######## block 1 ########
Fig. 1: block 1, placement density heat map
Drawn at 2 px/µm. The die is cut into 12 by 15 equal tiles; dark blue is low, red is high, 0 to 100% covered.
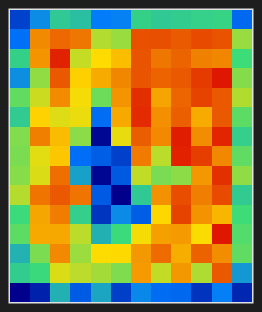

### config.mk
export PLATFORM = sky130hd
export DESIGN_NAME = tl_rx_err_msg_sender
export DESIGN_NICKNAME = d
export VERILOG_FILES = /design/src/rtl/tl_rx_err_msg_sender.sv
export SDC_FILE = /design/constraint.sdc
export NUM_CORES = 1
export LEC_CHECK = 0
export CORE_AREA = 3 3 118 143
export CTS_BUF_LIST = sky130_fd_sc_hd__clkbuf_2
export DETAILED_ROUTE_END_ITERATION = 10
export DIE_AREA = 0 0 121 146
export GPL_ROUTABILITY_DRIVEN = 0
export PLACE_DENSITY = 0.82
export SYNTH_ARGS = -nofsm -noshare
export SYNTH_HDL_FRONTEND = slang
export SYNTH_SLANG_ARGS = --single-unit
### constraint.sdc
create_clock -name clk -period 2.1 [get_ports clk]
set_input_delay 0.315 -clock clk [delete_from_list [all_inputs] [get_ports clk]]
set_output_delay 0.315 -clock clk [all_outputs]
set_load 0.005 [all_outputs]
### src/rtl/tl_rx_err_msg_sender.sv
// tl_rx_err_msg_sender: pops error FIFO entries and offers the error message,
// plus an optional Unsupported Request completion, to the TX arbiter.
module tl_rx_err_msg_sender #(
  parameter int GAP_CYCLES = 2,
  parameter int CNT_WIDTH  = 8
) (
  input  logic                 clk,
  input  logic                 rst,
  input  logic                 fifo_empty,
  input  logic [127:0]         fifo_tlp_msg,
  input  logic                 fifo_ur_cpl_valid,
  output logic                 fifo_msg_trans_en,
  output logic                 fifo_read_ptr_incr,
  input  logic [15:0]          completer_id,
  output logic                 tx_valid,
  input  logic                 tx_ready,
  output logic [127:0]         tx_hdr,
  output logic                 tx_is_cpl,
  output logic                 busy,
  output logic [CNT_WIDTH-1:0] msg_cnt,
  output logic [CNT_WIDTH-1:0] cpl_cnt
);
  localparam int GW = GAP_CYCLES > 1 ? $clog2(GAP_CYCLES) : 1;
  localparam logic [GW-1:0] GAP_LOAD = GW'(GAP_CYCLES > 0 ? GAP_CYCLES - 1 : 0);
  typedef enum logic [1:0] {IDLE, MSG, CPL, GAP} state_t;
  localparam state_t AFTER = GAP_CYCLES > 0 ? GAP : IDLE;
  state_t state, state_n;
  logic [127:0] msg_q;
  logic cpl_q, pop, hs;
  logic [GW-1:0] gap_cnt;
  assign pop = state == IDLE && !fifo_empty;
  assign fifo_msg_trans_en = pop;
  assign fifo_read_ptr_incr = pop;
  assign hs = tx_valid && tx_ready;
  assign busy = state != IDLE;
  always_comb begin
    state_n = state;
    tx_valid = 1'b0;
    tx_is_cpl = 1'b0;
    tx_hdr = '0;
    case (state)
      IDLE: state_n = pop ? MSG : IDLE;
      MSG: begin
        tx_valid = 1'b1;
        tx_hdr = msg_q;
        if (tx_ready) state_n = cpl_q ? CPL : AFTER;
      end
      CPL: begin
        tx_valid = 1'b1;
        tx_is_cpl = 1'b1;
        tx_hdr = {32'h0A00_0000, completer_id, 3'b001, 1'b0, 12'd0,
                  msg_q[95:80], msg_q[79:72], 8'h00, 32'h0};
        if (tx_ready) state_n = AFTER;
      end
      default: state_n = gap_cnt == '0 ? IDLE : GAP;
    endcase
  end
  always_ff @(posedge clk or negedge rst) begin
    if (!rst) begin
      state <= IDLE;
      msg_q <= '0;
      cpl_q <= 1'b0;
      gap_cnt <= '0;
      msg_cnt <= '0;
      cpl_cnt <= '0;
    end else begin
      state <= state_n;
      if (pop) begin
        msg_q <= fifo_tlp_msg;
        cpl_q <= fifo_ur_cpl_valid;
      end
      // load on GAP entry, count down while staying
      if (state_n == GAP) gap_cnt <= state == GAP ? gap_cnt - 1'b1 : GAP_LOAD;
      if (hs && !tx_is_cpl && msg_cnt != '1) msg_cnt <= msg_cnt + 1'b1;
      if (hs && tx_is_cpl && cpl_cnt != '1) cpl_cnt <= cpl_cnt + 1'b1;
    end
  end
endmodule

######## block 2 ########
### src/rtl/countdown_pkg.sv
// Shared types, defaults and the round-robin pick helper for the countdown scheduler.
package countdown_pkg;

  localparam int unsigned DefNreq  = 4;
  localparam int unsigned DefWidth = 8;
  localparam int unsigned MaxReq   = 8;

  typedef enum logic [1:0] {
    StIdle = 2'd0,
    StRun  = 2'd1,
    StDone = 2'd2
  } state_e;

  // One-hot winner: first set bit of req scanning ptr, ptr+1, ... modulo nreq.
  function automatic logic [MaxReq-1:0] rr_pick(input logic [MaxReq-1:0] req,
                                                input logic [2:0]        ptr,
                                                input logic [3:0]        nreq);
    logic [MaxReq-1:0] onehot;
    logic              found;
    logic [3:0]        idx;
    onehot = '0;
    found  = 1'b0;
    for (int k = 0; k < MaxReq; k++) begin
      idx = {1'b0, ptr} + 4'(k);
      if (idx >= nreq) idx = idx - nreq;
      if ((4'(k) < nreq) && !found && req[idx[2:0]]) begin
        onehot[idx[2:0]] = 1'b1;
        found            = 1'b1;
      end
    end
    return onehot;
  endfunction

endpackage

### src/rtl/down_cntr.sv
// Loadable down counter that saturates at zero; load wins over enable.
module down_cntr #(
  parameter int unsigned WIDTH = 8
) (
  input  logic             clock,
  input  logic             reset,
  input  logic             load,
  input  logic [WIDTH-1:0] load_val,
  input  logic             en,
  output logic [WIDTH-1:0] count,
  output logic             zero
);

  assign zero = (count == '0);

  // Counter register: load, otherwise decrement down to the zero floor.
  always_ff @(posedge clock) begin
    if (reset) begin
      count <= '0;
    end else if (load) begin
      count <= load_val;
    end else if (en && !zero) begin
      count <= count - 1'b1;
    end
  end

endmodule

### src/rtl/countdown_sched.sv
// Round-robin scheduler sharing one down counter among NREQ timer requesters.
module countdown_sched
  import countdown_pkg::*;
#(
  parameter int unsigned NREQ  = DefNreq,
  parameter int unsigned WIDTH = DefWidth
) (
  input  logic                  clock,
  input  logic                  reset,
  input  logic [NREQ-1:0]       req,
  input  logic [NREQ*WIDTH-1:0] load_val,
  input  logic                  abort,
  output logic [NREQ-1:0]       grant,
  output logic                  busy,
  output logic [WIDTH-1:0]      count,
  output logic [NREQ-1:0]       done
);

  localparam int unsigned PW = $clog2(NREQ);

  state_e            state_q;
  logic [PW-1:0]     ptr_q;
  logic [PW-1:0]     owner_q;
  logic [PW-1:0]     next_ptr;
  logic [MaxReq-1:0] req_ext;
  logic [MaxReq-1:0] winner_full;
  logic [NREQ-1:0]   winner_oh;
  logic [PW-1:0]     winner_idx;
  logic [WIDTH-1:0]  load_sel;
  logic              cnt_load;
  logic [WIDTH-1:0]  cnt_load_val;
  logic              cnt_en;
  logic              cnt_zero;
  logic              unused_pick;

  // Widen req to the helper's fixed width.
  always_comb begin
    req_ext            = '0;
    req_ext[NREQ-1:0]  = req;
  end

  assign winner_full = rr_pick(req_ext, 3'(ptr_q), 4'(NREQ));
  assign winner_oh   = winner_full[NREQ-1:0];
  assign unused_pick = ^winner_full;

  // Convert the one-hot winner to an index for the load_val mux and pointer update.
  always_comb begin
    winner_idx = '0;
    for (int i = 0; i < NREQ; i++) begin
      if (winner_oh[i]) winner_idx = PW'(i);
    end
  end

  assign load_sel = load_val[winner_idx*WIDTH +: WIDTH];
  assign next_ptr = (owner_q == PW'(NREQ - 1)) ? '0 : owner_q + 1'b1;

  // Counter controls: load the winner's length on grant, clear on abort, count in RUN.
  always_comb begin
    cnt_load     = 1'b0;
    cnt_load_val = '0;
    cnt_en       = 1'b0;
    if (state_q == StIdle && |req) begin
      cnt_load     = 1'b1;
      cnt_load_val = load_sel;
    end else if (state_q == StRun) begin
      cnt_load = abort;
      cnt_en   = 1'b1;
    end
  end

  down_cntr #(
    .WIDTH (WIDTH)
  ) u_down_cntr (
    .clock    (clock),
    .reset    (reset),
    .load     (cnt_load),
    .load_val (cnt_load_val),
    .en       (cnt_en),
    .count    (count),
    .zero     (cnt_zero)
  );

  // Scheduler FSM with registered grant, busy and done.
  always_ff @(posedge clock) begin
    if (reset) begin
      state_q <= StIdle;
      ptr_q   <= '0;
      owner_q <= '0;
      grant   <= '0;
      busy    <= 1'b0;
      done    <= '0;
    end else begin
      unique case (state_q)
        StIdle: begin
          done <= '0;
          if (|req) begin
            grant   <= winner_oh;
            owner_q <= winner_idx;
            busy    <= 1'b1;
            state_q <= StRun;
          end
        end
        StRun: begin
          // Abort takes precedence over reaching zero in the same cycle.
          if (abort) begin
            grant   <= '0;
            busy    <= 1'b0;
            ptr_q   <= next_ptr;
            state_q <= StIdle;
          end else if (cnt_zero) begin
            done    <= grant;
            state_q <= StDone;
          end
        end
        StDone: begin
          done    <= '0;
          grant   <= '0;
          busy    <= 1'b0;
          ptr_q   <= next_ptr;
          state_q <= StIdle;
        end
        default: begin
          done    <= '0;
          grant   <= '0;
          busy    <= 1'b0;
          state_q <= StIdle;
        end
      endcase
    end
  end

endmodule

### config.mk
export PLATFORM = sky130hd
export DESIGN_NAME = countdown_sched
export DESIGN_NICKNAME = d
export VERILOG_FILES = /design/src/rtl/countdown_pkg.sv /design/src/rtl/down_cntr.sv /design/src/rtl/countdown_sched.sv
export SDC_FILE = /design/constraint.sdc
export NUM_CORES = 1
export LEC_CHECK = 0
export CAP_MARGIN = 15
export CORE_ASPECT_RATIO = 0.75
export CORE_UTILIZATION = 30
export CTS_BUF_LIST = sky130_fd_sc_hd__clkbuf_16
export DETAILED_ROUTE_END_ITERATION = 16
export RECOVER_POWER = 50
export SYNTH_ARGS = -nofsm -noshare
export SYNTH_HDL_FRONTEND = slang
export SYNTH_SLANG_ARGS = --single-unit
### constraint.sdc
create_clock -name clock -period 3.25 [get_ports clock]
set_input_delay 0.4875 -clock clock [delete_from_list [all_inputs] [get_ports clock]]
set_output_delay 0.4875 -clock clock [all_outputs]
set_load 0.02 [all_outputs]
Fig. 2: block 2, placement density heat map
Drawn at 4 px/µm. The die is cut into 9 by 7 equal tiles; dark blue is low, red is high, 0 to 100% covered.
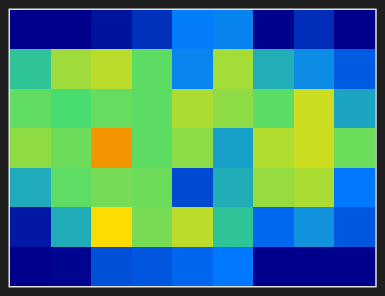
14% of the tiles are nearly empty. The emptiest ninth of the die: lower right. 1.6% of the tiles are over 75% full. The fullest tile reaches 83%. The mean over all tiles is 38%.
effective utilization at floorplan: 32.3%
standard cell core area: 0.00555 mm²
final standard cell utilization of the core: 44.4%

==> results.py, block 2 <==
# Metrics from the implementation run
metrics = {
    "worst_hold_path": {
        "hold_start": "busy$_SDFFE_PP0P_",
        "holdCritPathClass": "flip-flop to flip-flop",
    },
    "placement": {
        "dp.cells": 329,
        "dp_slack_ns": 0.287,
    },
    "floorplan": {
        "floorplan.die.width_um": 91.3,
        "chipHeight_um": 69.0,
    },
    "run_status": {
        "status": "completed",
    },
    "layout": {
        "register_with_the_most_flip_flops": "u_down_cntr.count",
        "layout_top_cell_excl_fill_tap": "sky130_fd_sc_hd__clkdlybuf4s50_1",
        "drive_gt1_share_pct": 10.9,
        "final_cell_area_mm2": 0.00246,
        "layout.cells.most_common_list": "sky130_fd_sc_hd__clkdlybuf4s50_1, sky130_fd_sc_hd__dfxtp_1, sky130_fd_sc_hd__o21ai_0, sky130_fd_sc_hd__dlygate4sd3_1, sky130_fd_sc_hd__nand2_1",
        "layout_area_overhead_pct": 37.4,
        "seq_share_pct": 18.7,
        "numSequentialCells": 23,
    },
    "clocking": {
        "clock_tree.buffer_depth": 2,
        "tritoncts.num_buffers": 3,
        "clk_pin_slew_ns": 0.06,
        "clkLatencyLatePin_ns": 0.26,
    },
    "global_route": {
        "first_global_vias": 1611,
        "antenna_found_initial": 0,
    },
    "drt": {
        "detailroute.wirelength.met2_um": 1990,
        "dr_wl_met3_um": 353,
    },
    "critical_path": {
        "cp_top_family": "simple AND/OR/NAND/NOR gates",
        "reg2reg_setup_slack_ns": 0.38,
        "worst_path_max_delay_cell": "sky130_fd_sc_hd__nor3_1",
        "critPathKind": "flip-flop to flip-flop",
    },
    "synthesis": {
        "synth_seq_share_pct": 25.7,
    },
    "power": {
        "total_power_mw": 1.46,
    },
    "final_timing": {
        "final_period_minus_worst_setup_slack_ns": 2.87,
    },
}
Fig. 3: block 1, cell placement
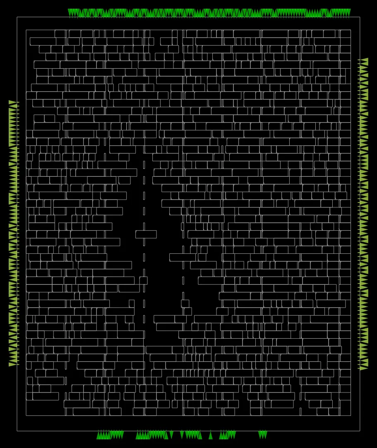
number of inserted filler cells in the final layout: 969
Seq cells: 148

Fig. 4: block 1, the metal 1 layer
Drawn at 3 px/µm. Supply wires on this layer in gray.
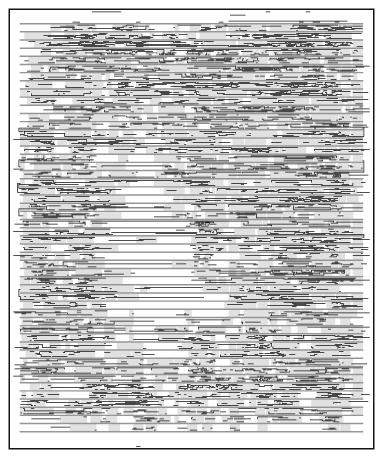
933 nets have wire on it. The wires run mostly horizontal. The longest straight run is 52.4 µm. The layer holds 34% of the routed length. The layer carries 9210 µm of wire.
number of vias after detailed routing: 6248
final wirelength: 27100 µm
met1 capacity usage during global routing: 31.0%

## Picture notes: Fig. 1
The fullest tile reaches 97%. The mean over all tiles is 64%. 46% of the tiles are over 75% full. 2.2% of the tiles are nearly empty.
effective utilization at floorplan: 44.0%
final standard cell utilization of the core: 74.4%

==> results.py, block 1 <==
# Metrics from the implementation run
metrics = {
    "synthesis": {
        "synth_top_flop_cell": "sky130_fd_sc_hd__dfrtp_1",
        "synth-simple-area-share_pct": 11.5,
        "ys_top_cells_by_count": "sky130_fd_sc_hd__dfrtp_1, sky130_fd_sc_hd__mux2_2, sky130_fd_sc_hd__and3_1, sky130_fd_sc_hd__a22o_1, sky130_fd_sc_hd__clkbuf_1",
        "synth_seq_share_pct": 54.0,
        "yosys.stat.chipArea_mm2": 0.00686,
        "edf_count": 0,
        "ys_seq_elements": 148,
        "synth_stat.cells": 528,
    },
    "final_timing": {
        "setup_ws_ns": -0.527,
        "grt_setup_unrepaired": "yes",
        "timing.slew.headroom_pct": 64.7,
        "timing.fmax_mhz": 381,
        "finalSetupViolCount": 131,
        "maxSlewViolCount": 0,
        "final_period_minus_worst_setup_slack_ns": 2.63,
    },
    "power": {
        "vdd.ir_drop.worst_uv": 705,
        "power.combinational.fraction_pct": 61.9,
        "share_clk_of_total_power_pct": 9.5,
        "switching_power_total_mw": 6.45,
    },
    "critical_path": {
        "critPathKind": "flip-flop to primary output",
        "critical_path.max_stage_delay_ns": 0.43,
        "r2r_endpoint": "msg_cnt[7]$_DFFE_PN0P_",
        "total_stage_count_of_the_critical_path": 8,
    },
    "layout": {
        "comb-cell-share_pct": 27.8,
        "final-instance-count-excl-fill": 1122,
        "leading_cell_category_by_total_area": "non-clock buffers",
        "nNonClkBuffers": 394,
        "biggestRegsByFlops": "msg_q x128, cpl_cnt x8, msg_cnt x8",
        "layout_top_cell_excl_fill_tap": "sky130_fd_sc_hd__clkdlybuf4s50_1",
        "largest_reg_flops": 128,
    },
    "clocking": {
        "postCtsResizedCells": 619,
        "cts_htree_levels": 4,
        "clkLatencyLatePin_ns": 0.71,
        "numClockSinks": 148,
    },
    "global_route": {
        "antenna_found_initial": 3,
        "largest_net_degree_at_the_start_of_global_routing": 58,
        "grtUsageTotal_pct": 29.5,
        "gr-total-overflow": 0,
    },
    "flow_run": {
        "cap_violations": 0,
    },
    "drt": {
        "drt.antenna.violating_nets": 0,
        "detailroute.wirelength.met2_um": 14000,
        "top_layer": "met4",
        "drc_errors": 0,
        "detailedRoute.firstPassIterationCount": 4,
        "post_drt_via_cell_ratio": 5.57,
    },
    "run_status": {
        "status": "finished with violations",
        "failed_checks": "setup timing",
    },
    "placement": {
        "dp_slack_ns": -0.110,
        "dp.cells": 1012,
    },
    "worst_hold_path": {
        "holdCritPathClass": "primary input to asynchronous set/reset pin",
    },
}

######## block 3 ########
Fig. 5: block 3, the metal 1 layer
Drawn at 3 px/µm. Supply wires on this layer in gray.
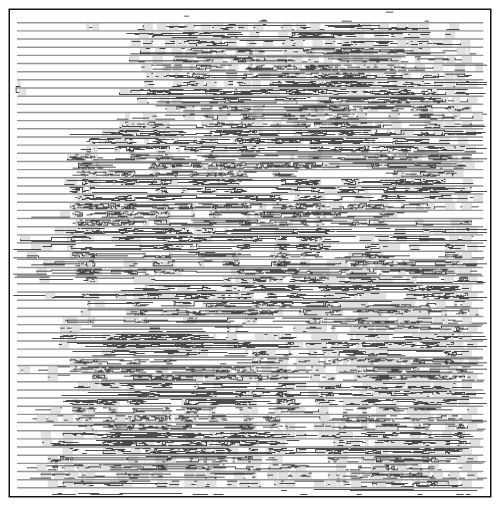

[config.mk]
export PLATFORM = sky130hd
export DESIGN_NAME = dmem_lane_arbiter
export DESIGN_NICKNAME = d
export VERILOG_FILES = /design/src/rtl/dmem_lane_arbiter.sv
export SDC_FILE = /design/constraint.sdc
export NUM_CORES = 1
export LEC_CHECK = 0
export ABC_AREA = 0
export CORE_AREA = 2 2 158 160
export CTS_CLUSTER_DIAMETER = 40
export DETAILED_ROUTE_END_ITERATION = 16
export DIE_AREA = 0 0 160 162
export GPL_TIMING_DRIVEN = 0
export PLACE_DENSITY = 0.66
export SLEW_MARGIN = 25
export SYNTH_ARGS = -nofsm -noshare
export SYNTH_HDL_FRONTEND = slang
export SYNTH_SLANG_ARGS = --single-unit
[constraint.sdc]
create_clock -name clk -period 11.7 [get_ports clk]
set_clock_uncertainty 0.2 [all_clocks]
set_input_delay 1.755 -clock clk [delete_from_list [all_inputs] [get_ports clk]]
set_output_delay 1.755 -clock clk [all_outputs]
set_load 0.1 [all_outputs]
[src/rtl/dmem_lane_arbiter.sv]
// Round-robin front end for the four byte-lane data banks.
// Steers byte/half/word accesses at any alignment; each response follows its grant by one cycle.
module dmem_lane_arbiter #(
  parameter int unsigned DEPTH = 8192
) (
  input  logic         clk,
  input  logic         rst,
  input  logic         a_req,
  input  logic         a_we,
  input  logic [1:0]   a_size,
  input  logic         a_unsigned,
  input  logic [31:0]  a_addr,
  input  logic [31:0]  a_wdata,
  output logic         a_gnt,
  output logic         a_rvalid,
  output logic [31:0]  a_rdata,
  output logic         a_err,
  input  logic         b_req,
  input  logic         b_we,
  input  logic [1:0]   b_size,
  input  logic         b_unsigned,
  input  logic [31:0]  b_addr,
  input  logic [31:0]  b_wdata,
  output logic         b_gnt,
  output logic         b_rvalid,
  output logic [31:0]  b_rdata,
  output logic         b_err,
  output logic [3:0]   bank_we,
  output logic [127:0] bank_num,
  output logic [31:0]  bank_wdata,
  input  logic [31:0]  bank_rdata
);

  localparam int unsigned LANES = 4;
  localparam int unsigned BW    = 8;
  localparam int unsigned XW    = 32;
  localparam int unsigned AW    = 32;
  localparam int unsigned IW    = AW - 2;

  logic          last_b;
  logic          any_gnt;
  logic          req_we;
  logic          req_uns;
  logic [1:0]    req_size;
  logic [AW-1:0] req_addr;
  logic [XW-1:0] req_wdata;
  logic [2:0]    req_n;
  logic [IW:0]   req_last;
  logic          req_err;

  logic [LANES-1:0][1:0]    lane_k;
  logic [LANES-1:0][IW-1:0] lane_idx;

  logic          vld_q;
  logic          own_b_q;
  logic          uns_q;
  logic          load_q;
  logic          err_q;
  logic [1:0]    size_q;
  logic [1:0]    off_q;

  logic [LANES-1:0][1:0] rd_lane;
  logic [XW-1:0]         rd_raw;
  logic [XW-1:0]         rd_data;

  // Round-robin: a contested cycle goes to whoever was not granted last.
  always_comb begin
    a_gnt   = ~rst & a_req & (~b_req | last_b);
    b_gnt   = ~rst & b_req & (~a_req | ~last_b);
    any_gnt = a_gnt | b_gnt;
  end

  // Selected request and its error check; req_last holds {overflow, index of last byte}.
  always_comb begin
    req_we    = b_gnt ? b_we       : a_we;
    req_uns   = b_gnt ? b_unsigned : a_unsigned;
    req_size  = b_gnt ? b_size     : a_size;
    req_addr  = b_gnt ? b_addr     : a_addr;
    req_wdata = b_gnt ? b_wdata    : a_wdata;
    case (req_size)
      2'd0:    req_n = 3'd1;
      2'd1:    req_n = 3'd2;
      default: req_n = 3'd4;
    endcase
    req_last = {1'b0, req_addr[AW-1:2]}
             + (IW+1)'((3'(req_addr[1:0]) + req_n - 3'd1) >> 2);
    req_err  = (req_size == 2'd3) | req_last[IW] | (XW'(req_last[IW-1:0]) >= DEPTH);
  end

  // Lane j carries byte k = j - addr[1:0]; lanes below the start offset wrap into the next word.
  always_comb begin
    bank_we    = '0;
    bank_num   = '0;
    bank_wdata = '0;
    lane_k     = '0;
    lane_idx   = '0;
    for (int j = 0; j < LANES; j++) begin
      lane_k[j]   = 2'(j) - req_addr[1:0];
      lane_idx[j] = req_addr[AW-1:2] + IW'(2'(j) < req_addr[1:0]);
      bank_num[XW*j +: XW] = XW'(req_addr[AW-1:2]);
      if (3'(lane_k[j]) < req_n) begin
        bank_num[XW*j +: XW]   = XW'(lane_idx[j]);
        bank_wdata[BW*j +: BW] = req_wdata[BW*lane_k[j] +: BW];
        bank_we[j]             = any_gnt & req_we & ~req_err;
      end
    end
  end

  // Response context captured at grant; rst discards anything in flight.
  always_ff @(posedge clk) begin
    if (rst) begin
      last_b  <= 1'b1;
      vld_q   <= 1'b0;
      own_b_q <= 1'b0;
      uns_q   <= 1'b0;
      load_q  <= 1'b0;
      err_q   <= 1'b0;
      size_q  <= '0;
      off_q   <= '0;
    end else begin
      vld_q <= any_gnt;
      if (any_gnt) begin
        last_b  <= b_gnt;
        own_b_q <= b_gnt;
        uns_q   <= req_uns;
        load_q  <= ~req_we;
        err_q   <= req_err;
        size_q  <= req_size;
        off_q   <= req_addr[1:0];
      end
    end
  end

  // Rotate bank bytes back to little-endian order, then extend.
  always_comb begin
    rd_raw  = '0;
    rd_data = '0;
    rd_lane = '0;
    for (int k = 0; k < LANES; k++) begin
      rd_lane[k]          = off_q + 2'(k);
      rd_raw[BW*k +: BW]  = bank_rdata[BW*rd_lane[k] +: BW];
    end
    case (size_q)
      2'd0:    rd_data = uns_q ? XW'(rd_raw[7:0])  : {{24{rd_raw[7]}},  rd_raw[7:0]};
      2'd1:    rd_data = uns_q ? XW'(rd_raw[15:0]) : {{16{rd_raw[15]}}, rd_raw[15:0]};
      2'd2:    rd_data = rd_raw;
      default: rd_data = '0;
    endcase
    if (!load_q || err_q) begin
      rd_data = '0;
    end
  end

  always_comb begin
    a_rvalid = vld_q & ~own_b_q & ~rst;
    b_rvalid = vld_q & own_b_q & ~rst;
    a_rdata  = a_rvalid ? rd_data : '0;
    b_rdata  = b_rvalid ? rd_data : '0;
    a_err    = a_rvalid & err_q;
    b_err    = b_rvalid & err_q;
  end

endmodule

######## block 4 ########
### src/rtl/mips_multicycle.sv
// Multi-cycle MIPS core: one shared ALU, one unified memory port with a req/ready handshake.
// Optional feature macro MIPS_BNE_EN: when defined, opcode 0x05 (bne) is legal; otherwise it halts.
//   state  | meaning
//   FETCH  | request instruction at pc; on ready latch IR, pc += 4
//   DECODE | read rs/rt into A/B, precompute branch target into ALUOut
//   EXEC   | ALU op, load/store address, or resolve beq/bne/j
//   MEM    | data access at ALUOut
//   WB     | register file write
//   HALT   | illegal opcode seen; idle until reset
module mips_multicycle #(
    parameter logic [31:0] RESET_PC = 32'h0000_0000,
    parameter int          ADDR_W   = 32
) (
    input  logic              i_clock,
    input  logic              i_reset,
    output logic              o_mem_req,
    output logic              o_mem_we,
    output logic [ADDR_W-1:0] o_mem_addr,
    output logic [31:0]       o_mem_wdata,
    input  logic [31:0]       i_mem_rdata,
    input  logic              i_mem_ready,
    output logic [31:0]       o_pc,
    output logic [31:0]       o_ula_result,
    output logic              o_retire,
    output logic              o_halted
);

`ifdef MIPS_BNE_EN
    localparam bit BNE_EN = 1'b1;
`else
    localparam bit BNE_EN = 1'b0;
`endif

    localparam logic [5:0] OP_RTYPE = 6'h00, OP_J  = 6'h02, OP_BEQ = 6'h04, OP_BNE = 6'h05;
    localparam logic [5:0] OP_ADDI  = 6'h08, OP_LW = 6'h23, OP_SW  = 6'h2B;
    localparam logic [5:0] FN_ADD = 6'h20, FN_SUB = 6'h22, FN_AND = 6'h24, FN_OR = 6'h25, FN_SLT = 6'h2A;

    typedef enum logic [2:0] {S_FETCH, S_DECODE, S_EXEC, S_MEM, S_WB, S_HALT} state_t;

    state_t      r_state, w_next;
    logic        r_active;
    logic [31:0] r_pc, r_ir, r_a, r_b, r_aluout, r_mdr;
    logic [31:0] r_regs [32];

    logic [5:0]  w_op, w_funct;
    logic [4:0]  w_rs, w_rt, w_rd, w_wr_addr;
    logic [31:0] w_sext, w_alu_b, w_alu_y, w_wr_data, w_addr;
    logic        w_is_r, w_is_addi, w_is_lw, w_is_sw, w_is_beq, w_is_bne, w_is_j;
    logic        w_legal, w_branch, w_taken, w_req, w_accept;

    assign w_op    = r_ir[31:26];
    assign w_rs    = r_ir[25:21];
    assign w_rt    = r_ir[20:16];
    assign w_rd    = r_ir[15:11];
    assign w_funct = r_ir[5:0];
    assign w_sext  = {{16{r_ir[15]}}, r_ir[15:0]};

    assign w_is_r    = (w_op == OP_RTYPE);
    assign w_is_addi = (w_op == OP_ADDI);
    assign w_is_lw   = (w_op == OP_LW);
    assign w_is_sw   = (w_op == OP_SW);
    assign w_is_beq  = (w_op == OP_BEQ);
    assign w_is_bne  = BNE_EN && (w_op == OP_BNE);
    assign w_is_j    = (w_op == OP_J);
    assign w_branch  = w_is_beq || w_is_bne;
    assign w_taken   = (w_is_beq && (r_a == r_b)) || (w_is_bne && (r_a != r_b));
    assign w_legal   = (w_is_r && (w_funct inside {FN_ADD, FN_SUB, FN_AND, FN_OR, FN_SLT}))
                     || w_is_addi || w_is_lw || w_is_sw || w_branch || w_is_j;

    // Shared ALU: R-type uses B, everything else adds the sign-extended immediate
    always_comb begin
        w_alu_b = w_is_r ? r_b : w_sext;
        w_alu_y = r_a + w_alu_b;
        if (w_is_r) begin
            case (w_funct)
                FN_SUB:  w_alu_y = r_a - w_alu_b;
                FN_AND:  w_alu_y = r_a & w_alu_b;
                FN_OR:   w_alu_y = r_a | w_alu_b;
                FN_SLT:  w_alu_y = {31'd0, ($signed(r_a) < $signed(w_alu_b))};
                default: w_alu_y = r_a + w_alu_b;
            endcase
        end
    end

    assign w_wr_addr = w_is_r ? w_rd : w_rt;
    assign w_wr_data = w_is_lw ? r_mdr : r_aluout;

    always_ff @(posedge i_clock or negedge i_reset) begin
        if (!i_reset) begin
            r_state  <= S_FETCH;
            r_active <= 1'b0;
        end else begin
            r_state  <= w_next;
            r_active <= 1'b1;
        end
    end

    // r_active keeps the port quiet while reset is held and drops it the instant reset asserts
    always_comb begin
        w_next   = r_state;
        w_req    = 1'b0;
        o_retire = 1'b0;
        case (r_state)
            S_FETCH: begin
                w_req = r_active;
                if (r_active && i_mem_ready) w_next = S_DECODE;
            end
            S_DECODE: w_next = w_legal ? S_EXEC : S_HALT;
            S_EXEC: begin
                if (w_branch || w_is_j) begin
                    o_retire = 1'b1;
                    w_next   = S_FETCH;
                end else if (w_is_lw || w_is_sw) begin
                    w_next = S_MEM;
                end else begin
                    w_next = S_WB;
                end
            end
            S_MEM: begin
                w_req = 1'b1;
                if (i_mem_ready) begin
                    if (w_is_sw) begin
                        o_retire = 1'b1;
                        w_next   = S_FETCH;
                    end else begin
                        w_next = S_WB;
                    end
                end
            end
            S_WB: begin
                o_retire = 1'b1;
                w_next   = S_FETCH;
            end
            S_HALT:  w_next = S_HALT;
            default: w_next = S_FETCH;
        endcase
    end

    assign w_accept = w_req && i_mem_ready;
    assign w_addr   = (r_state == S_MEM) ? r_aluout : r_pc;

    always_ff @(posedge i_clock or negedge i_reset) begin
        if (!i_reset) begin
            r_pc     <= RESET_PC;
            r_ir     <= 32'd0;
            r_a      <= 32'd0;
            r_b      <= 32'd0;
            r_aluout <= 32'd0;
            r_mdr    <= 32'd0;
            for (int i = 0; i < 32; i++) r_regs[i] <= 32'd0;
        end else begin
            case (r_state)
                S_FETCH: begin
                    if (w_accept) begin
                        r_ir <= i_mem_rdata;
                        r_pc <= r_pc + 32'd4;
                    end
                end
                S_DECODE: begin
                    r_a      <= r_regs[w_rs];
                    r_b      <= r_regs[w_rt];
                    r_aluout <= r_pc + {w_sext[29:0], 2'b00};
                end
                S_EXEC: begin
                    if (w_branch) begin
                        if (w_taken) r_pc <= r_aluout;
                    end else if (w_is_j) begin
                        r_pc <= {r_pc[31:28], r_ir[25:0], 2'b00};
                    end else begin
                        r_aluout <= w_alu_y;
                    end
                end
                S_MEM: begin
                    if (w_accept && !w_is_sw) r_mdr <= i_mem_rdata;
                end
                S_WB: begin
                    if (w_wr_addr != 5'd0) r_regs[w_wr_addr] <= w_wr_data;
                end
                default: ;
            endcase
        end
    end

    assign o_mem_req    = w_req;
    assign o_mem_we     = (r_state == S_MEM) && w_is_sw;
    assign o_mem_addr   = w_addr[ADDR_W-1:0];
    assign o_mem_wdata  = r_b;
    assign o_pc         = r_pc;
    assign o_ula_result = r_aluout;
    assign o_halted     = (r_state == S_HALT);

endmodule

### config.mk
export PLATFORM = sky130hd
export DESIGN_NAME = mips_multicycle
export DESIGN_NICKNAME = d
export VERILOG_FILES = /design/src/rtl/mips_multicycle.sv
export SDC_FILE = /design/constraint.sdc
export NUM_CORES = 2
export LEC_CHECK = 0
export CELL_PAD_IN_SITES_DETAIL_PLACEMENT = 1
export CELL_PAD_IN_SITES_GLOBAL_PLACEMENT = 2
export CORE_AREA = 2 2 458 505
export CTS_BUF_LIST = sky130_fd_sc_hd__clkbuf_8
export CTS_CLUSTER_SIZE = 20
export DETAILED_ROUTE_END_ITERATION = 8
export DIE_AREA = 0 0 460 507
export PLACE_DENSITY_LB_ADDON = 0.1
export SLEW_MARGIN = 20
export SYNTH_ARGS = -nofsm -noshare
export SYNTH_HDL_FRONTEND = slang
export SYNTH_SLANG_ARGS = --single-unit
### constraint.sdc
create_clock -name i_clock -period 8.6 [get_ports i_clock]
set_input_delay 2.15 -clock i_clock [delete_from_list [all_inputs] [get_ports i_clock]]
set_output_delay 2.15 -clock i_clock [all_outputs]
set_load 0.1 [all_outputs]
######## block 5 ########
## config.mk

```make
export PLATFORM = sky130hd
export DESIGN_NAME = round_ring_pipe
export DESIGN_NICKNAME = d
export VERILOG_FILES = /design/src/rtl/round_ring_pipe.sv
export SDC_FILE = /design/constraint.sdc
export NUM_CORES = 2
export LEC_CHECK = 0
export CAP_MARGIN = 15
export CORE_AREA = 2 2 510 512
export CTS_CLUSTER_SIZE = 30
export DETAILED_ROUTE_END_ITERATION = 8
export DIE_AREA = 0 0 512 514
export PLACE_DENSITY_LB_ADDON = 0.1
export SYNTH_ARGS = -nofsm -noshare
export SYNTH_HDL_FRONTEND = slang
export SYNTH_SLANG_ARGS = --single-unit
export TNS_END_PERCENT = 10
```

## constraint.sdc

```tcl
create_clock -name clk -period 2.3 [get_ports clk]
set_input_delay 0.46 -clock clk [delete_from_list [all_inputs] [get_ports clk]]
set_output_delay 0.46 -clock clk [all_outputs]
set_load 0.05 [all_outputs]
```

## src/rtl/round_ring_pipe.sv

```systemverilog
// round_ring_pipe: a ring of STAGES registered round stages. Each stage has
// its own round key. Each accepted block makes PASSES laps of the ring and
// then leaves through a registered output port. Up to STAGES blocks can be
// in flight at once. Each block carries its own valid bit, pass counter and
// tag. The output has no backpressure.
module round_ring_pipe #(
    parameter int                       WIDTH      = 640,
    parameter int                       KEY_W      = 20,
    parameter int                       STAGES     = 4,
    parameter int                       PASSES     = 1,
    parameter int                       ROT        = 1,
    parameter logic [STAGES*KEY_W-1:0]  ROUND_KEYS = {20'hFEDCB, 20'hABCDE, 20'h67890, 20'h12345},
    parameter int                       TAG_W      = 8
) (
    input  logic                            clk,
    input  logic                            reset,
    input  logic [WIDTH-1:0]                in_data,
    input  logic [TAG_W-1:0]                in_tag,
    input  logic                            in_valid,
    output logic                            in_ready,
    output logic [WIDTH-1:0]                out_data,
    output logic [TAG_W-1:0]                out_tag,
    output logic                            out_valid,
    output logic [$clog2(STAGES+1)-1:0]     occupancy
);

    localparam int TL    = STAGES - 1;
    localparam int P_W   = (PASSES > 1) ? $clog2(PASSES) : 1;
    localparam int OCC_W = $clog2(STAGES + 1);
    localparam int REPS  = WIDTH / KEY_W;

    localparam logic [P_W-1:0]   P_LAST  = P_W'(PASSES - 1);
    localparam logic [OCC_W-1:0] OCC_ONE = OCC_W'(1);

    // Left rotation by the compile-time amount ROT. It is written as a window
    // over the doubled word, so ROT=0 gives a plain pass-through.
    function automatic logic [WIDTH-1:0] rotl_f(input logic [WIDTH-1:0] x);
        logic [2*WIDTH-1:0] dbl;
        dbl = {x, x};
        return dbl[2*WIDTH-1-ROT -: WIDTH];
    endfunction

    // Round k: rotate left, then XOR with round key k repeated across the word.
    function automatic logic [WIDTH-1:0] round_f(input logic [WIDTH-1:0] x, input int k);
        logic [KEY_W-1:0] key;
        key = ROUND_KEYS[k*KEY_W +: KEY_W];
        return rotl_f(x) ^ {REPS{key}};
    endfunction

    // Slot state. Data and tag are don't-care while the slot's valid bit is clear.
    logic [WIDTH-1:0]  data_q [STAGES];
    logic [TAG_W-1:0]  tag_q  [STAGES];
    logic [P_W-1:0]    p_q    [STAGES];
    logic [STAGES-1:0] vld_q;

    logic [WIDTH-1:0]  rnd_d  [STAGES];

    logic [WIDTH-1:0]  s0_data_d;
    logic [TAG_W-1:0]  s0_tag_d;
    logic [P_W-1:0]    s0_p_d;
    logic              s0_vld_d;

    logic [WIDTH-1:0]  out_data_q;
    logic [TAG_W-1:0]  out_tag_q;
    logic              out_valid_q;
    logic [OCC_W-1:0]  occ_q;
    logic [OCC_W-1:0]  occ_d;

    logic              tail_final;
    logic              accept;

    // Each slot's round output. The tail's result is either the finished
    // block or the data that goes back into slot 0.
    always_comb begin
        for (int k = 0; k < STAGES; k++) begin
            rnd_d[k] = round_f(data_q[k], k);
        end
    end

    assign tail_final = vld_q[TL] && (p_q[TL] == P_LAST);
    // Built only from registered state, so in_valid cannot loop back into in_ready.
    assign in_ready   = !vld_q[TL] || tail_final;
    assign accept     = in_valid && in_ready;

    // Slot 0 entry. A block that recirculates takes priority. Otherwise a new
    // input is loaded raw, and round 0 is applied on the way into slot 1.
    always_comb begin
        s0_data_d = in_data;
        s0_tag_d  = in_tag;
        s0_vld_d  = in_valid;
        s0_p_d    = '0;
        if (vld_q[TL] && !tail_final) begin
            s0_data_d = rnd_d[TL];
            s0_tag_d  = tag_q[TL];
            s0_vld_d  = 1'b1;
            s0_p_d    = p_q[TL] + P_W'(1);
        end
    end

    // Occupancy: an exit and an accept on the same edge cancel out.
    always_comb begin
        occ_d = occ_q;
        case ({accept, tail_final})
            2'b10:   occ_d = occ_q + OCC_ONE;
            2'b01:   occ_d = occ_q - OCC_ONE;
            default: occ_d = occ_q;
        endcase
    end

    // Control state and output port. Reset drops every in-flight block.
    always_ff @(posedge clk) begin
        if (reset) begin
            vld_q       <= '0;
            for (int k = 0; k < STAGES; k++) begin
                p_q[k] <= '0;
            end
            out_valid_q <= 1'b0;
            out_data_q  <= '0;
            out_tag_q   <= '0;
            occ_q       <= '0;
        end else begin
            for (int k = 0; k < TL; k++) begin
                vld_q[k+1] <= vld_q[k];
                p_q[k+1]   <= p_q[k];
            end
            vld_q[0]    <= s0_vld_d;
            p_q[0]      <= s0_p_d;
            out_valid_q <= tail_final;
            if (tail_final) begin
                out_data_q <= rnd_d[TL];
                out_tag_q  <= tag_q[TL];
            end
            occ_q       <= occ_d;
        end
    end

    // Datapath shift around the ring. No reset is needed because each slot's
    // valid bit qualifies its data.
    always_ff @(posedge clk) begin
        for (int k = 0; k < TL; k++) begin
            data_q[k+1] <= rnd_d[k];
            tag_q[k+1]  <= tag_q[k];
        end
        data_q[0] <= s0_data_d;
        tag_q[0]  <= s0_tag_d;
    end

    assign out_data  = out_data_q;
    assign out_tag   = out_tag_q;
    assign out_valid = out_valid_q;
    assign occupancy = occ_q;

endmodule
```

######## block 6 ########
<file path="src/rtl/aes_seq_pkg.sv">
// Shared types and constants for the aes_engine command sequencer.
// Byte index 0 always refers to the most significant byte of a 128-bit block.
package aes_seq_pkg;

  localparam int NBYTES = 16;
  localparam int BLK_W  = NBYTES * 8;
  localparam int IDX_W  = $clog2(NBYTES);

  localparam logic [1:0] CMD_NOP  = 2'b00;
  localparam logic [1:0] CMD_KEY  = 2'b01;
  localparam logic [1:0] CMD_DATA = 2'b10;

  typedef enum logic [2:0] {
    IDLE,
    KEY,
    DATA,
    RECV,
    RESP
  } state_t;

  // Translate a send/receive order index into its packed byte position.
  function automatic logic [IDX_W-1:0] byte_pos(input logic [IDX_W-1:0] idx);
    return IDX_W'(NBYTES - 1) - idx;
  endfunction

endpackage

</file>
<file path="src/rtl/aes_byte_collector.sv">
// Capture register for the result block: engine bytes are written MSB first by
// index, and the whole block can be cleared synchronously.
module aes_byte_collector
  import aes_seq_pkg::*;
(
  input  logic             clk,
  input  logic             rst,
  input  logic             clr,
  input  logic             we,
  input  logic [IDX_W-1:0] idx,
  input  logic [7:0]       din,
  output logic [BLK_W-1:0] data
);

  logic [NBYTES-1:0][7:0] cap_q;

  // NOTE: the capture block is cleared by reset on purpose, because rsp_data is
  // architecturally visible and must read zero before the first response.
  always_ff @(posedge clk) begin
    if (rst || clr) begin
      cap_q <= '0;
    end else if (we) begin
      cap_q[byte_pos(idx)] <= din;
    end
  end

  assign data = cap_q;

endmodule

</file>
<file path="src/rtl/aes_cmd_sequencer.sv">
// Serialises 128-bit key/plaintext requests onto the byte-wide aes_engine port
// and gathers the 16 result bytes into one response, tracking key residency.
module aes_cmd_sequencer
  import aes_seq_pkg::*;
#(
  parameter int TIMEOUT = 255
) (
  input  logic             clk,
  input  logic             rst,
  input  logic             req_valid,
  output logic             req_ready,
  input  logic             req_key_load,
  input  logic [BLK_W-1:0] req_key,
  input  logic [BLK_W-1:0] req_data,
  output logic             rsp_valid,
  input  logic             rsp_ready,
  output logic [BLK_W-1:0] rsp_data,
  output logic             rsp_err,
  output logic             key_loaded,
  output logic [1:0]       eng_cmd,
  output logic [7:0]       eng_din,
  input  logic             eng_ready,
  input  logic             eng_ok,
  input  logic [7:0]       eng_dout
);

  state_t                 state;
  logic [IDX_W-1:0]       idx;
  logic [7:0]             timer;
  logic [NBYTES-1:0][7:0] key_q;
  logic [NBYTES-1:0][7:0] data_q;

  logic       last_idx;
  logic       timeout_hit;
  logic       cap_clr;
  logic       cap_we;
  logic [7:0] sel_byte;

  assign last_idx    = (idx == IDX_W'(NBYTES - 1));
  assign timeout_hit = (state == RECV) && !eng_ok && (timer == 8'(TIMEOUT - 1));
  assign cap_we      = (state == RECV) && eng_ok;
  assign cap_clr     = ((state == IDLE) && req_valid) || timeout_hit;

  // 16:1 byte mux feeding the engine while a block is being streamed out.
  assign sel_byte = (state == KEY) ? key_q[byte_pos(idx)] : data_q[byte_pos(idx)];

  // NOTE: every output gets a default before the case so no state can leave a
  // path unassigned and infer a latch.
  always_comb begin
    eng_cmd = CMD_NOP;
    eng_din = '0;
    case (state)
      KEY: begin
        eng_cmd = CMD_KEY;
        eng_din = sel_byte;
      end
      DATA: begin
        eng_cmd = CMD_DATA;
        eng_din = sel_byte;
      end
      default: ;
    endcase
  end

  // NOTE: state registers use non-blocking assignments so every branch sees the
  // pre-edge values of state, idx and timer regardless of statement order.
  always_ff @(posedge clk) begin
    if (rst) begin
      state      <= IDLE;
      idx        <= '0;
      timer      <= '0;
      key_q      <= '0;
      data_q     <= '0;
      req_ready  <= 1'b1;
      rsp_valid  <= 1'b0;
      rsp_err    <= 1'b0;
      key_loaded <= 1'b0;
    end else begin
      case (state)
        IDLE: begin
          if (req_valid) begin
            key_q     <= req_key;
            data_q    <= req_data;
            idx       <= '0;
            rsp_err   <= 1'b0;
            req_ready <= 1'b0;
            if (req_key_load) begin
              key_loaded <= 1'b0;
              state      <= KEY;
            end else if (key_loaded) begin
              state <= DATA;
            end else begin
              rsp_err   <= 1'b1;
              rsp_valid <= 1'b1;
              state     <= RESP;
            end
          end
        end
        KEY: begin
          if (eng_ready) begin
            if (last_idx) begin
              key_loaded <= 1'b1;
              idx        <= '0;
              state      <= DATA;
            end else begin
              idx <= idx + 1'b1;
            end
          end
        end
        DATA: begin
          if (eng_ready) begin
            if (last_idx) begin
              idx   <= '0;
              timer <= '0;
              state <= RECV;
            end else begin
              idx <= idx + 1'b1;
            end
          end
        end
        RECV: begin
          if (eng_ok) begin
            timer <= '0;
            if (last_idx) begin
              idx       <= '0;
              rsp_valid <= 1'b1;
              state     <= RESP;
            end else begin
              idx <= idx + 1'b1;
            end
          end else if (timeout_hit) begin
            // Engine went silent mid-result; its internal state is unknown.
            timer      <= '0;
            idx        <= '0;
            rsp_err    <= 1'b1;
            rsp_valid  <= 1'b1;
            key_loaded <= 1'b0;
            state      <= RESP;
          end else begin
            timer <= timer + 1'b1;
          end
        end
        RESP: begin
          if (rsp_ready) begin
            rsp_valid <= 1'b0;
            req_ready <= 1'b1;
            state     <= IDLE;
          end
        end
        default: state <= IDLE;
      endcase
    end
  end

  aes_byte_collector u_collector (
    .clk  (clk),
    .rst  (rst),
    .clr  (cap_clr),
    .we   (cap_we),
    .idx  (idx),
    .din  (eng_dout),
    .data (rsp_data)
  );

endmodule

</file>
<file path="config.mk">
export PLATFORM = sky130hd
export DESIGN_NAME = aes_cmd_sequencer
export DESIGN_NICKNAME = d
export VERILOG_FILES = /design/src/rtl/aes_seq_pkg.sv /design/src/rtl/aes_byte_collector.sv /design/src/rtl/aes_cmd_sequencer.sv
export SDC_FILE = /design/constraint.sdc
export NUM_CORES = 1
export LEC_CHECK = 0
export CAP_MARGIN = 20
export CORE_MARGIN = 2
export CORE_UTILIZATION = 49
export CTS_CLUSTER_SIZE = 25
export DETAILED_ROUTE_END_ITERATION = 12
export GPL_TIMING_DRIVEN = 1
export PLACE_DENSITY = 0.84
export SETUP_SLACK_MARGIN = 0.3
export SLEW_MARGIN = 10
export SYNTH_ARGS = -nofsm -noshare
export SYNTH_HDL_FRONTEND = slang
export SYNTH_HIERARCHICAL = 1
export SYNTH_SLANG_ARGS = --single-unit
</file>
<file path="constraint.sdc">
create_clock -name clk -period 2.9 [get_ports clk]
set_input_delay 0.435 -clock clk [delete_from_list [all_inputs] [get_ports clk]]
set_output_delay 0.435 -clock clk [all_outputs]
set_load 0.02 [all_outputs]
</file>

## Gallery

Cell placement.
image #1
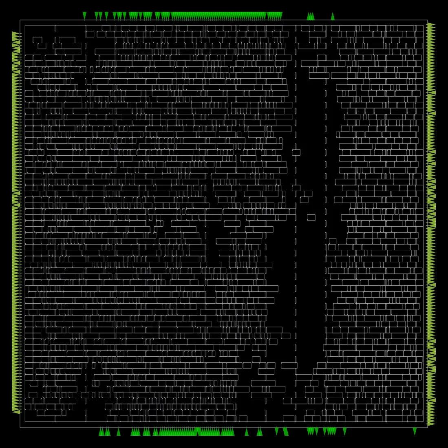
image #2
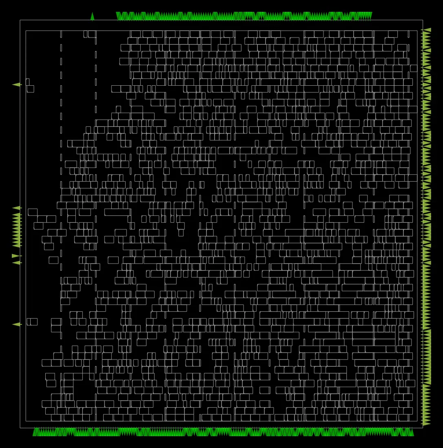
image #3
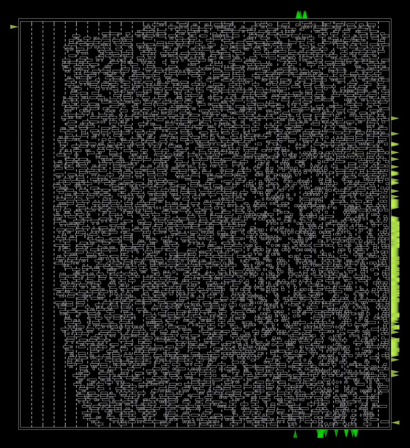
image #4
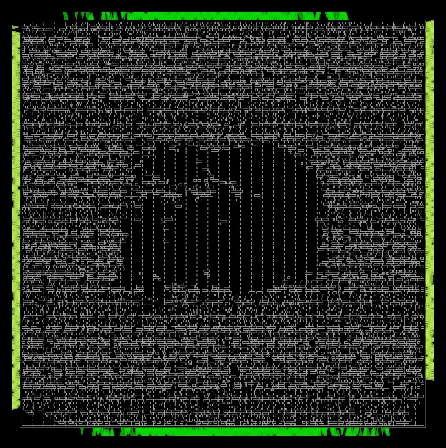
| picture | from |
|---|---|
| image #3 | block 4 |
| image #1 | block 6 |
| image #2 | block 3 |
| image #4 | block 5 |

Fig. 6: block 3, nets reached from selected ports
Drawn at 1.5 px/µm.
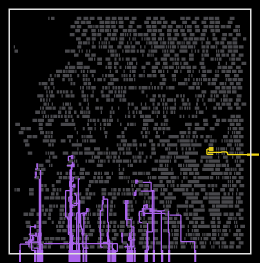
Key: purple = `bank_wdata` [direction output, end cells 32, wire 1200 µm]; yellow = `a_we` [direction input, end cells 1, wire 38.8 µm]
number of placed I/O pins: 406
number of port buffers: 396

About Fig. 5:
The layer carries 17900 µm of wire. The layer holds 43% of the routed length. 1567 nets have wire on it. The longest straight run is 63.0 µm.
met1 capacity usage during global routing: 39.8%
final wirelength: 41700 µm
number of vias after detailed routing: 10100

==> results.py, block 3 <==
# Metrics from the implementation run
metrics = {
    "floorplan": {
        "floorplan.die.width_um": 160,
        "chip_area_mm2": 0.0259,
        "rows": 57,
        "chipHeight_um": 162,
    },
    "synthesis": {
        "yosys.area_share.aoi_pct": 21.0,
        "post-synth-top-area-fraction_pct": 10.9,
        "yosysWarnings": 0,
        "synthMostInstantiatedCell": "sky130_fd_sc_hd__nor2_1",
        "yosysTopAreaCell": "sky130_fd_sc_hd__mux2i_1",
    },
    "critical_path": {
        "critical_path.max_stage_delay_ns": 1.19,
        "crit_buf_inv": 8,
        "crit_path_cell_trace": "clkdlybuf4s50_1 > nor2b_4 > nand2_8 > buf_8 > clkinv_2 > mux2i_4 > clkbuf_1 > ha_1 > clkbuf_1 > inv_2 > ha_1 > inv_1 > a41oi_1 > o21ai_1 > nand3_1 > nor3_1 > nand2_1 > xnor2_1 > clkdlybuf4s50_1",
        "r2r_endpoint": "err_q$_SDFFE_PP0N_",
        "crit_path_start": "b_req",
    },
    "power": {
        "netSwitchingFraction_pct": 67.2,
        "switching_power_total_uw": 793,
    },
    "worst_hold_path": {
        "hold_start": "load_q$_SDFFE_PP0N_",
    },
    "layout": {
        "seq_share_pct": 1.66,
        "antennaDiodeCount": 1,
        "final-instance-count-excl-fill": 1841,
        "finalNetCount": 1733,
        "layout.cells.most_common_list": "sky130_fd_sc_hd__clkdlybuf4s50_1, sky130_fd_sc_hd__nand2_1, sky130_fd_sc_hd__nor2_1",
        "layout.clock_buffers": 4,
    },
    "final_timing": {
        "timing.fmax_mhz": 88.6,
        "maxSlewViolCount": 0,
        "finalSetupViolCount": 0,
        "worstMarginPinSlew_ns": 1.07,
        "min_period_over_period_pct": 96.5,
    },
    "clocking": {
        "cts_htree_levels": 1,
        "clk_pin_slew_ns": 0.04,
        "postCtsResizedCells": 16,
        "clkLatencyLatePin_ns": 0.23,
        "tritoncts.num_buffers": 3,
    },
    "placement": {
        "finalWeightedCongestion": 1.04,
    },
    "run_status": {
        "status": "completed",
    },
    "global_route": {
        "antenna_found_initial": 1,
        "grt_util_met3_pct": 5.46,
        "gr-total-overflow": 0,
        "largest_net_degree_at_the_start_of_global_routing": 28,
    },
    "drt": {
        "met1Wirelength_um": 17900,
        "dr.first_iter.drc_count": 836,
    },
}
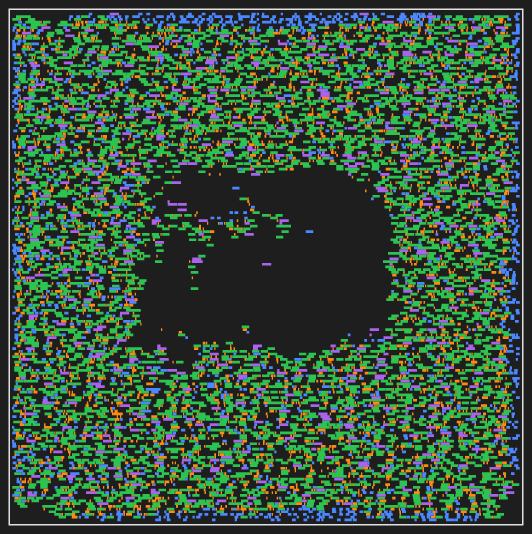
Fig. 7. Placed cells, one color a class (block 5).
Drawn at 1 px/µm.
Key: green = registers [cells 3252]; orange = remaining logic cells [cells 3516]; blue = remaining buffers and delay cells [cells 1468]; purple = clock drivers and dummy loads [cells 604]
site row count: 187
standard cell core area: 0.258 mm²
Seq/total area: 57.7%
total non-filler cell area in the finished layout: 0.113 mm²
final standard cell utilization of the core: 43.7%

==> results.py, block 5 <==
# Metrics from the implementation run
metrics = {
    "synthesis": {
        "yosysTopAreaCell": "sky130_fd_sc_hd__dfxtp_1",
        "synth_top_flop_cell": "sky130_fd_sc_hd__dfxtp_1",
        "synth_seq_share_pct": 76.9,
        "post-synth-top-area-fraction_pct": 76.9,
        "synthCells": 7110,
        "fp_nets": 7763,
        "synth_async_sr_flop_share_pct": 0,
        "synth-simple-area-share_pct": 5.83,
        "yosysWarnings": 0,
        "ys_top_cells_by_count": "sky130_fd_sc_hd__dfxtp_1, sky130_fd_sc_hd__inv_1, sky130_fd_sc_hd__nand2_1, sky130_fd_sc_hd__nor2_1, sky130_fd_sc_hd__o21ai_0",
    },
    "global_route": {
        "busiest_layer": "met2",
    },
    "final_timing": {
        "timing.fmax_mhz": 446,
        "finClkSkew_ns": 0.0870,
    },
    "layout": {
        "layout.filler_cells": 24400,
        "largest_reg_flops": 2560,
        "drive_gt1_share_pct": 17.9,
        "comb-cell-share_pct": 13.0,
        "non_clock_inverter_count": 901,
        "leading_cell_category_by_total_area": "flip-flops and latches",
    },
    "drt": {
        "dr.first_iter.drc_count": 2438,
        "post_drt_via_cell_ratio": 4.17,
        "finalWirelength_um": 247000,
    },
    "clocking": {
        "tritoncts_clock_tree": "done",
        "cts_hold_buf": 85,
    },
    "floorplan": {
        "chip_area_mm2": 0.263,
        "fp-utilization_pct": 32.8,
        "floorplan.die.width_um": 512,
    },
    "critical_path": {
        "r2r-start": "vld_q[3]$_SDFF_PP0_",
        "cp_top_family": "buffers and inverters",
        "crit_buf_inv": 1,
        "crit_path_start": "out_data[607]$_SDFFE_PP0P_",
        "crit_arrival_ns": 1.78,
        "crit_end": "out_data[607]",
    },
    "placement": {
        "hpwl_um": 175000,
        "finalWeightedCongestion": 0.825,
    },
    "power": {
        "netSwitchingFraction_pct": 21.2,
        "switching_power_total_mw": 25.4,
        "share_clk_of_total_power_pct": 46.3,
        "power.sequential.fraction_pct": 50.1,
    },
    "run_status": {
        "status": "completed",
    },
    "flow_run": {
        "cap_violations": 0,
    },
}
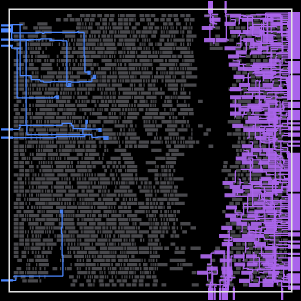
Fig. 8. Nets reached from selected ports (block 6).
Drawn at 1.5 px/µm.
Key: blue = `eng_din` [direction output, end cells 8, wire 679 µm]; purple = `rsp_data` [direction output, end cells 128, wire 3880 µm]
number of placed I/O pins: 413
number of port buffers: 412

Fig. 9: block 6, the metal 1 layer
Drawn at 2 px/µm. Supply wires on this layer in gray.
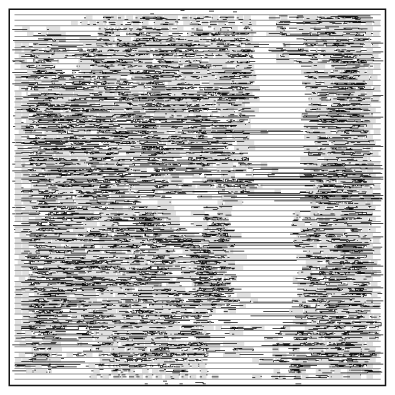
The longest straight run is 72.7 µm. 2278 nets have wire on it. The wires run mostly horizontal. The layer holds 38% of the routed length.
met1 capacity usage during global routing: 33.9%
final wirelength: 53300 µm
number of vias after detailed routing: 15100

==> results.py, block 6 <==
# Metrics from the implementation run
metrics = {
    "clocking": {
        "clk_pin_slew_ns": 0.06,
        "tritoncts_clock_tree": "done",
        "cts_hold_buf": 0,
        "tritoncts.num_buffers": 41,
    },
    "synthesis": {
        "synth-simple-area-share_pct": 19.5,
        "fp_nets": 2137,
        "portion_of_netlist_area_occupied_by_mux_cells_pct": 16.5,
        "ys_top_cells_by_count": "sky130_fd_sc_hd__nand2_1, sky130_fd_sc_hd__dfxtp_1, sky130_fd_sc_hd__a21oi_1, sky130_fd_sc_hd__mux2i_1, sky130_fd_sc_hd__clkbuf_1",
        "synth_top_flop_cell": "sky130_fd_sc_hd__dfxtp_1",
        "yosysWarnings": 6,
    },
    "floorplan": {
        "floorplan.die.width_um": 187,
        "chipHeight_um": 187,
        "floorplan.tapcells": 448,
        "fp-utilization_pct": 49.4,
        "rows": 67,
    },
    "layout": {
        "comb-cell-share_pct": 34.4,
        "final_util_pct": 69.4,
        "drive_gt1_share_pct": 12.3,
        "regArea_mm2": 0.00808,
        "non_clock_inverter_count": 14,
        "finalNetCount": 2539,
        "layout.clock_buffers": 50,
        "layout.filler_cells": 2388,
        "numSequentialCells": 403,
        "multi_input_combinational_gate_total": 1309,
    },
    "final_timing": {
        "finalSetupViolCount": 5,
        "final_period_minus_worst_setup_slack_ns": 2.99,
        "finClkSkew_ns": 0.00823,
        "maxSlewViolCount": 0,
        "worstMarginPinSlew_ns": 1.30,
        "setup_ws_ns": -0.0927,
    },
    "critical_path": {
        "crit_required_ns": 2.47,
        "r2r-start": "idx[1]$_SDFFE_PP0P_",
        "cp-start-kind": "flip-flop",
        "cp_top_family": "buffers and inverters",
        "total_stage_count_of_the_critical_path": 7,
    },
    "power": {
        "share_clk_of_total_power_pct": 30.7,
        "total_power_mw": 18.6,
        "power.clock.total_mw": 5.71,
        "powerComb_mw": 5.93,
        "largest_power_group": "sequential cells",
    },
    "run_status": {
        "status": "finished with violations",
        "failed_checks": "setup timing",
    },
    "placement": {
        "hpwl_um": 36600,
    },
    "drt": {
        "top_layer": "met5",
        "drt-wirelength-per-cell_um": 19.4,
        "detailedRoute.firstPassIterationCount": 5,
        "met1Wirelength_um": 20100,
        "dr.first_iter.drc_count": 1404,
    },
    "worst_hold_path": {
        "hold_start": "rst",
        "holdCritPathClass": "primary input to flip-flop",
        "hold_depth": 4,
    },
}
Fig. 10: block 4, nets reached from selected ports
Drawn at 1 px/µm.
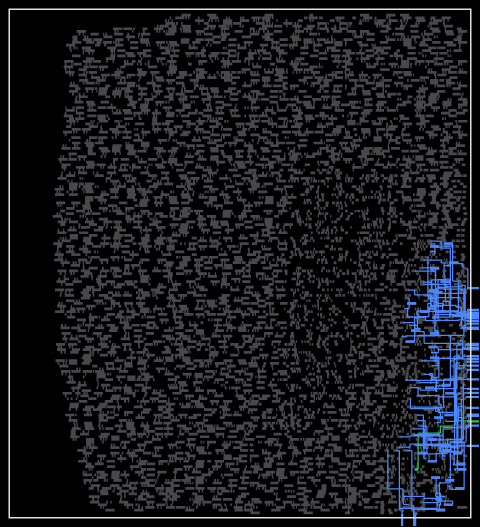
Key: blue = `o_pc` [direction output, end cells 32, wire 4320 µm]; green = `o_retire` [direction output, end cells 1, wire 96.3 µm]
number of placed I/O pins: 167
number of port buffers: 166

==> results.py, block 4 <==
# Metrics from the implementation run
metrics = {
    "critical_path": {
        "worst_path_max_delay_cell": "sky130_fd_sc_hd__clkdlybuf4s50_1",
        "crit_arrival_ns": 4.83,
        "critical_path.max_stage_delay_ns": 1.29,
        "cp-start-kind": "primary input",
        "crit_path_start": "i_mem_ready",
        "crit_buf_inv": 3,
        "r2r_endpoint": "o_ula_result[22]$_DFFE_PN0P_",
        "reg2reg_depth": 15,
        "crit_path_cell_trace": "clkdlybuf4s50_1 > inv_1 > o311ai_0 > clkdlybuf4s50_1",
    },
    "power": {
        "leak_nw": 32.7,
        "power.clock.total_mw": 5.91,
        "netSwitchingFraction_pct": 46.8,
        "share_clk_of_total_power_pct": 17.8,
        "power_density_mw_per_mm2": 429,
    },
    "layout": {
        "leading_cell_category_by_total_area": "logic gates",
        "layout_top_cell_excl_fill_tap": "sky130_fd_sc_hd__dfrtp_1",
        "regArea_mm2": 0.0306,
        "clkCellAreaFrac_pct": 6.03,
        "numSequentialCells": 1220,
        "non_clock_inverter_count": 111,
        "drive_gt1_share_pct": 20.9,
        "layout.clock_buffers": 292,
        "nNonClkBuffers": 297,
        "multi_input_combinational_gate_total": 4282,
        "antennaDiodeCount": 4,
        "seq_share_pct": 39.5,
    },
    "final_timing": {
        "setup_ws_ns": 1.62,
        "whs_ns": 0.394,
        "timing.fmax_mhz": 143,
        "report.final.hold_viol_count": 0,
        "worstMarginPinSlew_ns": 1.16,
        "finClkSkew_ns": 0.0915,
        "fin_setup_tns_ns": 0,
    },
    "clocking": {
        "tritoncts_clock_tree": "done",
        "cts_hold_buf": 0,
        "post_cts_buffers": 0,
        "clock_tree.buffer_depth": 3,
    },
    "synthesis": {
        "fp_nets": 6374,
        "synth_async_sr_flop_share_pct": 100,
        "ys_top_cells_by_count": "sky130_fd_sc_hd__dfrtp_1, sky130_fd_sc_hd__nand2_1, sky130_fd_sc_hd__mux4_2, sky130_fd_sc_hd__o21ai_0, sky130_fd_sc_hd__a21oi_1",
        "per_instance_average_area_after_synthesis_um2": 11.0,
        "synth_top_flop_cell": "sky130_fd_sc_hd__dfrtp_1",
        "yosysTopAreaCell": "sky130_fd_sc_hd__dfrtp_1",
        "yosys.area_share.aoi_pct": 13.4,
        "edf_count": 0,
        "post_synth_xor_area_fraction_pct": 1.08,
        "post_synth_instance_area_mm2": 0.0681,
    },
    "drt": {
        "met1Wirelength_um": 128000,
        "route.vias.total": 51000,
        "top_layer": "met4",
        "dr_wl_met3_um": 9900,
    },
    "floorplan": {
        "rows": 184,
    },
    "global_route": {
        "largest_net_degree_at_the_start_of_global_routing": 164,
        "grt_util_met3_pct": 3.06,
        "first_global_vias": 54200,
    },
    "worst_hold_path": {
        "hold_start": "r_regs[1018]$_DFFE_PN0P_",
        "hold_depth": 0,
    },
    "placement": {
        "finalWeightedCongestion": 0.876,
        "hpwl_um": 178000,
    },
    "run_status": {
        "status": "completed",
    },
}

######## block 7 ########
Fig. 11: block 7, placed cells, one color a class
Drawn at 2 px/µm.
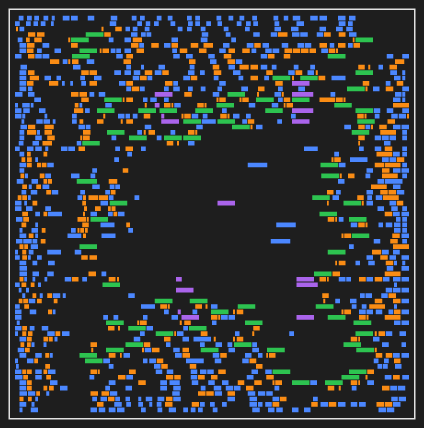

==> src/rtl/soc_b3_wb_rr_pkg.sv <==
// Shared types and helpers for the soc_b3_wb_rr Wishbone B3 shared bus.
package soc_b3_wb_pkg;

    typedef enum logic [1:0] {
        IDLE = 2'd0,
        BUSY = 2'd1,
        HOLD = 2'd2
    } state_e;

    localparam logic [2:0] CTI_CLASSIC = 3'b000;
    localparam logic [2:0] CTI_CONST   = 3'b001;
    localparam logic [2:0] CTI_INCR    = 3'b010;
    localparam logic [2:0] CTI_EOB     = 3'b111;

    localparam logic [1:0] BTE_LINEAR  = 2'b00;
    localparam logic [1:0] BTE_WRAP4   = 2'b01;
    localparam logic [1:0] BTE_WRAP8   = 2'b10;
    localparam logic [1:0] BTE_WRAP16  = 2'b11;

    // Callers zero-extend to this width so one helper serves any ADDR_WIDTH up to 64.
    localparam int MAX_AW = 64;

    function automatic logic addr_hit(input logic [MAX_AW-1:0] adr,
                                      input logic [MAX_AW-1:0] base,
                                      input logic [MAX_AW-1:0] mask);
        return (adr & mask) == base;
    endfunction

endpackage

==> src/rtl/soc_b3_wb_rr_if.sv <==
// Bus bundle for soc_b3_wb_rr: master-facing request/response and slave-facing broadcast/response.
// Modport master is the interconnect (it masters the slave side); modport slave is the endpoint agents.
interface soc_b3_wb_rr_if #(
    parameter int MASTERS    = 2,
    parameter int SLAVES     = 2,
    parameter int ADDR_WIDTH = 32,
    parameter int DATA_WIDTH = 32
);
    localparam int SEL_WIDTH = DATA_WIDTH / 8;

    logic [MASTERS-1:0][ADDR_WIDTH-1:0] m_adr_i;
    logic [MASTERS-1:0][DATA_WIDTH-1:0] m_dat_i;
    logic [MASTERS-1:0][SEL_WIDTH-1:0]  m_sel_i;
    logic [MASTERS-1:0]                 m_cyc_i;
    logic [MASTERS-1:0]                 m_stb_i;
    logic [MASTERS-1:0]                 m_we_i;
    logic [MASTERS-1:0][2:0]            m_cti_i;
    logic [MASTERS-1:0][1:0]            m_bte_i;
    logic [MASTERS-1:0][DATA_WIDTH-1:0] m_dat_o;
    logic [MASTERS-1:0]                 m_ack_o;
    logic [MASTERS-1:0]                 m_err_o;
    logic [MASTERS-1:0]                 m_rty_o;

    logic [SLAVES-1:0][ADDR_WIDTH-1:0]  s_adr_o;
    logic [SLAVES-1:0][DATA_WIDTH-1:0]  s_dat_o;
    logic [SLAVES-1:0][SEL_WIDTH-1:0]   s_sel_o;
    logic [SLAVES-1:0]                  s_we_o;
    logic [SLAVES-1:0][2:0]             s_cti_o;
    logic [SLAVES-1:0][1:0]             s_bte_o;
    logic [SLAVES-1:0]                  s_cyc_o;
    logic [SLAVES-1:0]                  s_stb_o;
    logic [SLAVES-1:0][DATA_WIDTH-1:0]  s_dat_i;
    logic [SLAVES-1:0]                  s_ack_i;
    logic [SLAVES-1:0]                  s_err_i;
    logic [SLAVES-1:0]                  s_rty_i;

    modport master (
        input  m_adr_i, m_dat_i, m_sel_i, m_cyc_i, m_stb_i, m_we_i, m_cti_i, m_bte_i,
        output m_dat_o, m_ack_o, m_err_o, m_rty_o,
        output s_adr_o, s_dat_o, s_sel_o, s_we_o, s_cti_o, s_bte_o, s_cyc_o, s_stb_o,
        input  s_dat_i, s_ack_i, s_err_i, s_rty_i
    );

    modport slave (
        output m_adr_i, m_dat_i, m_sel_i, m_cyc_i, m_stb_i, m_we_i, m_cti_i, m_bte_i,
        input  m_dat_o, m_ack_o, m_err_o, m_rty_o,
        input  s_adr_o, s_dat_o, s_sel_o, s_we_o, s_cti_o, s_bte_o, s_cyc_o, s_stb_o,
        output s_dat_i, s_ack_i, s_err_i, s_rty_i
    );

endinterface

==> src/rtl/soc_b3_wb_rr_arb.sv <==
// soc_rr_arb_wb: round-robin pick of the first requester at or after the pointer (one-hot + index).
module soc_rr_arb_wb #(
    parameter int MASTERS = 2,
    parameter int IDX_W   = 1
) (
    input  logic [MASTERS-1:0] i_req,
    input  logic [IDX_W-1:0]   i_ptr,
    output logic [MASTERS-1:0] o_gnt,
    output logic [IDX_W-1:0]   o_idx
);

    logic w_found;
    int   w_k;

    always_comb begin
        o_gnt   = '0;
        o_idx   = '0;
        w_found = 1'b0;
        w_k     = 0;
        for (int i = 0; i < MASTERS; i++) begin
            // Wrap without a modulo operator so MASTERS need not be a power of two.
            w_k = int'(i_ptr) + i;
            if (w_k >= MASTERS) begin
                w_k = w_k - MASTERS;
            end
            if (!w_found && i_req[w_k[IDX_W-1:0]]) begin
                w_found                 = 1'b1;
                o_gnt[w_k[IDX_W-1:0]]   = 1'b1;
                o_idx                   = w_k[IDX_W-1:0];
            end
        end
    end

endmodule

==> src/rtl/soc_b3_wb_rr.sv <==
// Shared Wishbone B3 bus: N masters, M base/mask-decoded slaves, round-robin grant, write snoop, bus hold.
// Optional watchdog enabled by defining SOC_B3_WB_TIMEOUT_EN.
module soc_b3_wb_rr
    import soc_b3_wb_pkg::*;
#(
    parameter int MASTERS    = 2,
    parameter int SLAVES     = 2,
    parameter int ADDR_WIDTH = 32,
    parameter int DATA_WIDTH = 32,
    parameter logic [SLAVES-1:0][ADDR_WIDTH-1:0] S_BASE = '0,
    parameter logic [SLAVES-1:0][ADDR_WIDTH-1:0] S_MASK = '0,
    parameter int TIMEOUT    = 255
) (
    input  logic                    clk_i,
    input  logic                    rst_ni,
    soc_b3_wb_rr_if.master          bus,
    input  logic                    bus_hold_i,
    output logic                    bus_hold_ack_o,
    output logic [ADDR_WIDTH-1:0]   snoop_adr_o,
    output logic [DATA_WIDTH-1:0]   snoop_dat_o,
    output logic [DATA_WIDTH/8-1:0] snoop_sel_o,
    output logic                    snoop_en_o
);

    localparam int SEL_WIDTH = DATA_WIDTH / 8;
    localparam int MIDX_W    = (MASTERS > 1) ? $clog2(MASTERS) : 1;
    localparam int SIDX_W    = (SLAVES > 1) ? $clog2(SLAVES) : 1;

    state_e                r_state, w_next;
    logic [MIDX_W-1:0]     r_gidx, w_gidx_nxt;
    logic [MIDX_W-1:0]     r_ptr, w_ptr_nxt;
    logic [MASTERS-1:0]    w_arb_gnt;
    logic [MIDX_W-1:0]     w_arb_idx;

    logic                  w_gcyc, w_gstb, w_gwe;
    logic [ADDR_WIDTH-1:0] w_gadr;
    logic [DATA_WIDTH-1:0] w_gdat;
    logic [SEL_WIDTH-1:0]  w_gsel;
    logic [2:0]            w_gcti;
    logic [1:0]            w_gbte;

    logic                  w_active, w_hit, w_route, w_blk, w_tmo;
    logic [SIDX_W-1:0]     w_sidx;
    logic                  w_s_ack, w_s_err, w_s_rty, w_miss_err;

    logic                  r_snoop_en;
    logic [ADDR_WIDTH-1:0] r_snoop_adr;
    logic [DATA_WIDTH-1:0] r_snoop_dat;
    logic [SEL_WIDTH-1:0]  r_snoop_sel;

    soc_rr_arb_wb #(
        .MASTERS (MASTERS),
        .IDX_W   (MIDX_W)
    ) u_arb (
        .i_req   (bus.m_cyc_i),
        .i_ptr   (r_ptr),
        .o_gnt   (w_arb_gnt),
        .o_idx   (w_arb_idx)
    );

    assign w_gcyc   = bus.m_cyc_i[r_gidx];
    assign w_gstb   = bus.m_stb_i[r_gidx];
    assign w_gwe    = bus.m_we_i[r_gidx];
    assign w_gadr   = bus.m_adr_i[r_gidx];
    assign w_gdat   = bus.m_dat_i[r_gidx];
    assign w_gsel   = bus.m_sel_i[r_gidx];
    assign w_gcti   = bus.m_cti_i[r_gidx];
    assign w_gbte   = bus.m_bte_i[r_gidx];

    // The release cycle (granted cyc already low) is not active, so it never strobes.
    assign w_active = (r_state == BUSY) && w_gcyc;

    // Descending scan so the lowest matching slave index wins.
    always_comb begin
        w_hit  = 1'b0;
        w_sidx = '0;
        for (int s = SLAVES - 1; s >= 0; s--) begin
            if (addr_hit(MAX_AW'(w_gadr), MAX_AW'(S_BASE[s]), MAX_AW'(S_MASK[s]))) begin
                w_hit  = 1'b1;
                w_sidx = SIDX_W'(s);
            end
        end
    end

    assign w_route    = w_active && w_hit && !w_blk;
    assign w_s_ack    = w_route && w_gstb && bus.s_ack_i[w_sidx];
    assign w_s_err    = w_route && w_gstb && bus.s_err_i[w_sidx];
    assign w_s_rty    = w_route && w_gstb && bus.s_rty_i[w_sidx];
    assign w_miss_err = w_active && !w_hit && w_gstb && !w_blk;

`ifdef SOC_B3_WB_TIMEOUT_EN
    localparam int TMO_W = $clog2(TIMEOUT + 1);

    logic [TMO_W-1:0] r_tmo_cnt;
    logic             r_tmo_blk;
    logic             w_term;

    assign w_term = w_s_ack || w_s_err || w_s_rty || w_miss_err;
    assign w_blk  = r_tmo_blk;
    assign w_tmo  = w_active && w_gstb && !r_tmo_blk && !w_term &&
                    (r_tmo_cnt == TMO_W'(TIMEOUT - 1));

    // After firing, the slave side stays dark until the master gives up the cycle.
    always_ff @(posedge clk_i or negedge rst_ni) begin
        if (!rst_ni) begin
            r_tmo_cnt <= '0;
            r_tmo_blk <= 1'b0;
        end else if (!w_active) begin
            r_tmo_cnt <= '0;
            r_tmo_blk <= 1'b0;
        end else begin
            if (w_tmo) begin
                r_tmo_blk <= 1'b1;
            end
            if (w_term) begin
                r_tmo_cnt <= '0;
            end else if (w_gstb && !r_tmo_blk) begin
                r_tmo_cnt <= r_tmo_cnt + 1'b1;
            end
        end
    end
`else
    assign w_blk = 1'b0;
    assign w_tmo = 1'b0;
`endif

    always_comb begin
        bus.s_adr_o = '0;
        bus.s_dat_o = '0;
        bus.s_sel_o = '0;
        bus.s_we_o  = '0;
        bus.s_cti_o = '0;
        bus.s_bte_o = '0;
        bus.s_cyc_o = '0;
        bus.s_stb_o = '0;
        bus.m_dat_o = '0;
        bus.m_ack_o = '0;
        bus.m_err_o = '0;
        bus.m_rty_o = '0;
        if (w_active) begin
            for (int s = 0; s < SLAVES; s++) begin
                bus.s_adr_o[s] = w_gadr;
                bus.s_dat_o[s] = w_gdat;
                bus.s_sel_o[s] = w_gsel;
                bus.s_we_o[s]  = w_gwe;
                bus.s_cti_o[s] = w_gcti;
                bus.s_bte_o[s] = w_gbte;
            end
        end
        if (w_route) begin
            bus.s_cyc_o[w_sidx]  = 1'b1;
            bus.s_stb_o[w_sidx]  = w_gstb;
            bus.m_dat_o[r_gidx]  = bus.s_dat_i[w_sidx];
        end
        bus.m_ack_o[r_gidx] = w_s_ack;
        bus.m_err_o[r_gidx] = w_s_err || w_miss_err || w_tmo;
        bus.m_rty_o[r_gidx] = w_s_rty;
    end

    always_ff @(posedge clk_i or negedge rst_ni) begin
        if (!rst_ni) begin
            r_state <= IDLE;
            r_gidx  <= '0;
            r_ptr   <= '0;
        end else begin
            r_state <= w_next;
            r_gidx  <= w_gidx_nxt;
            r_ptr   <= w_ptr_nxt;
        end
    end

    // A hold request raised mid-cycle is honoured from IDLE, after the granted cycle ends.
    always_comb begin
        w_next     = r_state;
        w_gidx_nxt = r_gidx;
        w_ptr_nxt  = r_ptr;
        case (r_state)
            IDLE: begin
                if (bus_hold_i) begin
                    w_next = HOLD;
                end else if (|w_arb_gnt) begin
                    w_next     = BUSY;
                    w_gidx_nxt = w_arb_idx;
                end
            end
            BUSY: begin
                if (!w_gcyc) begin
                    w_next    = IDLE;
                    w_ptr_nxt = (r_gidx == MIDX_W'(MASTERS - 1)) ? '0 : r_gidx + 1'b1;
                end
            end
            HOLD: begin
                if (!bus_hold_i) begin
                    w_next = IDLE;
                end
            end
            default: w_next = IDLE;
        endcase
    end

    always_ff @(posedge clk_i or negedge rst_ni) begin
        if (!rst_ni) begin
            r_snoop_en  <= 1'b0;
            r_snoop_adr <= '0;
            r_snoop_dat <= '0;
            r_snoop_sel <= '0;
        end else begin
            r_snoop_en <= w_s_ack && w_gwe;
            if (w_s_ack && w_gwe) begin
                r_snoop_adr <= w_gadr;
                r_snoop_dat <= w_gdat;
                r_snoop_sel <= w_gsel;
            end
        end
    end

    assign snoop_en_o     = r_snoop_en;
    assign snoop_adr_o    = r_snoop_adr;
    assign snoop_dat_o    = r_snoop_dat;
    assign snoop_sel_o    = r_snoop_sel;
    assign bus_hold_ack_o = (r_state == HOLD);

endmodule

==> src/flat_wrapper.sv <==
// flat-port wrapper written by rule: the top's interface ports become plain ports
module soc_b3_wb_rr_flat import soc_b3_wb_pkg::*;
#(
    parameter int MASTERS    = 2,
    parameter int SLAVES     = 2,
    parameter int ADDR_WIDTH = 32,
    parameter int DATA_WIDTH = 32,
    parameter logic [SLAVES-1:0][ADDR_WIDTH-1:0] S_BASE = '0,
    parameter logic [SLAVES-1:0][ADDR_WIDTH-1:0] S_MASK = '0,
    parameter int TIMEOUT    = 255
)
  (clk_i, rst_ni, bus_hold_i, bus_hold_ack_o, snoop_adr_o, snoop_dat_o, snoop_sel_o, snoop_en_o, bus_m_adr_i, bus_m_dat_i, bus_m_sel_i, bus_m_cyc_i, bus_m_stb_i, bus_m_we_i, bus_m_cti_i, bus_m_bte_i, bus_m_dat_o, bus_m_ack_o, bus_m_err_o, bus_m_rty_o, bus_s_adr_o, bus_s_dat_o, bus_s_sel_o, bus_s_we_o, bus_s_cti_o, bus_s_bte_o, bus_s_cyc_o, bus_s_stb_o, bus_s_dat_i, bus_s_ack_i, bus_s_err_i, bus_s_rty_i);
  soc_b3_wb_rr_if #(.MASTERS(MASTERS), .SLAVES(SLAVES), .ADDR_WIDTH(ADDR_WIDTH), .DATA_WIDTH(DATA_WIDTH)) bus_i ();
  input  logic clk_i;
  input  logic rst_ni;
  input  logic bus_hold_i;
  output logic bus_hold_ack_o;
  output logic [ADDR_WIDTH-1:0] snoop_adr_o;
  output logic [DATA_WIDTH-1:0] snoop_dat_o;
  output logic [DATA_WIDTH/8-1:0] snoop_sel_o;
  output logic snoop_en_o;
  input wire logic [$bits(bus_i.m_adr_i)-1:0] bus_m_adr_i;
  input wire logic [$bits(bus_i.m_dat_i)-1:0] bus_m_dat_i;
  input wire logic [$bits(bus_i.m_sel_i)-1:0] bus_m_sel_i;
  input wire logic [$bits(bus_i.m_cyc_i)-1:0] bus_m_cyc_i;
  input wire logic [$bits(bus_i.m_stb_i)-1:0] bus_m_stb_i;
  input wire logic [$bits(bus_i.m_we_i)-1:0] bus_m_we_i;
  input wire logic [$bits(bus_i.m_cti_i)-1:0] bus_m_cti_i;
  input wire logic [$bits(bus_i.m_bte_i)-1:0] bus_m_bte_i;
  output wire logic [$bits(bus_i.m_dat_o)-1:0] bus_m_dat_o;
  output wire logic [$bits(bus_i.m_ack_o)-1:0] bus_m_ack_o;
  output wire logic [$bits(bus_i.m_err_o)-1:0] bus_m_err_o;
  output wire logic [$bits(bus_i.m_rty_o)-1:0] bus_m_rty_o;
  output wire logic [$bits(bus_i.s_adr_o)-1:0] bus_s_adr_o;
  output wire logic [$bits(bus_i.s_dat_o)-1:0] bus_s_dat_o;
  output wire logic [$bits(bus_i.s_sel_o)-1:0] bus_s_sel_o;
  output wire logic [$bits(bus_i.s_we_o)-1:0] bus_s_we_o;
  output wire logic [$bits(bus_i.s_cti_o)-1:0] bus_s_cti_o;
  output wire logic [$bits(bus_i.s_bte_o)-1:0] bus_s_bte_o;
  output wire logic [$bits(bus_i.s_cyc_o)-1:0] bus_s_cyc_o;
  output wire logic [$bits(bus_i.s_stb_o)-1:0] bus_s_stb_o;
  input wire logic [$bits(bus_i.s_dat_i)-1:0] bus_s_dat_i;
  input wire logic [$bits(bus_i.s_ack_i)-1:0] bus_s_ack_i;
  input wire logic [$bits(bus_i.s_err_i)-1:0] bus_s_err_i;
  input wire logic [$bits(bus_i.s_rty_i)-1:0] bus_s_rty_i;
  assign bus_i.m_adr_i = bus_m_adr_i;
  assign bus_i.m_dat_i = bus_m_dat_i;
  assign bus_i.m_sel_i = bus_m_sel_i;
  assign bus_i.m_cyc_i = bus_m_cyc_i;
  assign bus_i.m_stb_i = bus_m_stb_i;
  assign bus_i.m_we_i = bus_m_we_i;
  assign bus_i.m_cti_i = bus_m_cti_i;
  assign bus_i.m_bte_i = bus_m_bte_i;
  assign bus_m_dat_o = bus_i.m_dat_o;
  assign bus_m_ack_o = bus_i.m_ack_o;
  assign bus_m_err_o = bus_i.m_err_o;
  assign bus_m_rty_o = bus_i.m_rty_o;
  assign bus_s_adr_o = bus_i.s_adr_o;
  assign bus_s_dat_o = bus_i.s_dat_o;
  assign bus_s_sel_o = bus_i.s_sel_o;
  assign bus_s_we_o = bus_i.s_we_o;
  assign bus_s_cti_o = bus_i.s_cti_o;
  assign bus_s_bte_o = bus_i.s_bte_o;
  assign bus_s_cyc_o = bus_i.s_cyc_o;
  assign bus_s_stb_o = bus_i.s_stb_o;
  assign bus_i.s_dat_i = bus_s_dat_i;
  assign bus_i.s_ack_i = bus_s_ack_i;
  assign bus_i.s_err_i = bus_s_err_i;
  assign bus_i.s_rty_i = bus_s_rty_i;
  soc_b3_wb_rr #(.MASTERS(MASTERS), .SLAVES(SLAVES), .ADDR_WIDTH(ADDR_WIDTH), .DATA_WIDTH(DATA_WIDTH), .S_BASE(S_BASE), .S_MASK(S_MASK), .TIMEOUT(TIMEOUT)) u_core (.clk_i(clk_i), .rst_ni(rst_ni), .bus(bus_i), .bus_hold_i(bus_hold_i), .bus_hold_ack_o(bus_hold_ack_o), .snoop_adr_o(snoop_adr_o), .snoop_dat_o(snoop_dat_o), .snoop_sel_o(snoop_sel_o), .snoop_en_o(snoop_en_o));
endmodule
==> config.mk <==
export PLATFORM = sky130hd
export DESIGN_NAME = soc_b3_wb_rr_flat
export DESIGN_NICKNAME = d
export VERILOG_FILES = /design/src/rtl/soc_b3_wb_rr_pkg.sv /design/src/rtl/soc_b3_wb_rr_if.sv /design/src/rtl/soc_b3_wb_rr_arb.sv /design/src/rtl/soc_b3_wb_rr.sv /design/src/flat_wrapper.sv
export SDC_FILE = /design/constraint.sdc
export NUM_CORES = 1
export LEC_CHECK = 0
export CORE_AREA = 2 2 200 202
export CTS_CLUSTER_DIAMETER = 40
export DETAILED_ROUTE_END_ITERATION = 6
export DIE_AREA = 0 0 202 204
export PLACE_DENSITY_LB_ADDON = 0.12
export SETUP_SLACK_MARGIN = 0.5
export SLEW_MARGIN = 0
export SYNTH_ARGS = -nofsm -noshare
export SYNTH_HDL_FRONTEND = slang
export SYNTH_SLANG_ARGS = --single-unit
==> constraint.sdc <==
create_clock -name clk_i -period 2 [get_ports clk_i]
set_input_delay 0.4 -clock clk_i [delete_from_list [all_inputs] [get_ports clk_i]]
set_output_delay 0.4 -clock clk_i [all_outputs]
set_load 0.02 [all_outputs]
######## block 8 ########
<file path="src/rtl/bin_to_bcd_if.sv">
// Handshake and result bundle between a binary value producer and the BCD converter.
interface bin_to_bcd_if #(
    parameter int unsigned IN_WIDTH = 20,
    parameter int unsigned DIGITS   = 6
);
    logic                  start;
    logic [IN_WIDTH-1:0]   bin_in;
    logic                  busy;
    logic                  done;
    logic [4*DIGITS-1:0]   bcd_out;
    logic [DIGITS-1:0]     lz_mask;
    logic                  overflow;

    modport master (
        output start, bin_in,
        input  busy, done, bcd_out, lz_mask, overflow
    );

    modport slave (
        input  start, bin_in,
        output busy, done, bcd_out, lz_mask, overflow
    );
endinterface

</file>
<file path="src/rtl/bin_to_bcd_seq.sv">
// Sequential double-dabble converter: one adjust+shift step per clock, saturating to all 9s on
// overflow, with a leading-zero mask for blanking unused high display digits.
module bin_to_bcd_seq #(
    parameter int unsigned IN_WIDTH = 20,
    parameter int unsigned DIGITS   = 6
) (
    input logic          clk,
    input logic          rst,
    bin_to_bcd_if.slave  io_bus
);
    localparam int unsigned BcdW = 4 * DIGITS;
    localparam int unsigned CntW = $clog2(IN_WIDTH + 1);

    typedef enum logic [0:0] {StIdle, StConvert} state_e;

    state_e              r_state, w_state_d;
    logic [IN_WIDTH-1:0] r_bin, w_bin_d;
    logic [BcdW-1:0]     r_scratch, w_scratch_d, w_adj;
    logic [CntW-1:0]     r_cnt, w_cnt_d;
    logic                r_sticky, w_sticky_d;
    logic [BcdW-1:0]     r_bcd, w_bcd_d;
    logic [DIGITS-1:0]   r_lz, w_lz_d, w_lz_calc;
    logic                r_ovf, w_ovf_d;
    logic                r_done, w_done_d;
    logic                w_zero_run;

    // All digits are adjusted in parallel from their pre-adjust values.
    always_comb begin
        w_adj = r_scratch;
        for (int i = 0; i < DIGITS; i++) begin
            if (r_scratch[4*i +: 4] >= 4'd5) begin
                w_adj[4*i +: 4] = r_scratch[4*i +: 4] + 4'd3;
            end
        end
    end

    always_comb begin
        w_state_d   = r_state;
        w_bin_d     = r_bin;
        w_scratch_d = r_scratch;
        w_cnt_d     = r_cnt;
        w_sticky_d  = r_sticky;
        w_bcd_d     = r_bcd;
        w_ovf_d     = r_ovf;
        w_done_d    = 1'b0;
        unique case (r_state)
            StIdle: begin
                if (io_bus.start) begin
                    w_bin_d     = io_bus.bin_in;
                    w_scratch_d = '0;
                    w_cnt_d     = CntW'(IN_WIDTH);
                    w_sticky_d  = 1'b0;
                    w_state_d   = StConvert;
                end
            end
            StConvert: begin
                w_scratch_d = {w_adj[BcdW-2:0], r_bin[IN_WIDTH-1]};
                w_bin_d     = {r_bin[IN_WIDTH-2:0], 1'b0};
                w_sticky_d  = r_sticky | w_adj[BcdW-1];
                w_cnt_d     = r_cnt - 1'b1;
                if (r_cnt == CntW'(1)) begin
                    w_state_d = StIdle;
                    w_done_d  = 1'b1;
                    w_ovf_d   = w_sticky_d;
                    w_bcd_d   = w_sticky_d ? {DIGITS{4'h9}} : w_scratch_d;
                end
            end
            default: w_state_d = StIdle;
        endcase
    end

    // Bit i marks digit i as leading zero when it and every digit above it are zero.
    always_comb begin
        w_zero_run = 1'b1;
        w_lz_calc  = '0;
        for (int i = DIGITS - 1; i >= 1; i--) begin
            w_zero_run   = w_zero_run & (w_bcd_d[4*i +: 4] == 4'd0);
            w_lz_calc[i] = w_zero_run;
        end
        w_lz_d = w_done_d ? w_lz_calc : r_lz;
    end

    always_ff @(posedge clk) begin
        if (rst) begin
            r_state   <= StIdle;
            r_bin     <= '0;
            r_scratch <= '0;
            r_cnt     <= '0;
            r_sticky  <= 1'b0;
            r_bcd     <= '0;
            r_lz      <= {{(DIGITS-1){1'b1}}, 1'b0};
            r_ovf     <= 1'b0;
            r_done    <= 1'b0;
        end else begin
            r_state   <= w_state_d;
            r_bin     <= w_bin_d;
            r_scratch <= w_scratch_d;
            r_cnt     <= w_cnt_d;
            r_sticky  <= w_sticky_d;
            r_bcd     <= w_bcd_d;
            r_lz      <= w_lz_d;
            r_ovf     <= w_ovf_d;
            r_done    <= w_done_d;
        end
    end

    assign io_bus.busy     = (r_state == StConvert);
    assign io_bus.done     = r_done;
    assign io_bus.bcd_out  = r_bcd;
    assign io_bus.lz_mask  = r_lz;
    assign io_bus.overflow = r_ovf;
endmodule
</file>
<file path="src/flat_wrapper.sv">
// flat-port wrapper written by rule: the top's interface ports become plain ports
module bin_to_bcd_seq_flat 
#(
    parameter int unsigned IN_WIDTH = 20,
    parameter int unsigned DIGITS   = 6
)
  (clk, rst, io_bus_start, io_bus_bin_in, io_bus_busy, io_bus_done, io_bus_bcd_out, io_bus_lz_mask, io_bus_overflow);
  bin_to_bcd_if #(.IN_WIDTH(IN_WIDTH), .DIGITS(DIGITS)) io_bus_i ();
  input logic clk;
  input logic rst;
  input wire logic [$bits(io_bus_i.start)-1:0] io_bus_start;
  input wire logic [$bits(io_bus_i.bin_in)-1:0] io_bus_bin_in;
  output wire logic [$bits(io_bus_i.busy)-1:0] io_bus_busy;
  output wire logic [$bits(io_bus_i.done)-1:0] io_bus_done;
  output wire logic [$bits(io_bus_i.bcd_out)-1:0] io_bus_bcd_out;
  output wire logic [$bits(io_bus_i.lz_mask)-1:0] io_bus_lz_mask;
  output wire logic [$bits(io_bus_i.overflow)-1:0] io_bus_overflow;
  assign io_bus_i.start = io_bus_start;
  assign io_bus_i.bin_in = io_bus_bin_in;
  assign io_bus_busy = io_bus_i.busy;
  assign io_bus_done = io_bus_i.done;
  assign io_bus_bcd_out = io_bus_i.bcd_out;
  assign io_bus_lz_mask = io_bus_i.lz_mask;
  assign io_bus_overflow = io_bus_i.overflow;
  bin_to_bcd_seq #(.IN_WIDTH(IN_WIDTH), .DIGITS(DIGITS)) u_core (.clk(clk), .rst(rst), .io_bus(io_bus_i));
endmodule
</file>
<file path="config.mk">
export PLATFORM = sky130hd
export DESIGN_NAME = bin_to_bcd_seq_flat
export DESIGN_NICKNAME = d
export VERILOG_FILES = /design/src/rtl/bin_to_bcd_if.sv /design/src/rtl/bin_to_bcd_seq.sv /design/src/flat_wrapper.sv
export SDC_FILE = /design/constraint.sdc
export NUM_CORES = 1
export LEC_CHECK = 0
export CAP_MARGIN = 40
export CORE_MARGIN = 2
export CORE_UTILIZATION = 54
export DETAILED_ROUTE_END_ITERATION = 8
export GPL_ROUTABILITY_DRIVEN = 0
export PLACE_DENSITY = 0.78
export REMOVE_ABC_BUFFERS = 1
export SYNTH_ARGS = -nofsm -noshare
export SYNTH_HDL_FRONTEND = slang
export SYNTH_SLANG_ARGS = --single-unit
</file>
<file path="constraint.sdc">
create_clock -name clk -period 3.2 [get_ports clk]
set_clock_uncertainty 0.05 [all_clocks]
set_input_delay 0.96 -clock clk [delete_from_list [all_inputs] [get_ports clk]]
set_output_delay 0.96 -clock clk [all_outputs]
set_load 0.02 [all_outputs]
</file>
######## block 9 ########
<file path="config.mk">
export PLATFORM = sky130hd
export DESIGN_NAME = hazard_unit
export DESIGN_NICKNAME = d
export VERILOG_FILES = /design/src/rtl/hazard_unit.sv
export SDC_FILE = /design/constraint.sdc
export NUM_CORES = 1
export LEC_CHECK = 0
export CAP_MARGIN = 20
export CORE_UTILIZATION = 48
export DETAILED_ROUTE_END_ITERATION = 7
export PLACE_DENSITY = 0.91
export SETUP_SLACK_MARGIN = 0.5
export SKIP_LAST_GASP = 1
export SYNTH_ARGS = -nofsm -noshare
export SYNTH_HDL_FRONTEND = slang
export SYNTH_SLANG_ARGS = --single-unit
export TNS_END_PERCENT = 20
</file>
<file path="constraint.sdc">
create_clock -name clk -period 4.4 [get_ports clk]
set_input_delay 0.44 -clock clk [delete_from_list [all_inputs] [get_ports clk]]
set_output_delay 0.44 -clock clk [all_outputs]
set_load 0.05 [all_outputs]
</file>
<file path="src/rtl/hazard_unit.sv">
// hazard_unit: MIPS32 5-stage hazard detection, bypass selects and saturating stall counter
module hazard_unit #(
   parameter int CNT_W = 32
) (
   input  logic             clk,
   input  logic             reset,
   input  logic [4:0]       rs_D,
   input  logic [4:0]       rt_D,
   input  logic [4:0]       rs_E,
   input  logic [4:0]       rt_E,
   input  logic             memtoreg_E,
   input  logic             memtoreg_M,
   input  logic             regwrite_E,
   input  logic             regwrite_M,
   input  logic             regwrite_W,
   input  logic             jrop_D,
   input  logic             beq_D,
   input  logic [4:0]       writereg_E,
   input  logic [4:0]       writereg_M,
   input  logic [4:0]       writereg_W,
   output logic             stop,
   output logic [1:0]       forward_AD,
   output logic [1:0]       forward_BD,
   output logic [1:0]       forward_AE,
   output logic [1:0]       forward_BE,
   output logic [CNT_W-1:0] stall_cnt
);
   logic [CNT_W-1:0] stall_cnt_d, stall_cnt_q;
   logic             lw_stall, br_stall, jr_stall;
   logic             me_rs_d, me_rt_d, mm_rs_d, mm_rt_d, mw_rs_d, mw_rt_d;
   logic             mm_rs_e, mm_rt_e, mw_rs_e, mw_rt_e;

   // $0 is hardwired zero, so it never matches a producer
   function automatic logic hit(input logic we, input logic [4:0] wr, input logic [4:0] r);
      return we && (wr == r) && (r != 5'd0);
   endfunction

   always_comb begin
      me_rs_d  = hit(regwrite_E, writereg_E, rs_D);
      me_rt_d  = hit(regwrite_E, writereg_E, rt_D);
      mm_rs_d  = hit(regwrite_M, writereg_M, rs_D);
      mm_rt_d  = hit(regwrite_M, writereg_M, rt_D);
      mw_rs_d  = hit(regwrite_W, writereg_W, rs_D);
      mw_rt_d  = hit(regwrite_W, writereg_W, rt_D);
      mm_rs_e  = hit(regwrite_M, writereg_M, rs_E);
      mm_rt_e  = hit(regwrite_M, writereg_M, rt_E);
      mw_rs_e  = hit(regwrite_W, writereg_W, rs_E);
      mw_rt_e  = hit(regwrite_W, writereg_W, rt_E);
      lw_stall = memtoreg_E && regwrite_E && (writereg_E != 5'd0) &&
                 ((writereg_E == rs_D) || (writereg_E == rt_D));
      // a load still in M has no data yet for the D-stage comparator
      br_stall = beq_D && (me_rs_d || me_rt_d || (memtoreg_M && (mm_rs_d || mm_rt_d)));
      jr_stall = jrop_D && (me_rs_d || (memtoreg_M && mm_rs_d));
      stop       = reset && (lw_stall || br_stall || jr_stall);
      forward_AE = !reset ? 2'b00 : mm_rs_e ? 2'b10 : mw_rs_e ? 2'b01 : 2'b00;
      forward_BE = !reset ? 2'b00 : mm_rt_e ? 2'b10 : mw_rt_e ? 2'b01 : 2'b00;
      forward_AD = !reset ? 2'b00 : (mm_rs_d && !memtoreg_M) ? 2'b10 : mw_rs_d ? 2'b01 : 2'b00;
      forward_BD = !reset ? 2'b00 : (mm_rt_d && !memtoreg_M) ? 2'b10 : mw_rt_d ? 2'b01 : 2'b00;
      stall_cnt_d = (stop && (stall_cnt_q != {CNT_W{1'b1}})) ? stall_cnt_q + 1'b1 : stall_cnt_q;
   end

   always_ff @(posedge clk or negedge reset) begin
      if (!reset) stall_cnt_q <= '0;
      else        stall_cnt_q <= stall_cnt_d;
   end

   assign stall_cnt = stall_cnt_q;
endmodule

</file>
Fig. 12: block 9, cell placement
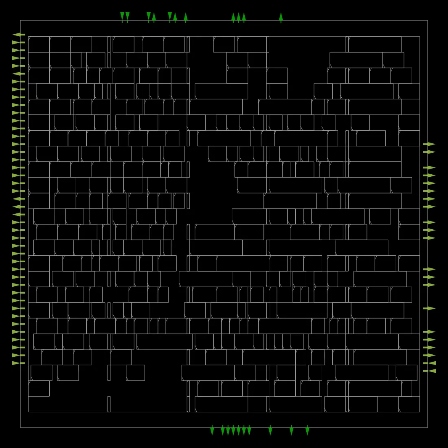
standard cell core area: 0.00444 mm²
site row count: 24
Seq/total area: 24.9%
Seq cells: 32
Layout Cells excl Fill: 374

==> results.py, block 9 <==
# Metrics from the implementation run
metrics = {
    "layout": {
        "drive_gt1_share_pct": 4.04,
        "clkCellAreaFrac_pct": 2.80,
        "final_util_pct": 72.3,
    },
    "global_route": {
        "gr-usage-met2_pct": 44.3,
        "gr-total-overflow": 0,
        "busiest_layer": "met2",
    },
    "placement": {
        "dp.cells": 366,
    },
    "power": {
        "netSwitchingFraction_pct": 30.1,
        "power.combinational.fraction_pct": 27.5,
        "cell_internal_pwr_uw": 527,
        "powerComb_uw": 208,
    },
    "flow_run": {
        "count_of_warning_messages_emitted_by_the_tools": 26,
    },
    "synthesis": {
        "synthCells": 239,
        "synth_stat.cells": 239,
        "synthMostInstantiatedCell": "sky130_fd_sc_hd__xnor2_1",
        "edf_count": 0,
        "ys_seq_elements": 32,
    },
    "drt": {
        "drt.antenna.violating_nets": 0,
        "dr.first_iter.drc_count": 101,
    },
    "final_timing": {
        "final_period_minus_worst_setup_slack_ns": 3.39,
        "min_period_over_period_pct": 76.9,
        "grt_setup_unrepaired": "no",
    },
    "floorplan": {
        "chipHeight_um": 70.8,
        "fp-utilization_pct": 51.2,
    },
    "critical_path": {
        "cp-start-kind": "primary input",
        "crit_path_cell_trace": "clkdlybuf4s50_1 > or4_1 > nor2_1 > nor4_1 > nor4_1 > clkdlybuf4s50_1",
        "worst_path_max_delay_cell": "sky130_fd_sc_hd__clkdlybuf4s50_1",
    },
    "run_status": {
        "status": "completed",
    },
}
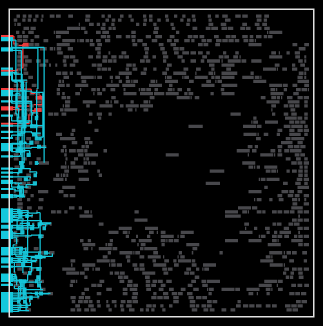
Fig. 13. Nets reached from selected ports (block 7).
Drawn at 1.5 px/µm.
Key: red = `bus_m_cti_i` [direction input, end cells 3, wire 119 µm]; cyan = `bus_m_dat_o` [direction output, end cells 64, wire 1780 µm]
number of port buffers: 479
number of placed I/O pins: 517

About Fig. 11:
Key: blue = remaining buffers and delay cells [cells 620]; green = registers [cells 73]; orange = remaining logic cells [cells 380]; purple = clock drivers and dummy loads [cells 16]
final standard cell utilization of the core: 30.5%
site row count: 73
total non-filler cell area in the finished layout: 0.0119 mm²

==> results.py, block 7 <==
# Metrics from the implementation run
metrics = {
    "drt": {
        "route.vias.total": 5655,
        "drc_errors": 0,
        "top_layer": "met4",
        "dr_wl_met3_um": 2060,
        "finalWirelength_um": 25500,
        "detailroute.wirelength.met2_um": 13900,
    },
    "critical_path": {
        "crit_path_cell_trace": "mux2i_2 > or2_4 > buf_6 > inv_4 > buf_4 > and4_4 > buf_6",
        "cp_top_family": "flip-flops",
        "critical_path_most_common_cell": "sky130_fd_sc_hd__buf_6",
        "end_kind": "primary output",
        "total_stage_count_of_the_critical_path": 7,
        "crit_path_start": "u_core.r_gidx$_DFFE_PN0P_",
        "critical_path.max_stage_delay_ns": 0.50,
        "path_max_fanout": 4,
        "crit_end": "bus_m_rty_o[1]",
        "cp-start-kind": "flip-flop",
    },
    "run_status": {
        "failed_checks": "setup timing",
        "status": "finished with violations",
    },
    "floorplan": {
        "chip_area_mm2": 0.0412,
        "floorplan.tapcells": 525,
        "chipHeight_um": 204,
    },
    "final_timing": {
        "min_period_over_period_pct": 118,
        "finalSetupViolCount": 284,
        "setup_ws_ns": -0.369,
        "whs_ns": 0.487,
        "final_period_minus_worst_setup_slack_ns": 2.37,
    },
    "power": {
        "total_power_mw": 10.2,
        "vdd.ir_drop.worst_uv": 282,
        "switching_power_total_mw": 3.95,
        "share_clk_of_total_power_pct": 18.9,
    },
    "clocking": {
        "clkLatencyLatePin_ns": 0.35,
        "numClockSinks": 73,
        "tritoncts_clock_tree": "done",
        "post_cts_buffers": 1,
    },
    "layout": {
        "comb-cell-share_pct": 26.3,
        "numSequentialCells": 73,
        "seq_share_pct": 15.3,
        "finalNetCount": 1309,
        "layout_area_overhead_pct": 133,
        "drive_gt1_share_pct": 47.9,
        "leading_cell_category_by_total_area": "non-clock buffers",
        "multi_input_combinational_gate_total": 311,
        "layout.clock_buffers": 9,
        "regArea_mm2": 0.00183,
        "non_clock_inverter_count": 69,
    },
    "synthesis": {
        "synth_stat.cells": 560,
        "logic_family": "multiplexers",
        "yosysTopAreaCell": "sky130_fd_sc_hd__dfrtp_1",
        "synthCells": 560,
        "area_leaders": "sky130_fd_sc_hd__dfrtp_1, sky130_fd_sc_hd__mux2i_1, sky130_fd_sc_hd__buf_4, sky130_fd_sc_hd__and2_1, sky130_fd_sc_hd__nor2_1",
        "post_synth_xor_area_fraction_pct": 0,
        "ys_types": 27,
        "edf_count": 0,
        "synth-simple-area-share_pct": 15.6,
    },
    "placement": {
        "dp_slack_ns": -0.865,
        "placedInstanceArea_mm2": 0.0115,
    },
    "worst_hold_path": {
        "holdCritPathClass": "primary input to flip-flop",
        "hold_depth": 2,
    },
    "global_route": {
        "gr-total-overflow": 0,
        "grt.met1_usage_pct": 12.6,
    },
}
Fig. 14: block 8, placement density heat map
Drawn at 4 px/µm. The die is cut into 9 by 9 equal tiles; dark blue is low, red is high, 0 to 100% covered.
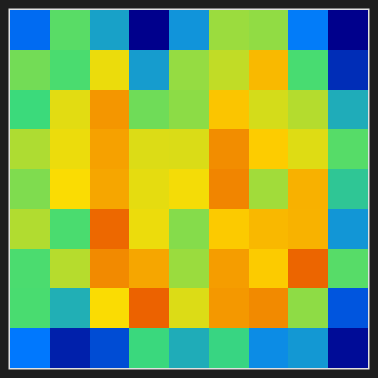
26% of the tiles are over 75% full. The fullest tile reaches 89%. 2.5% of the tiles are nearly empty. The mean over all tiles is 58%.
final standard cell utilization of the core: 66.3%
effective utilization at floorplan: 55.0%
standard cell core area: 0.00718 mm²

==> results.py, block 8 <==
# Metrics from the implementation run
metrics = {
    "clocking": {
        "tritoncts.num_buffers": 9,
    },
    "power": {
        "power.clock.total_uw": 835,
        "vdd.ir_drop.worst_uv": 286,
        "switching_power_total_uw": 499,
        "share_clk_of_total_power_pct": 39.3,
        "netSwitchingFraction_pct": 23.5,
    },
    "drt": {
        "finalWirelength_um": 8740,
        "drc_errors": 0,
        "route.vias.total": 3552,
    },
    "final_timing": {
        "worstMarginPinSlew_ns": 0.891,
        "report.final.hold_viol_count": 0,
        "fin_setup_tns_ns": 0,
        "whs_ns": 0.420,
    },
    "layout": {
        "nonClkBufAreaFrac_pct": 12.8,
        "layout.cells.most_common_list": "sky130_fd_sc_hd__nor2_1, sky130_fd_sc_hd__dfxtp_1, sky130_fd_sc_hd__a21oi_1",
        "layout_area_overhead_pct": 20.7,
        "final-instance-count-excl-fill": 644,
    },
    "run_status": {
        "status": "completed",
    },
    "synthesis": {
        "post-synth-top-area-fraction_pct": 41.6,
        "yosys.area_share.aoi_pct": 16.3,
    },
    "critical_path": {
        "critPathKind": "flip-flop to flip-flop",
        "crit_path_cell_trace": "or4b_4 > a2111oi_2 > nand2_1 > o31ai_1 > and4_1 > o2111ai_1 > o21ai_1",
        "r2r_endpoint": "u_core.io_bus.lz_mask[1]$_SDFFE_PP1P_",
        "end_kind": "flip-flop",
    },
    "flow_run": {
        "count_of_warning_messages_emitted_by_the_tools": 32,
    },
    "global_route": {
        "busiest_layer": "met2",
    },
}


==> screenshots <==
Cell placement.
picture 1
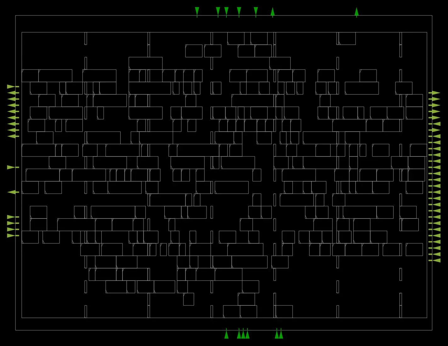
picture 2
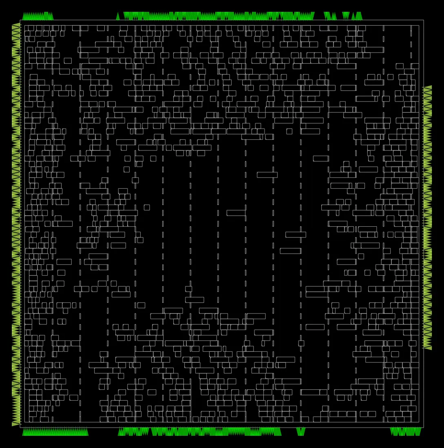
picture 3
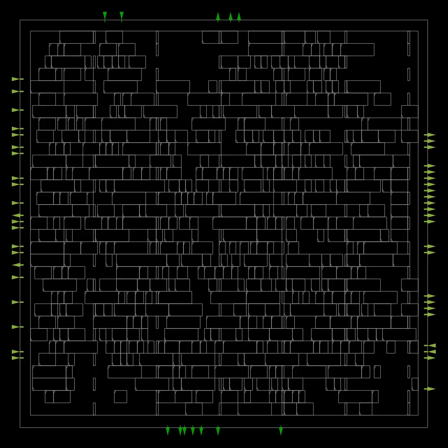
The one with the fewest cells is picture 1.
picture 3: block 8
picture 2: block 7
picture 1: block 2


==> notes/layouts.md <==
Pictures saved along the way, in no particular order.

Placement density heat map.
panel A
The die is cut into 23 by 25 equal tiles; dark blue is low, red is high, 0 to 100% covered.
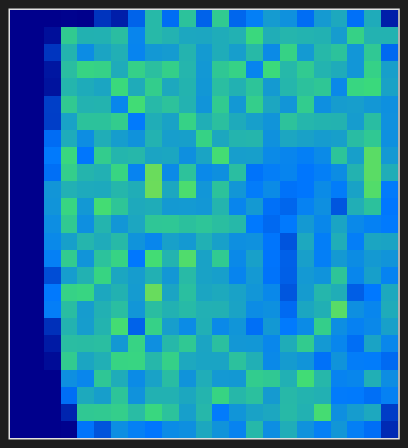
panel B
Drawn at 2 px/µm. The die is cut into 16 by 16 equal tiles; dark blue is low, red is high, 0 to 100% covered.
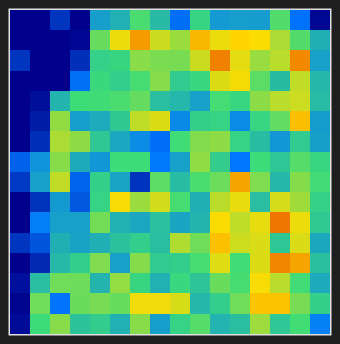
panel C
Drawn at 2 px/µm. The die is cut into 19 by 19 equal tiles; dark blue is low, red is high, 0 to 100% covered.
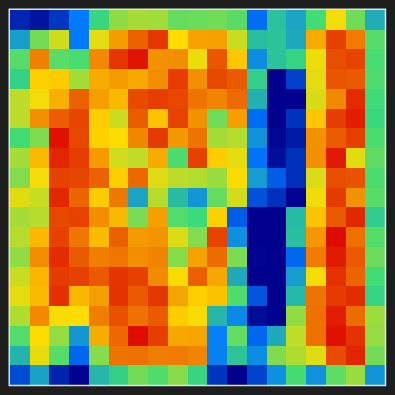
panel D
The die is cut into 26 by 26 equal tiles; dark blue is low, red is high, 0 to 100% covered.
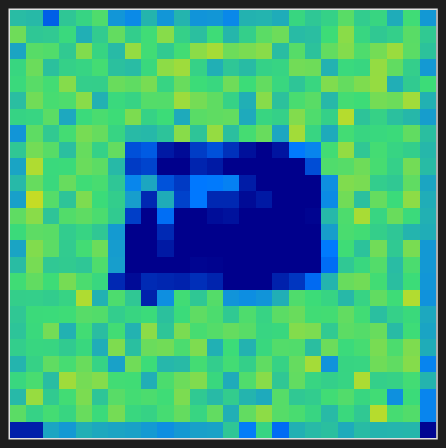
panel E
Drawn at 6 px/µm. The die is cut into 7 by 7 equal tiles; dark blue is low, red is high, 0 to 100% covered.
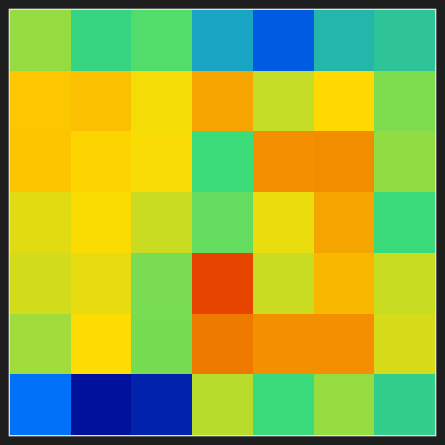
panel F
Drawn at 2 px/µm. The die is cut into 20 by 20 equal tiles; dark blue is low, red is high, 0 to 100% covered.
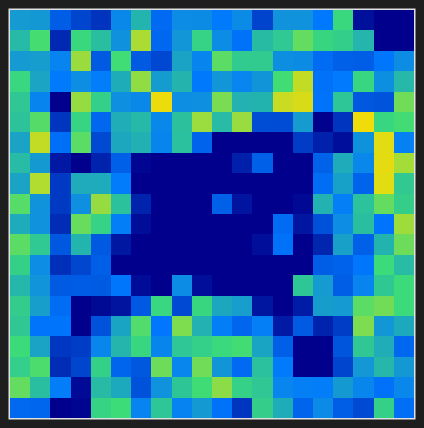
Panel E is block 9.
Panel B is block 3.
Panel C is block 6.
Panel A is block 4.
Panel F is block 7.
Panel D is block 5.

Key to panel B:
7.8% of the tiles are nearly empty. The fullest tile reaches 87%. 5.1% of the tiles are over 75% full. The emptiest ninth of the die: upper left. The mean over all tiles is 45%.

Power figures rest on the tool's default switching activity, not on a simulated workload.
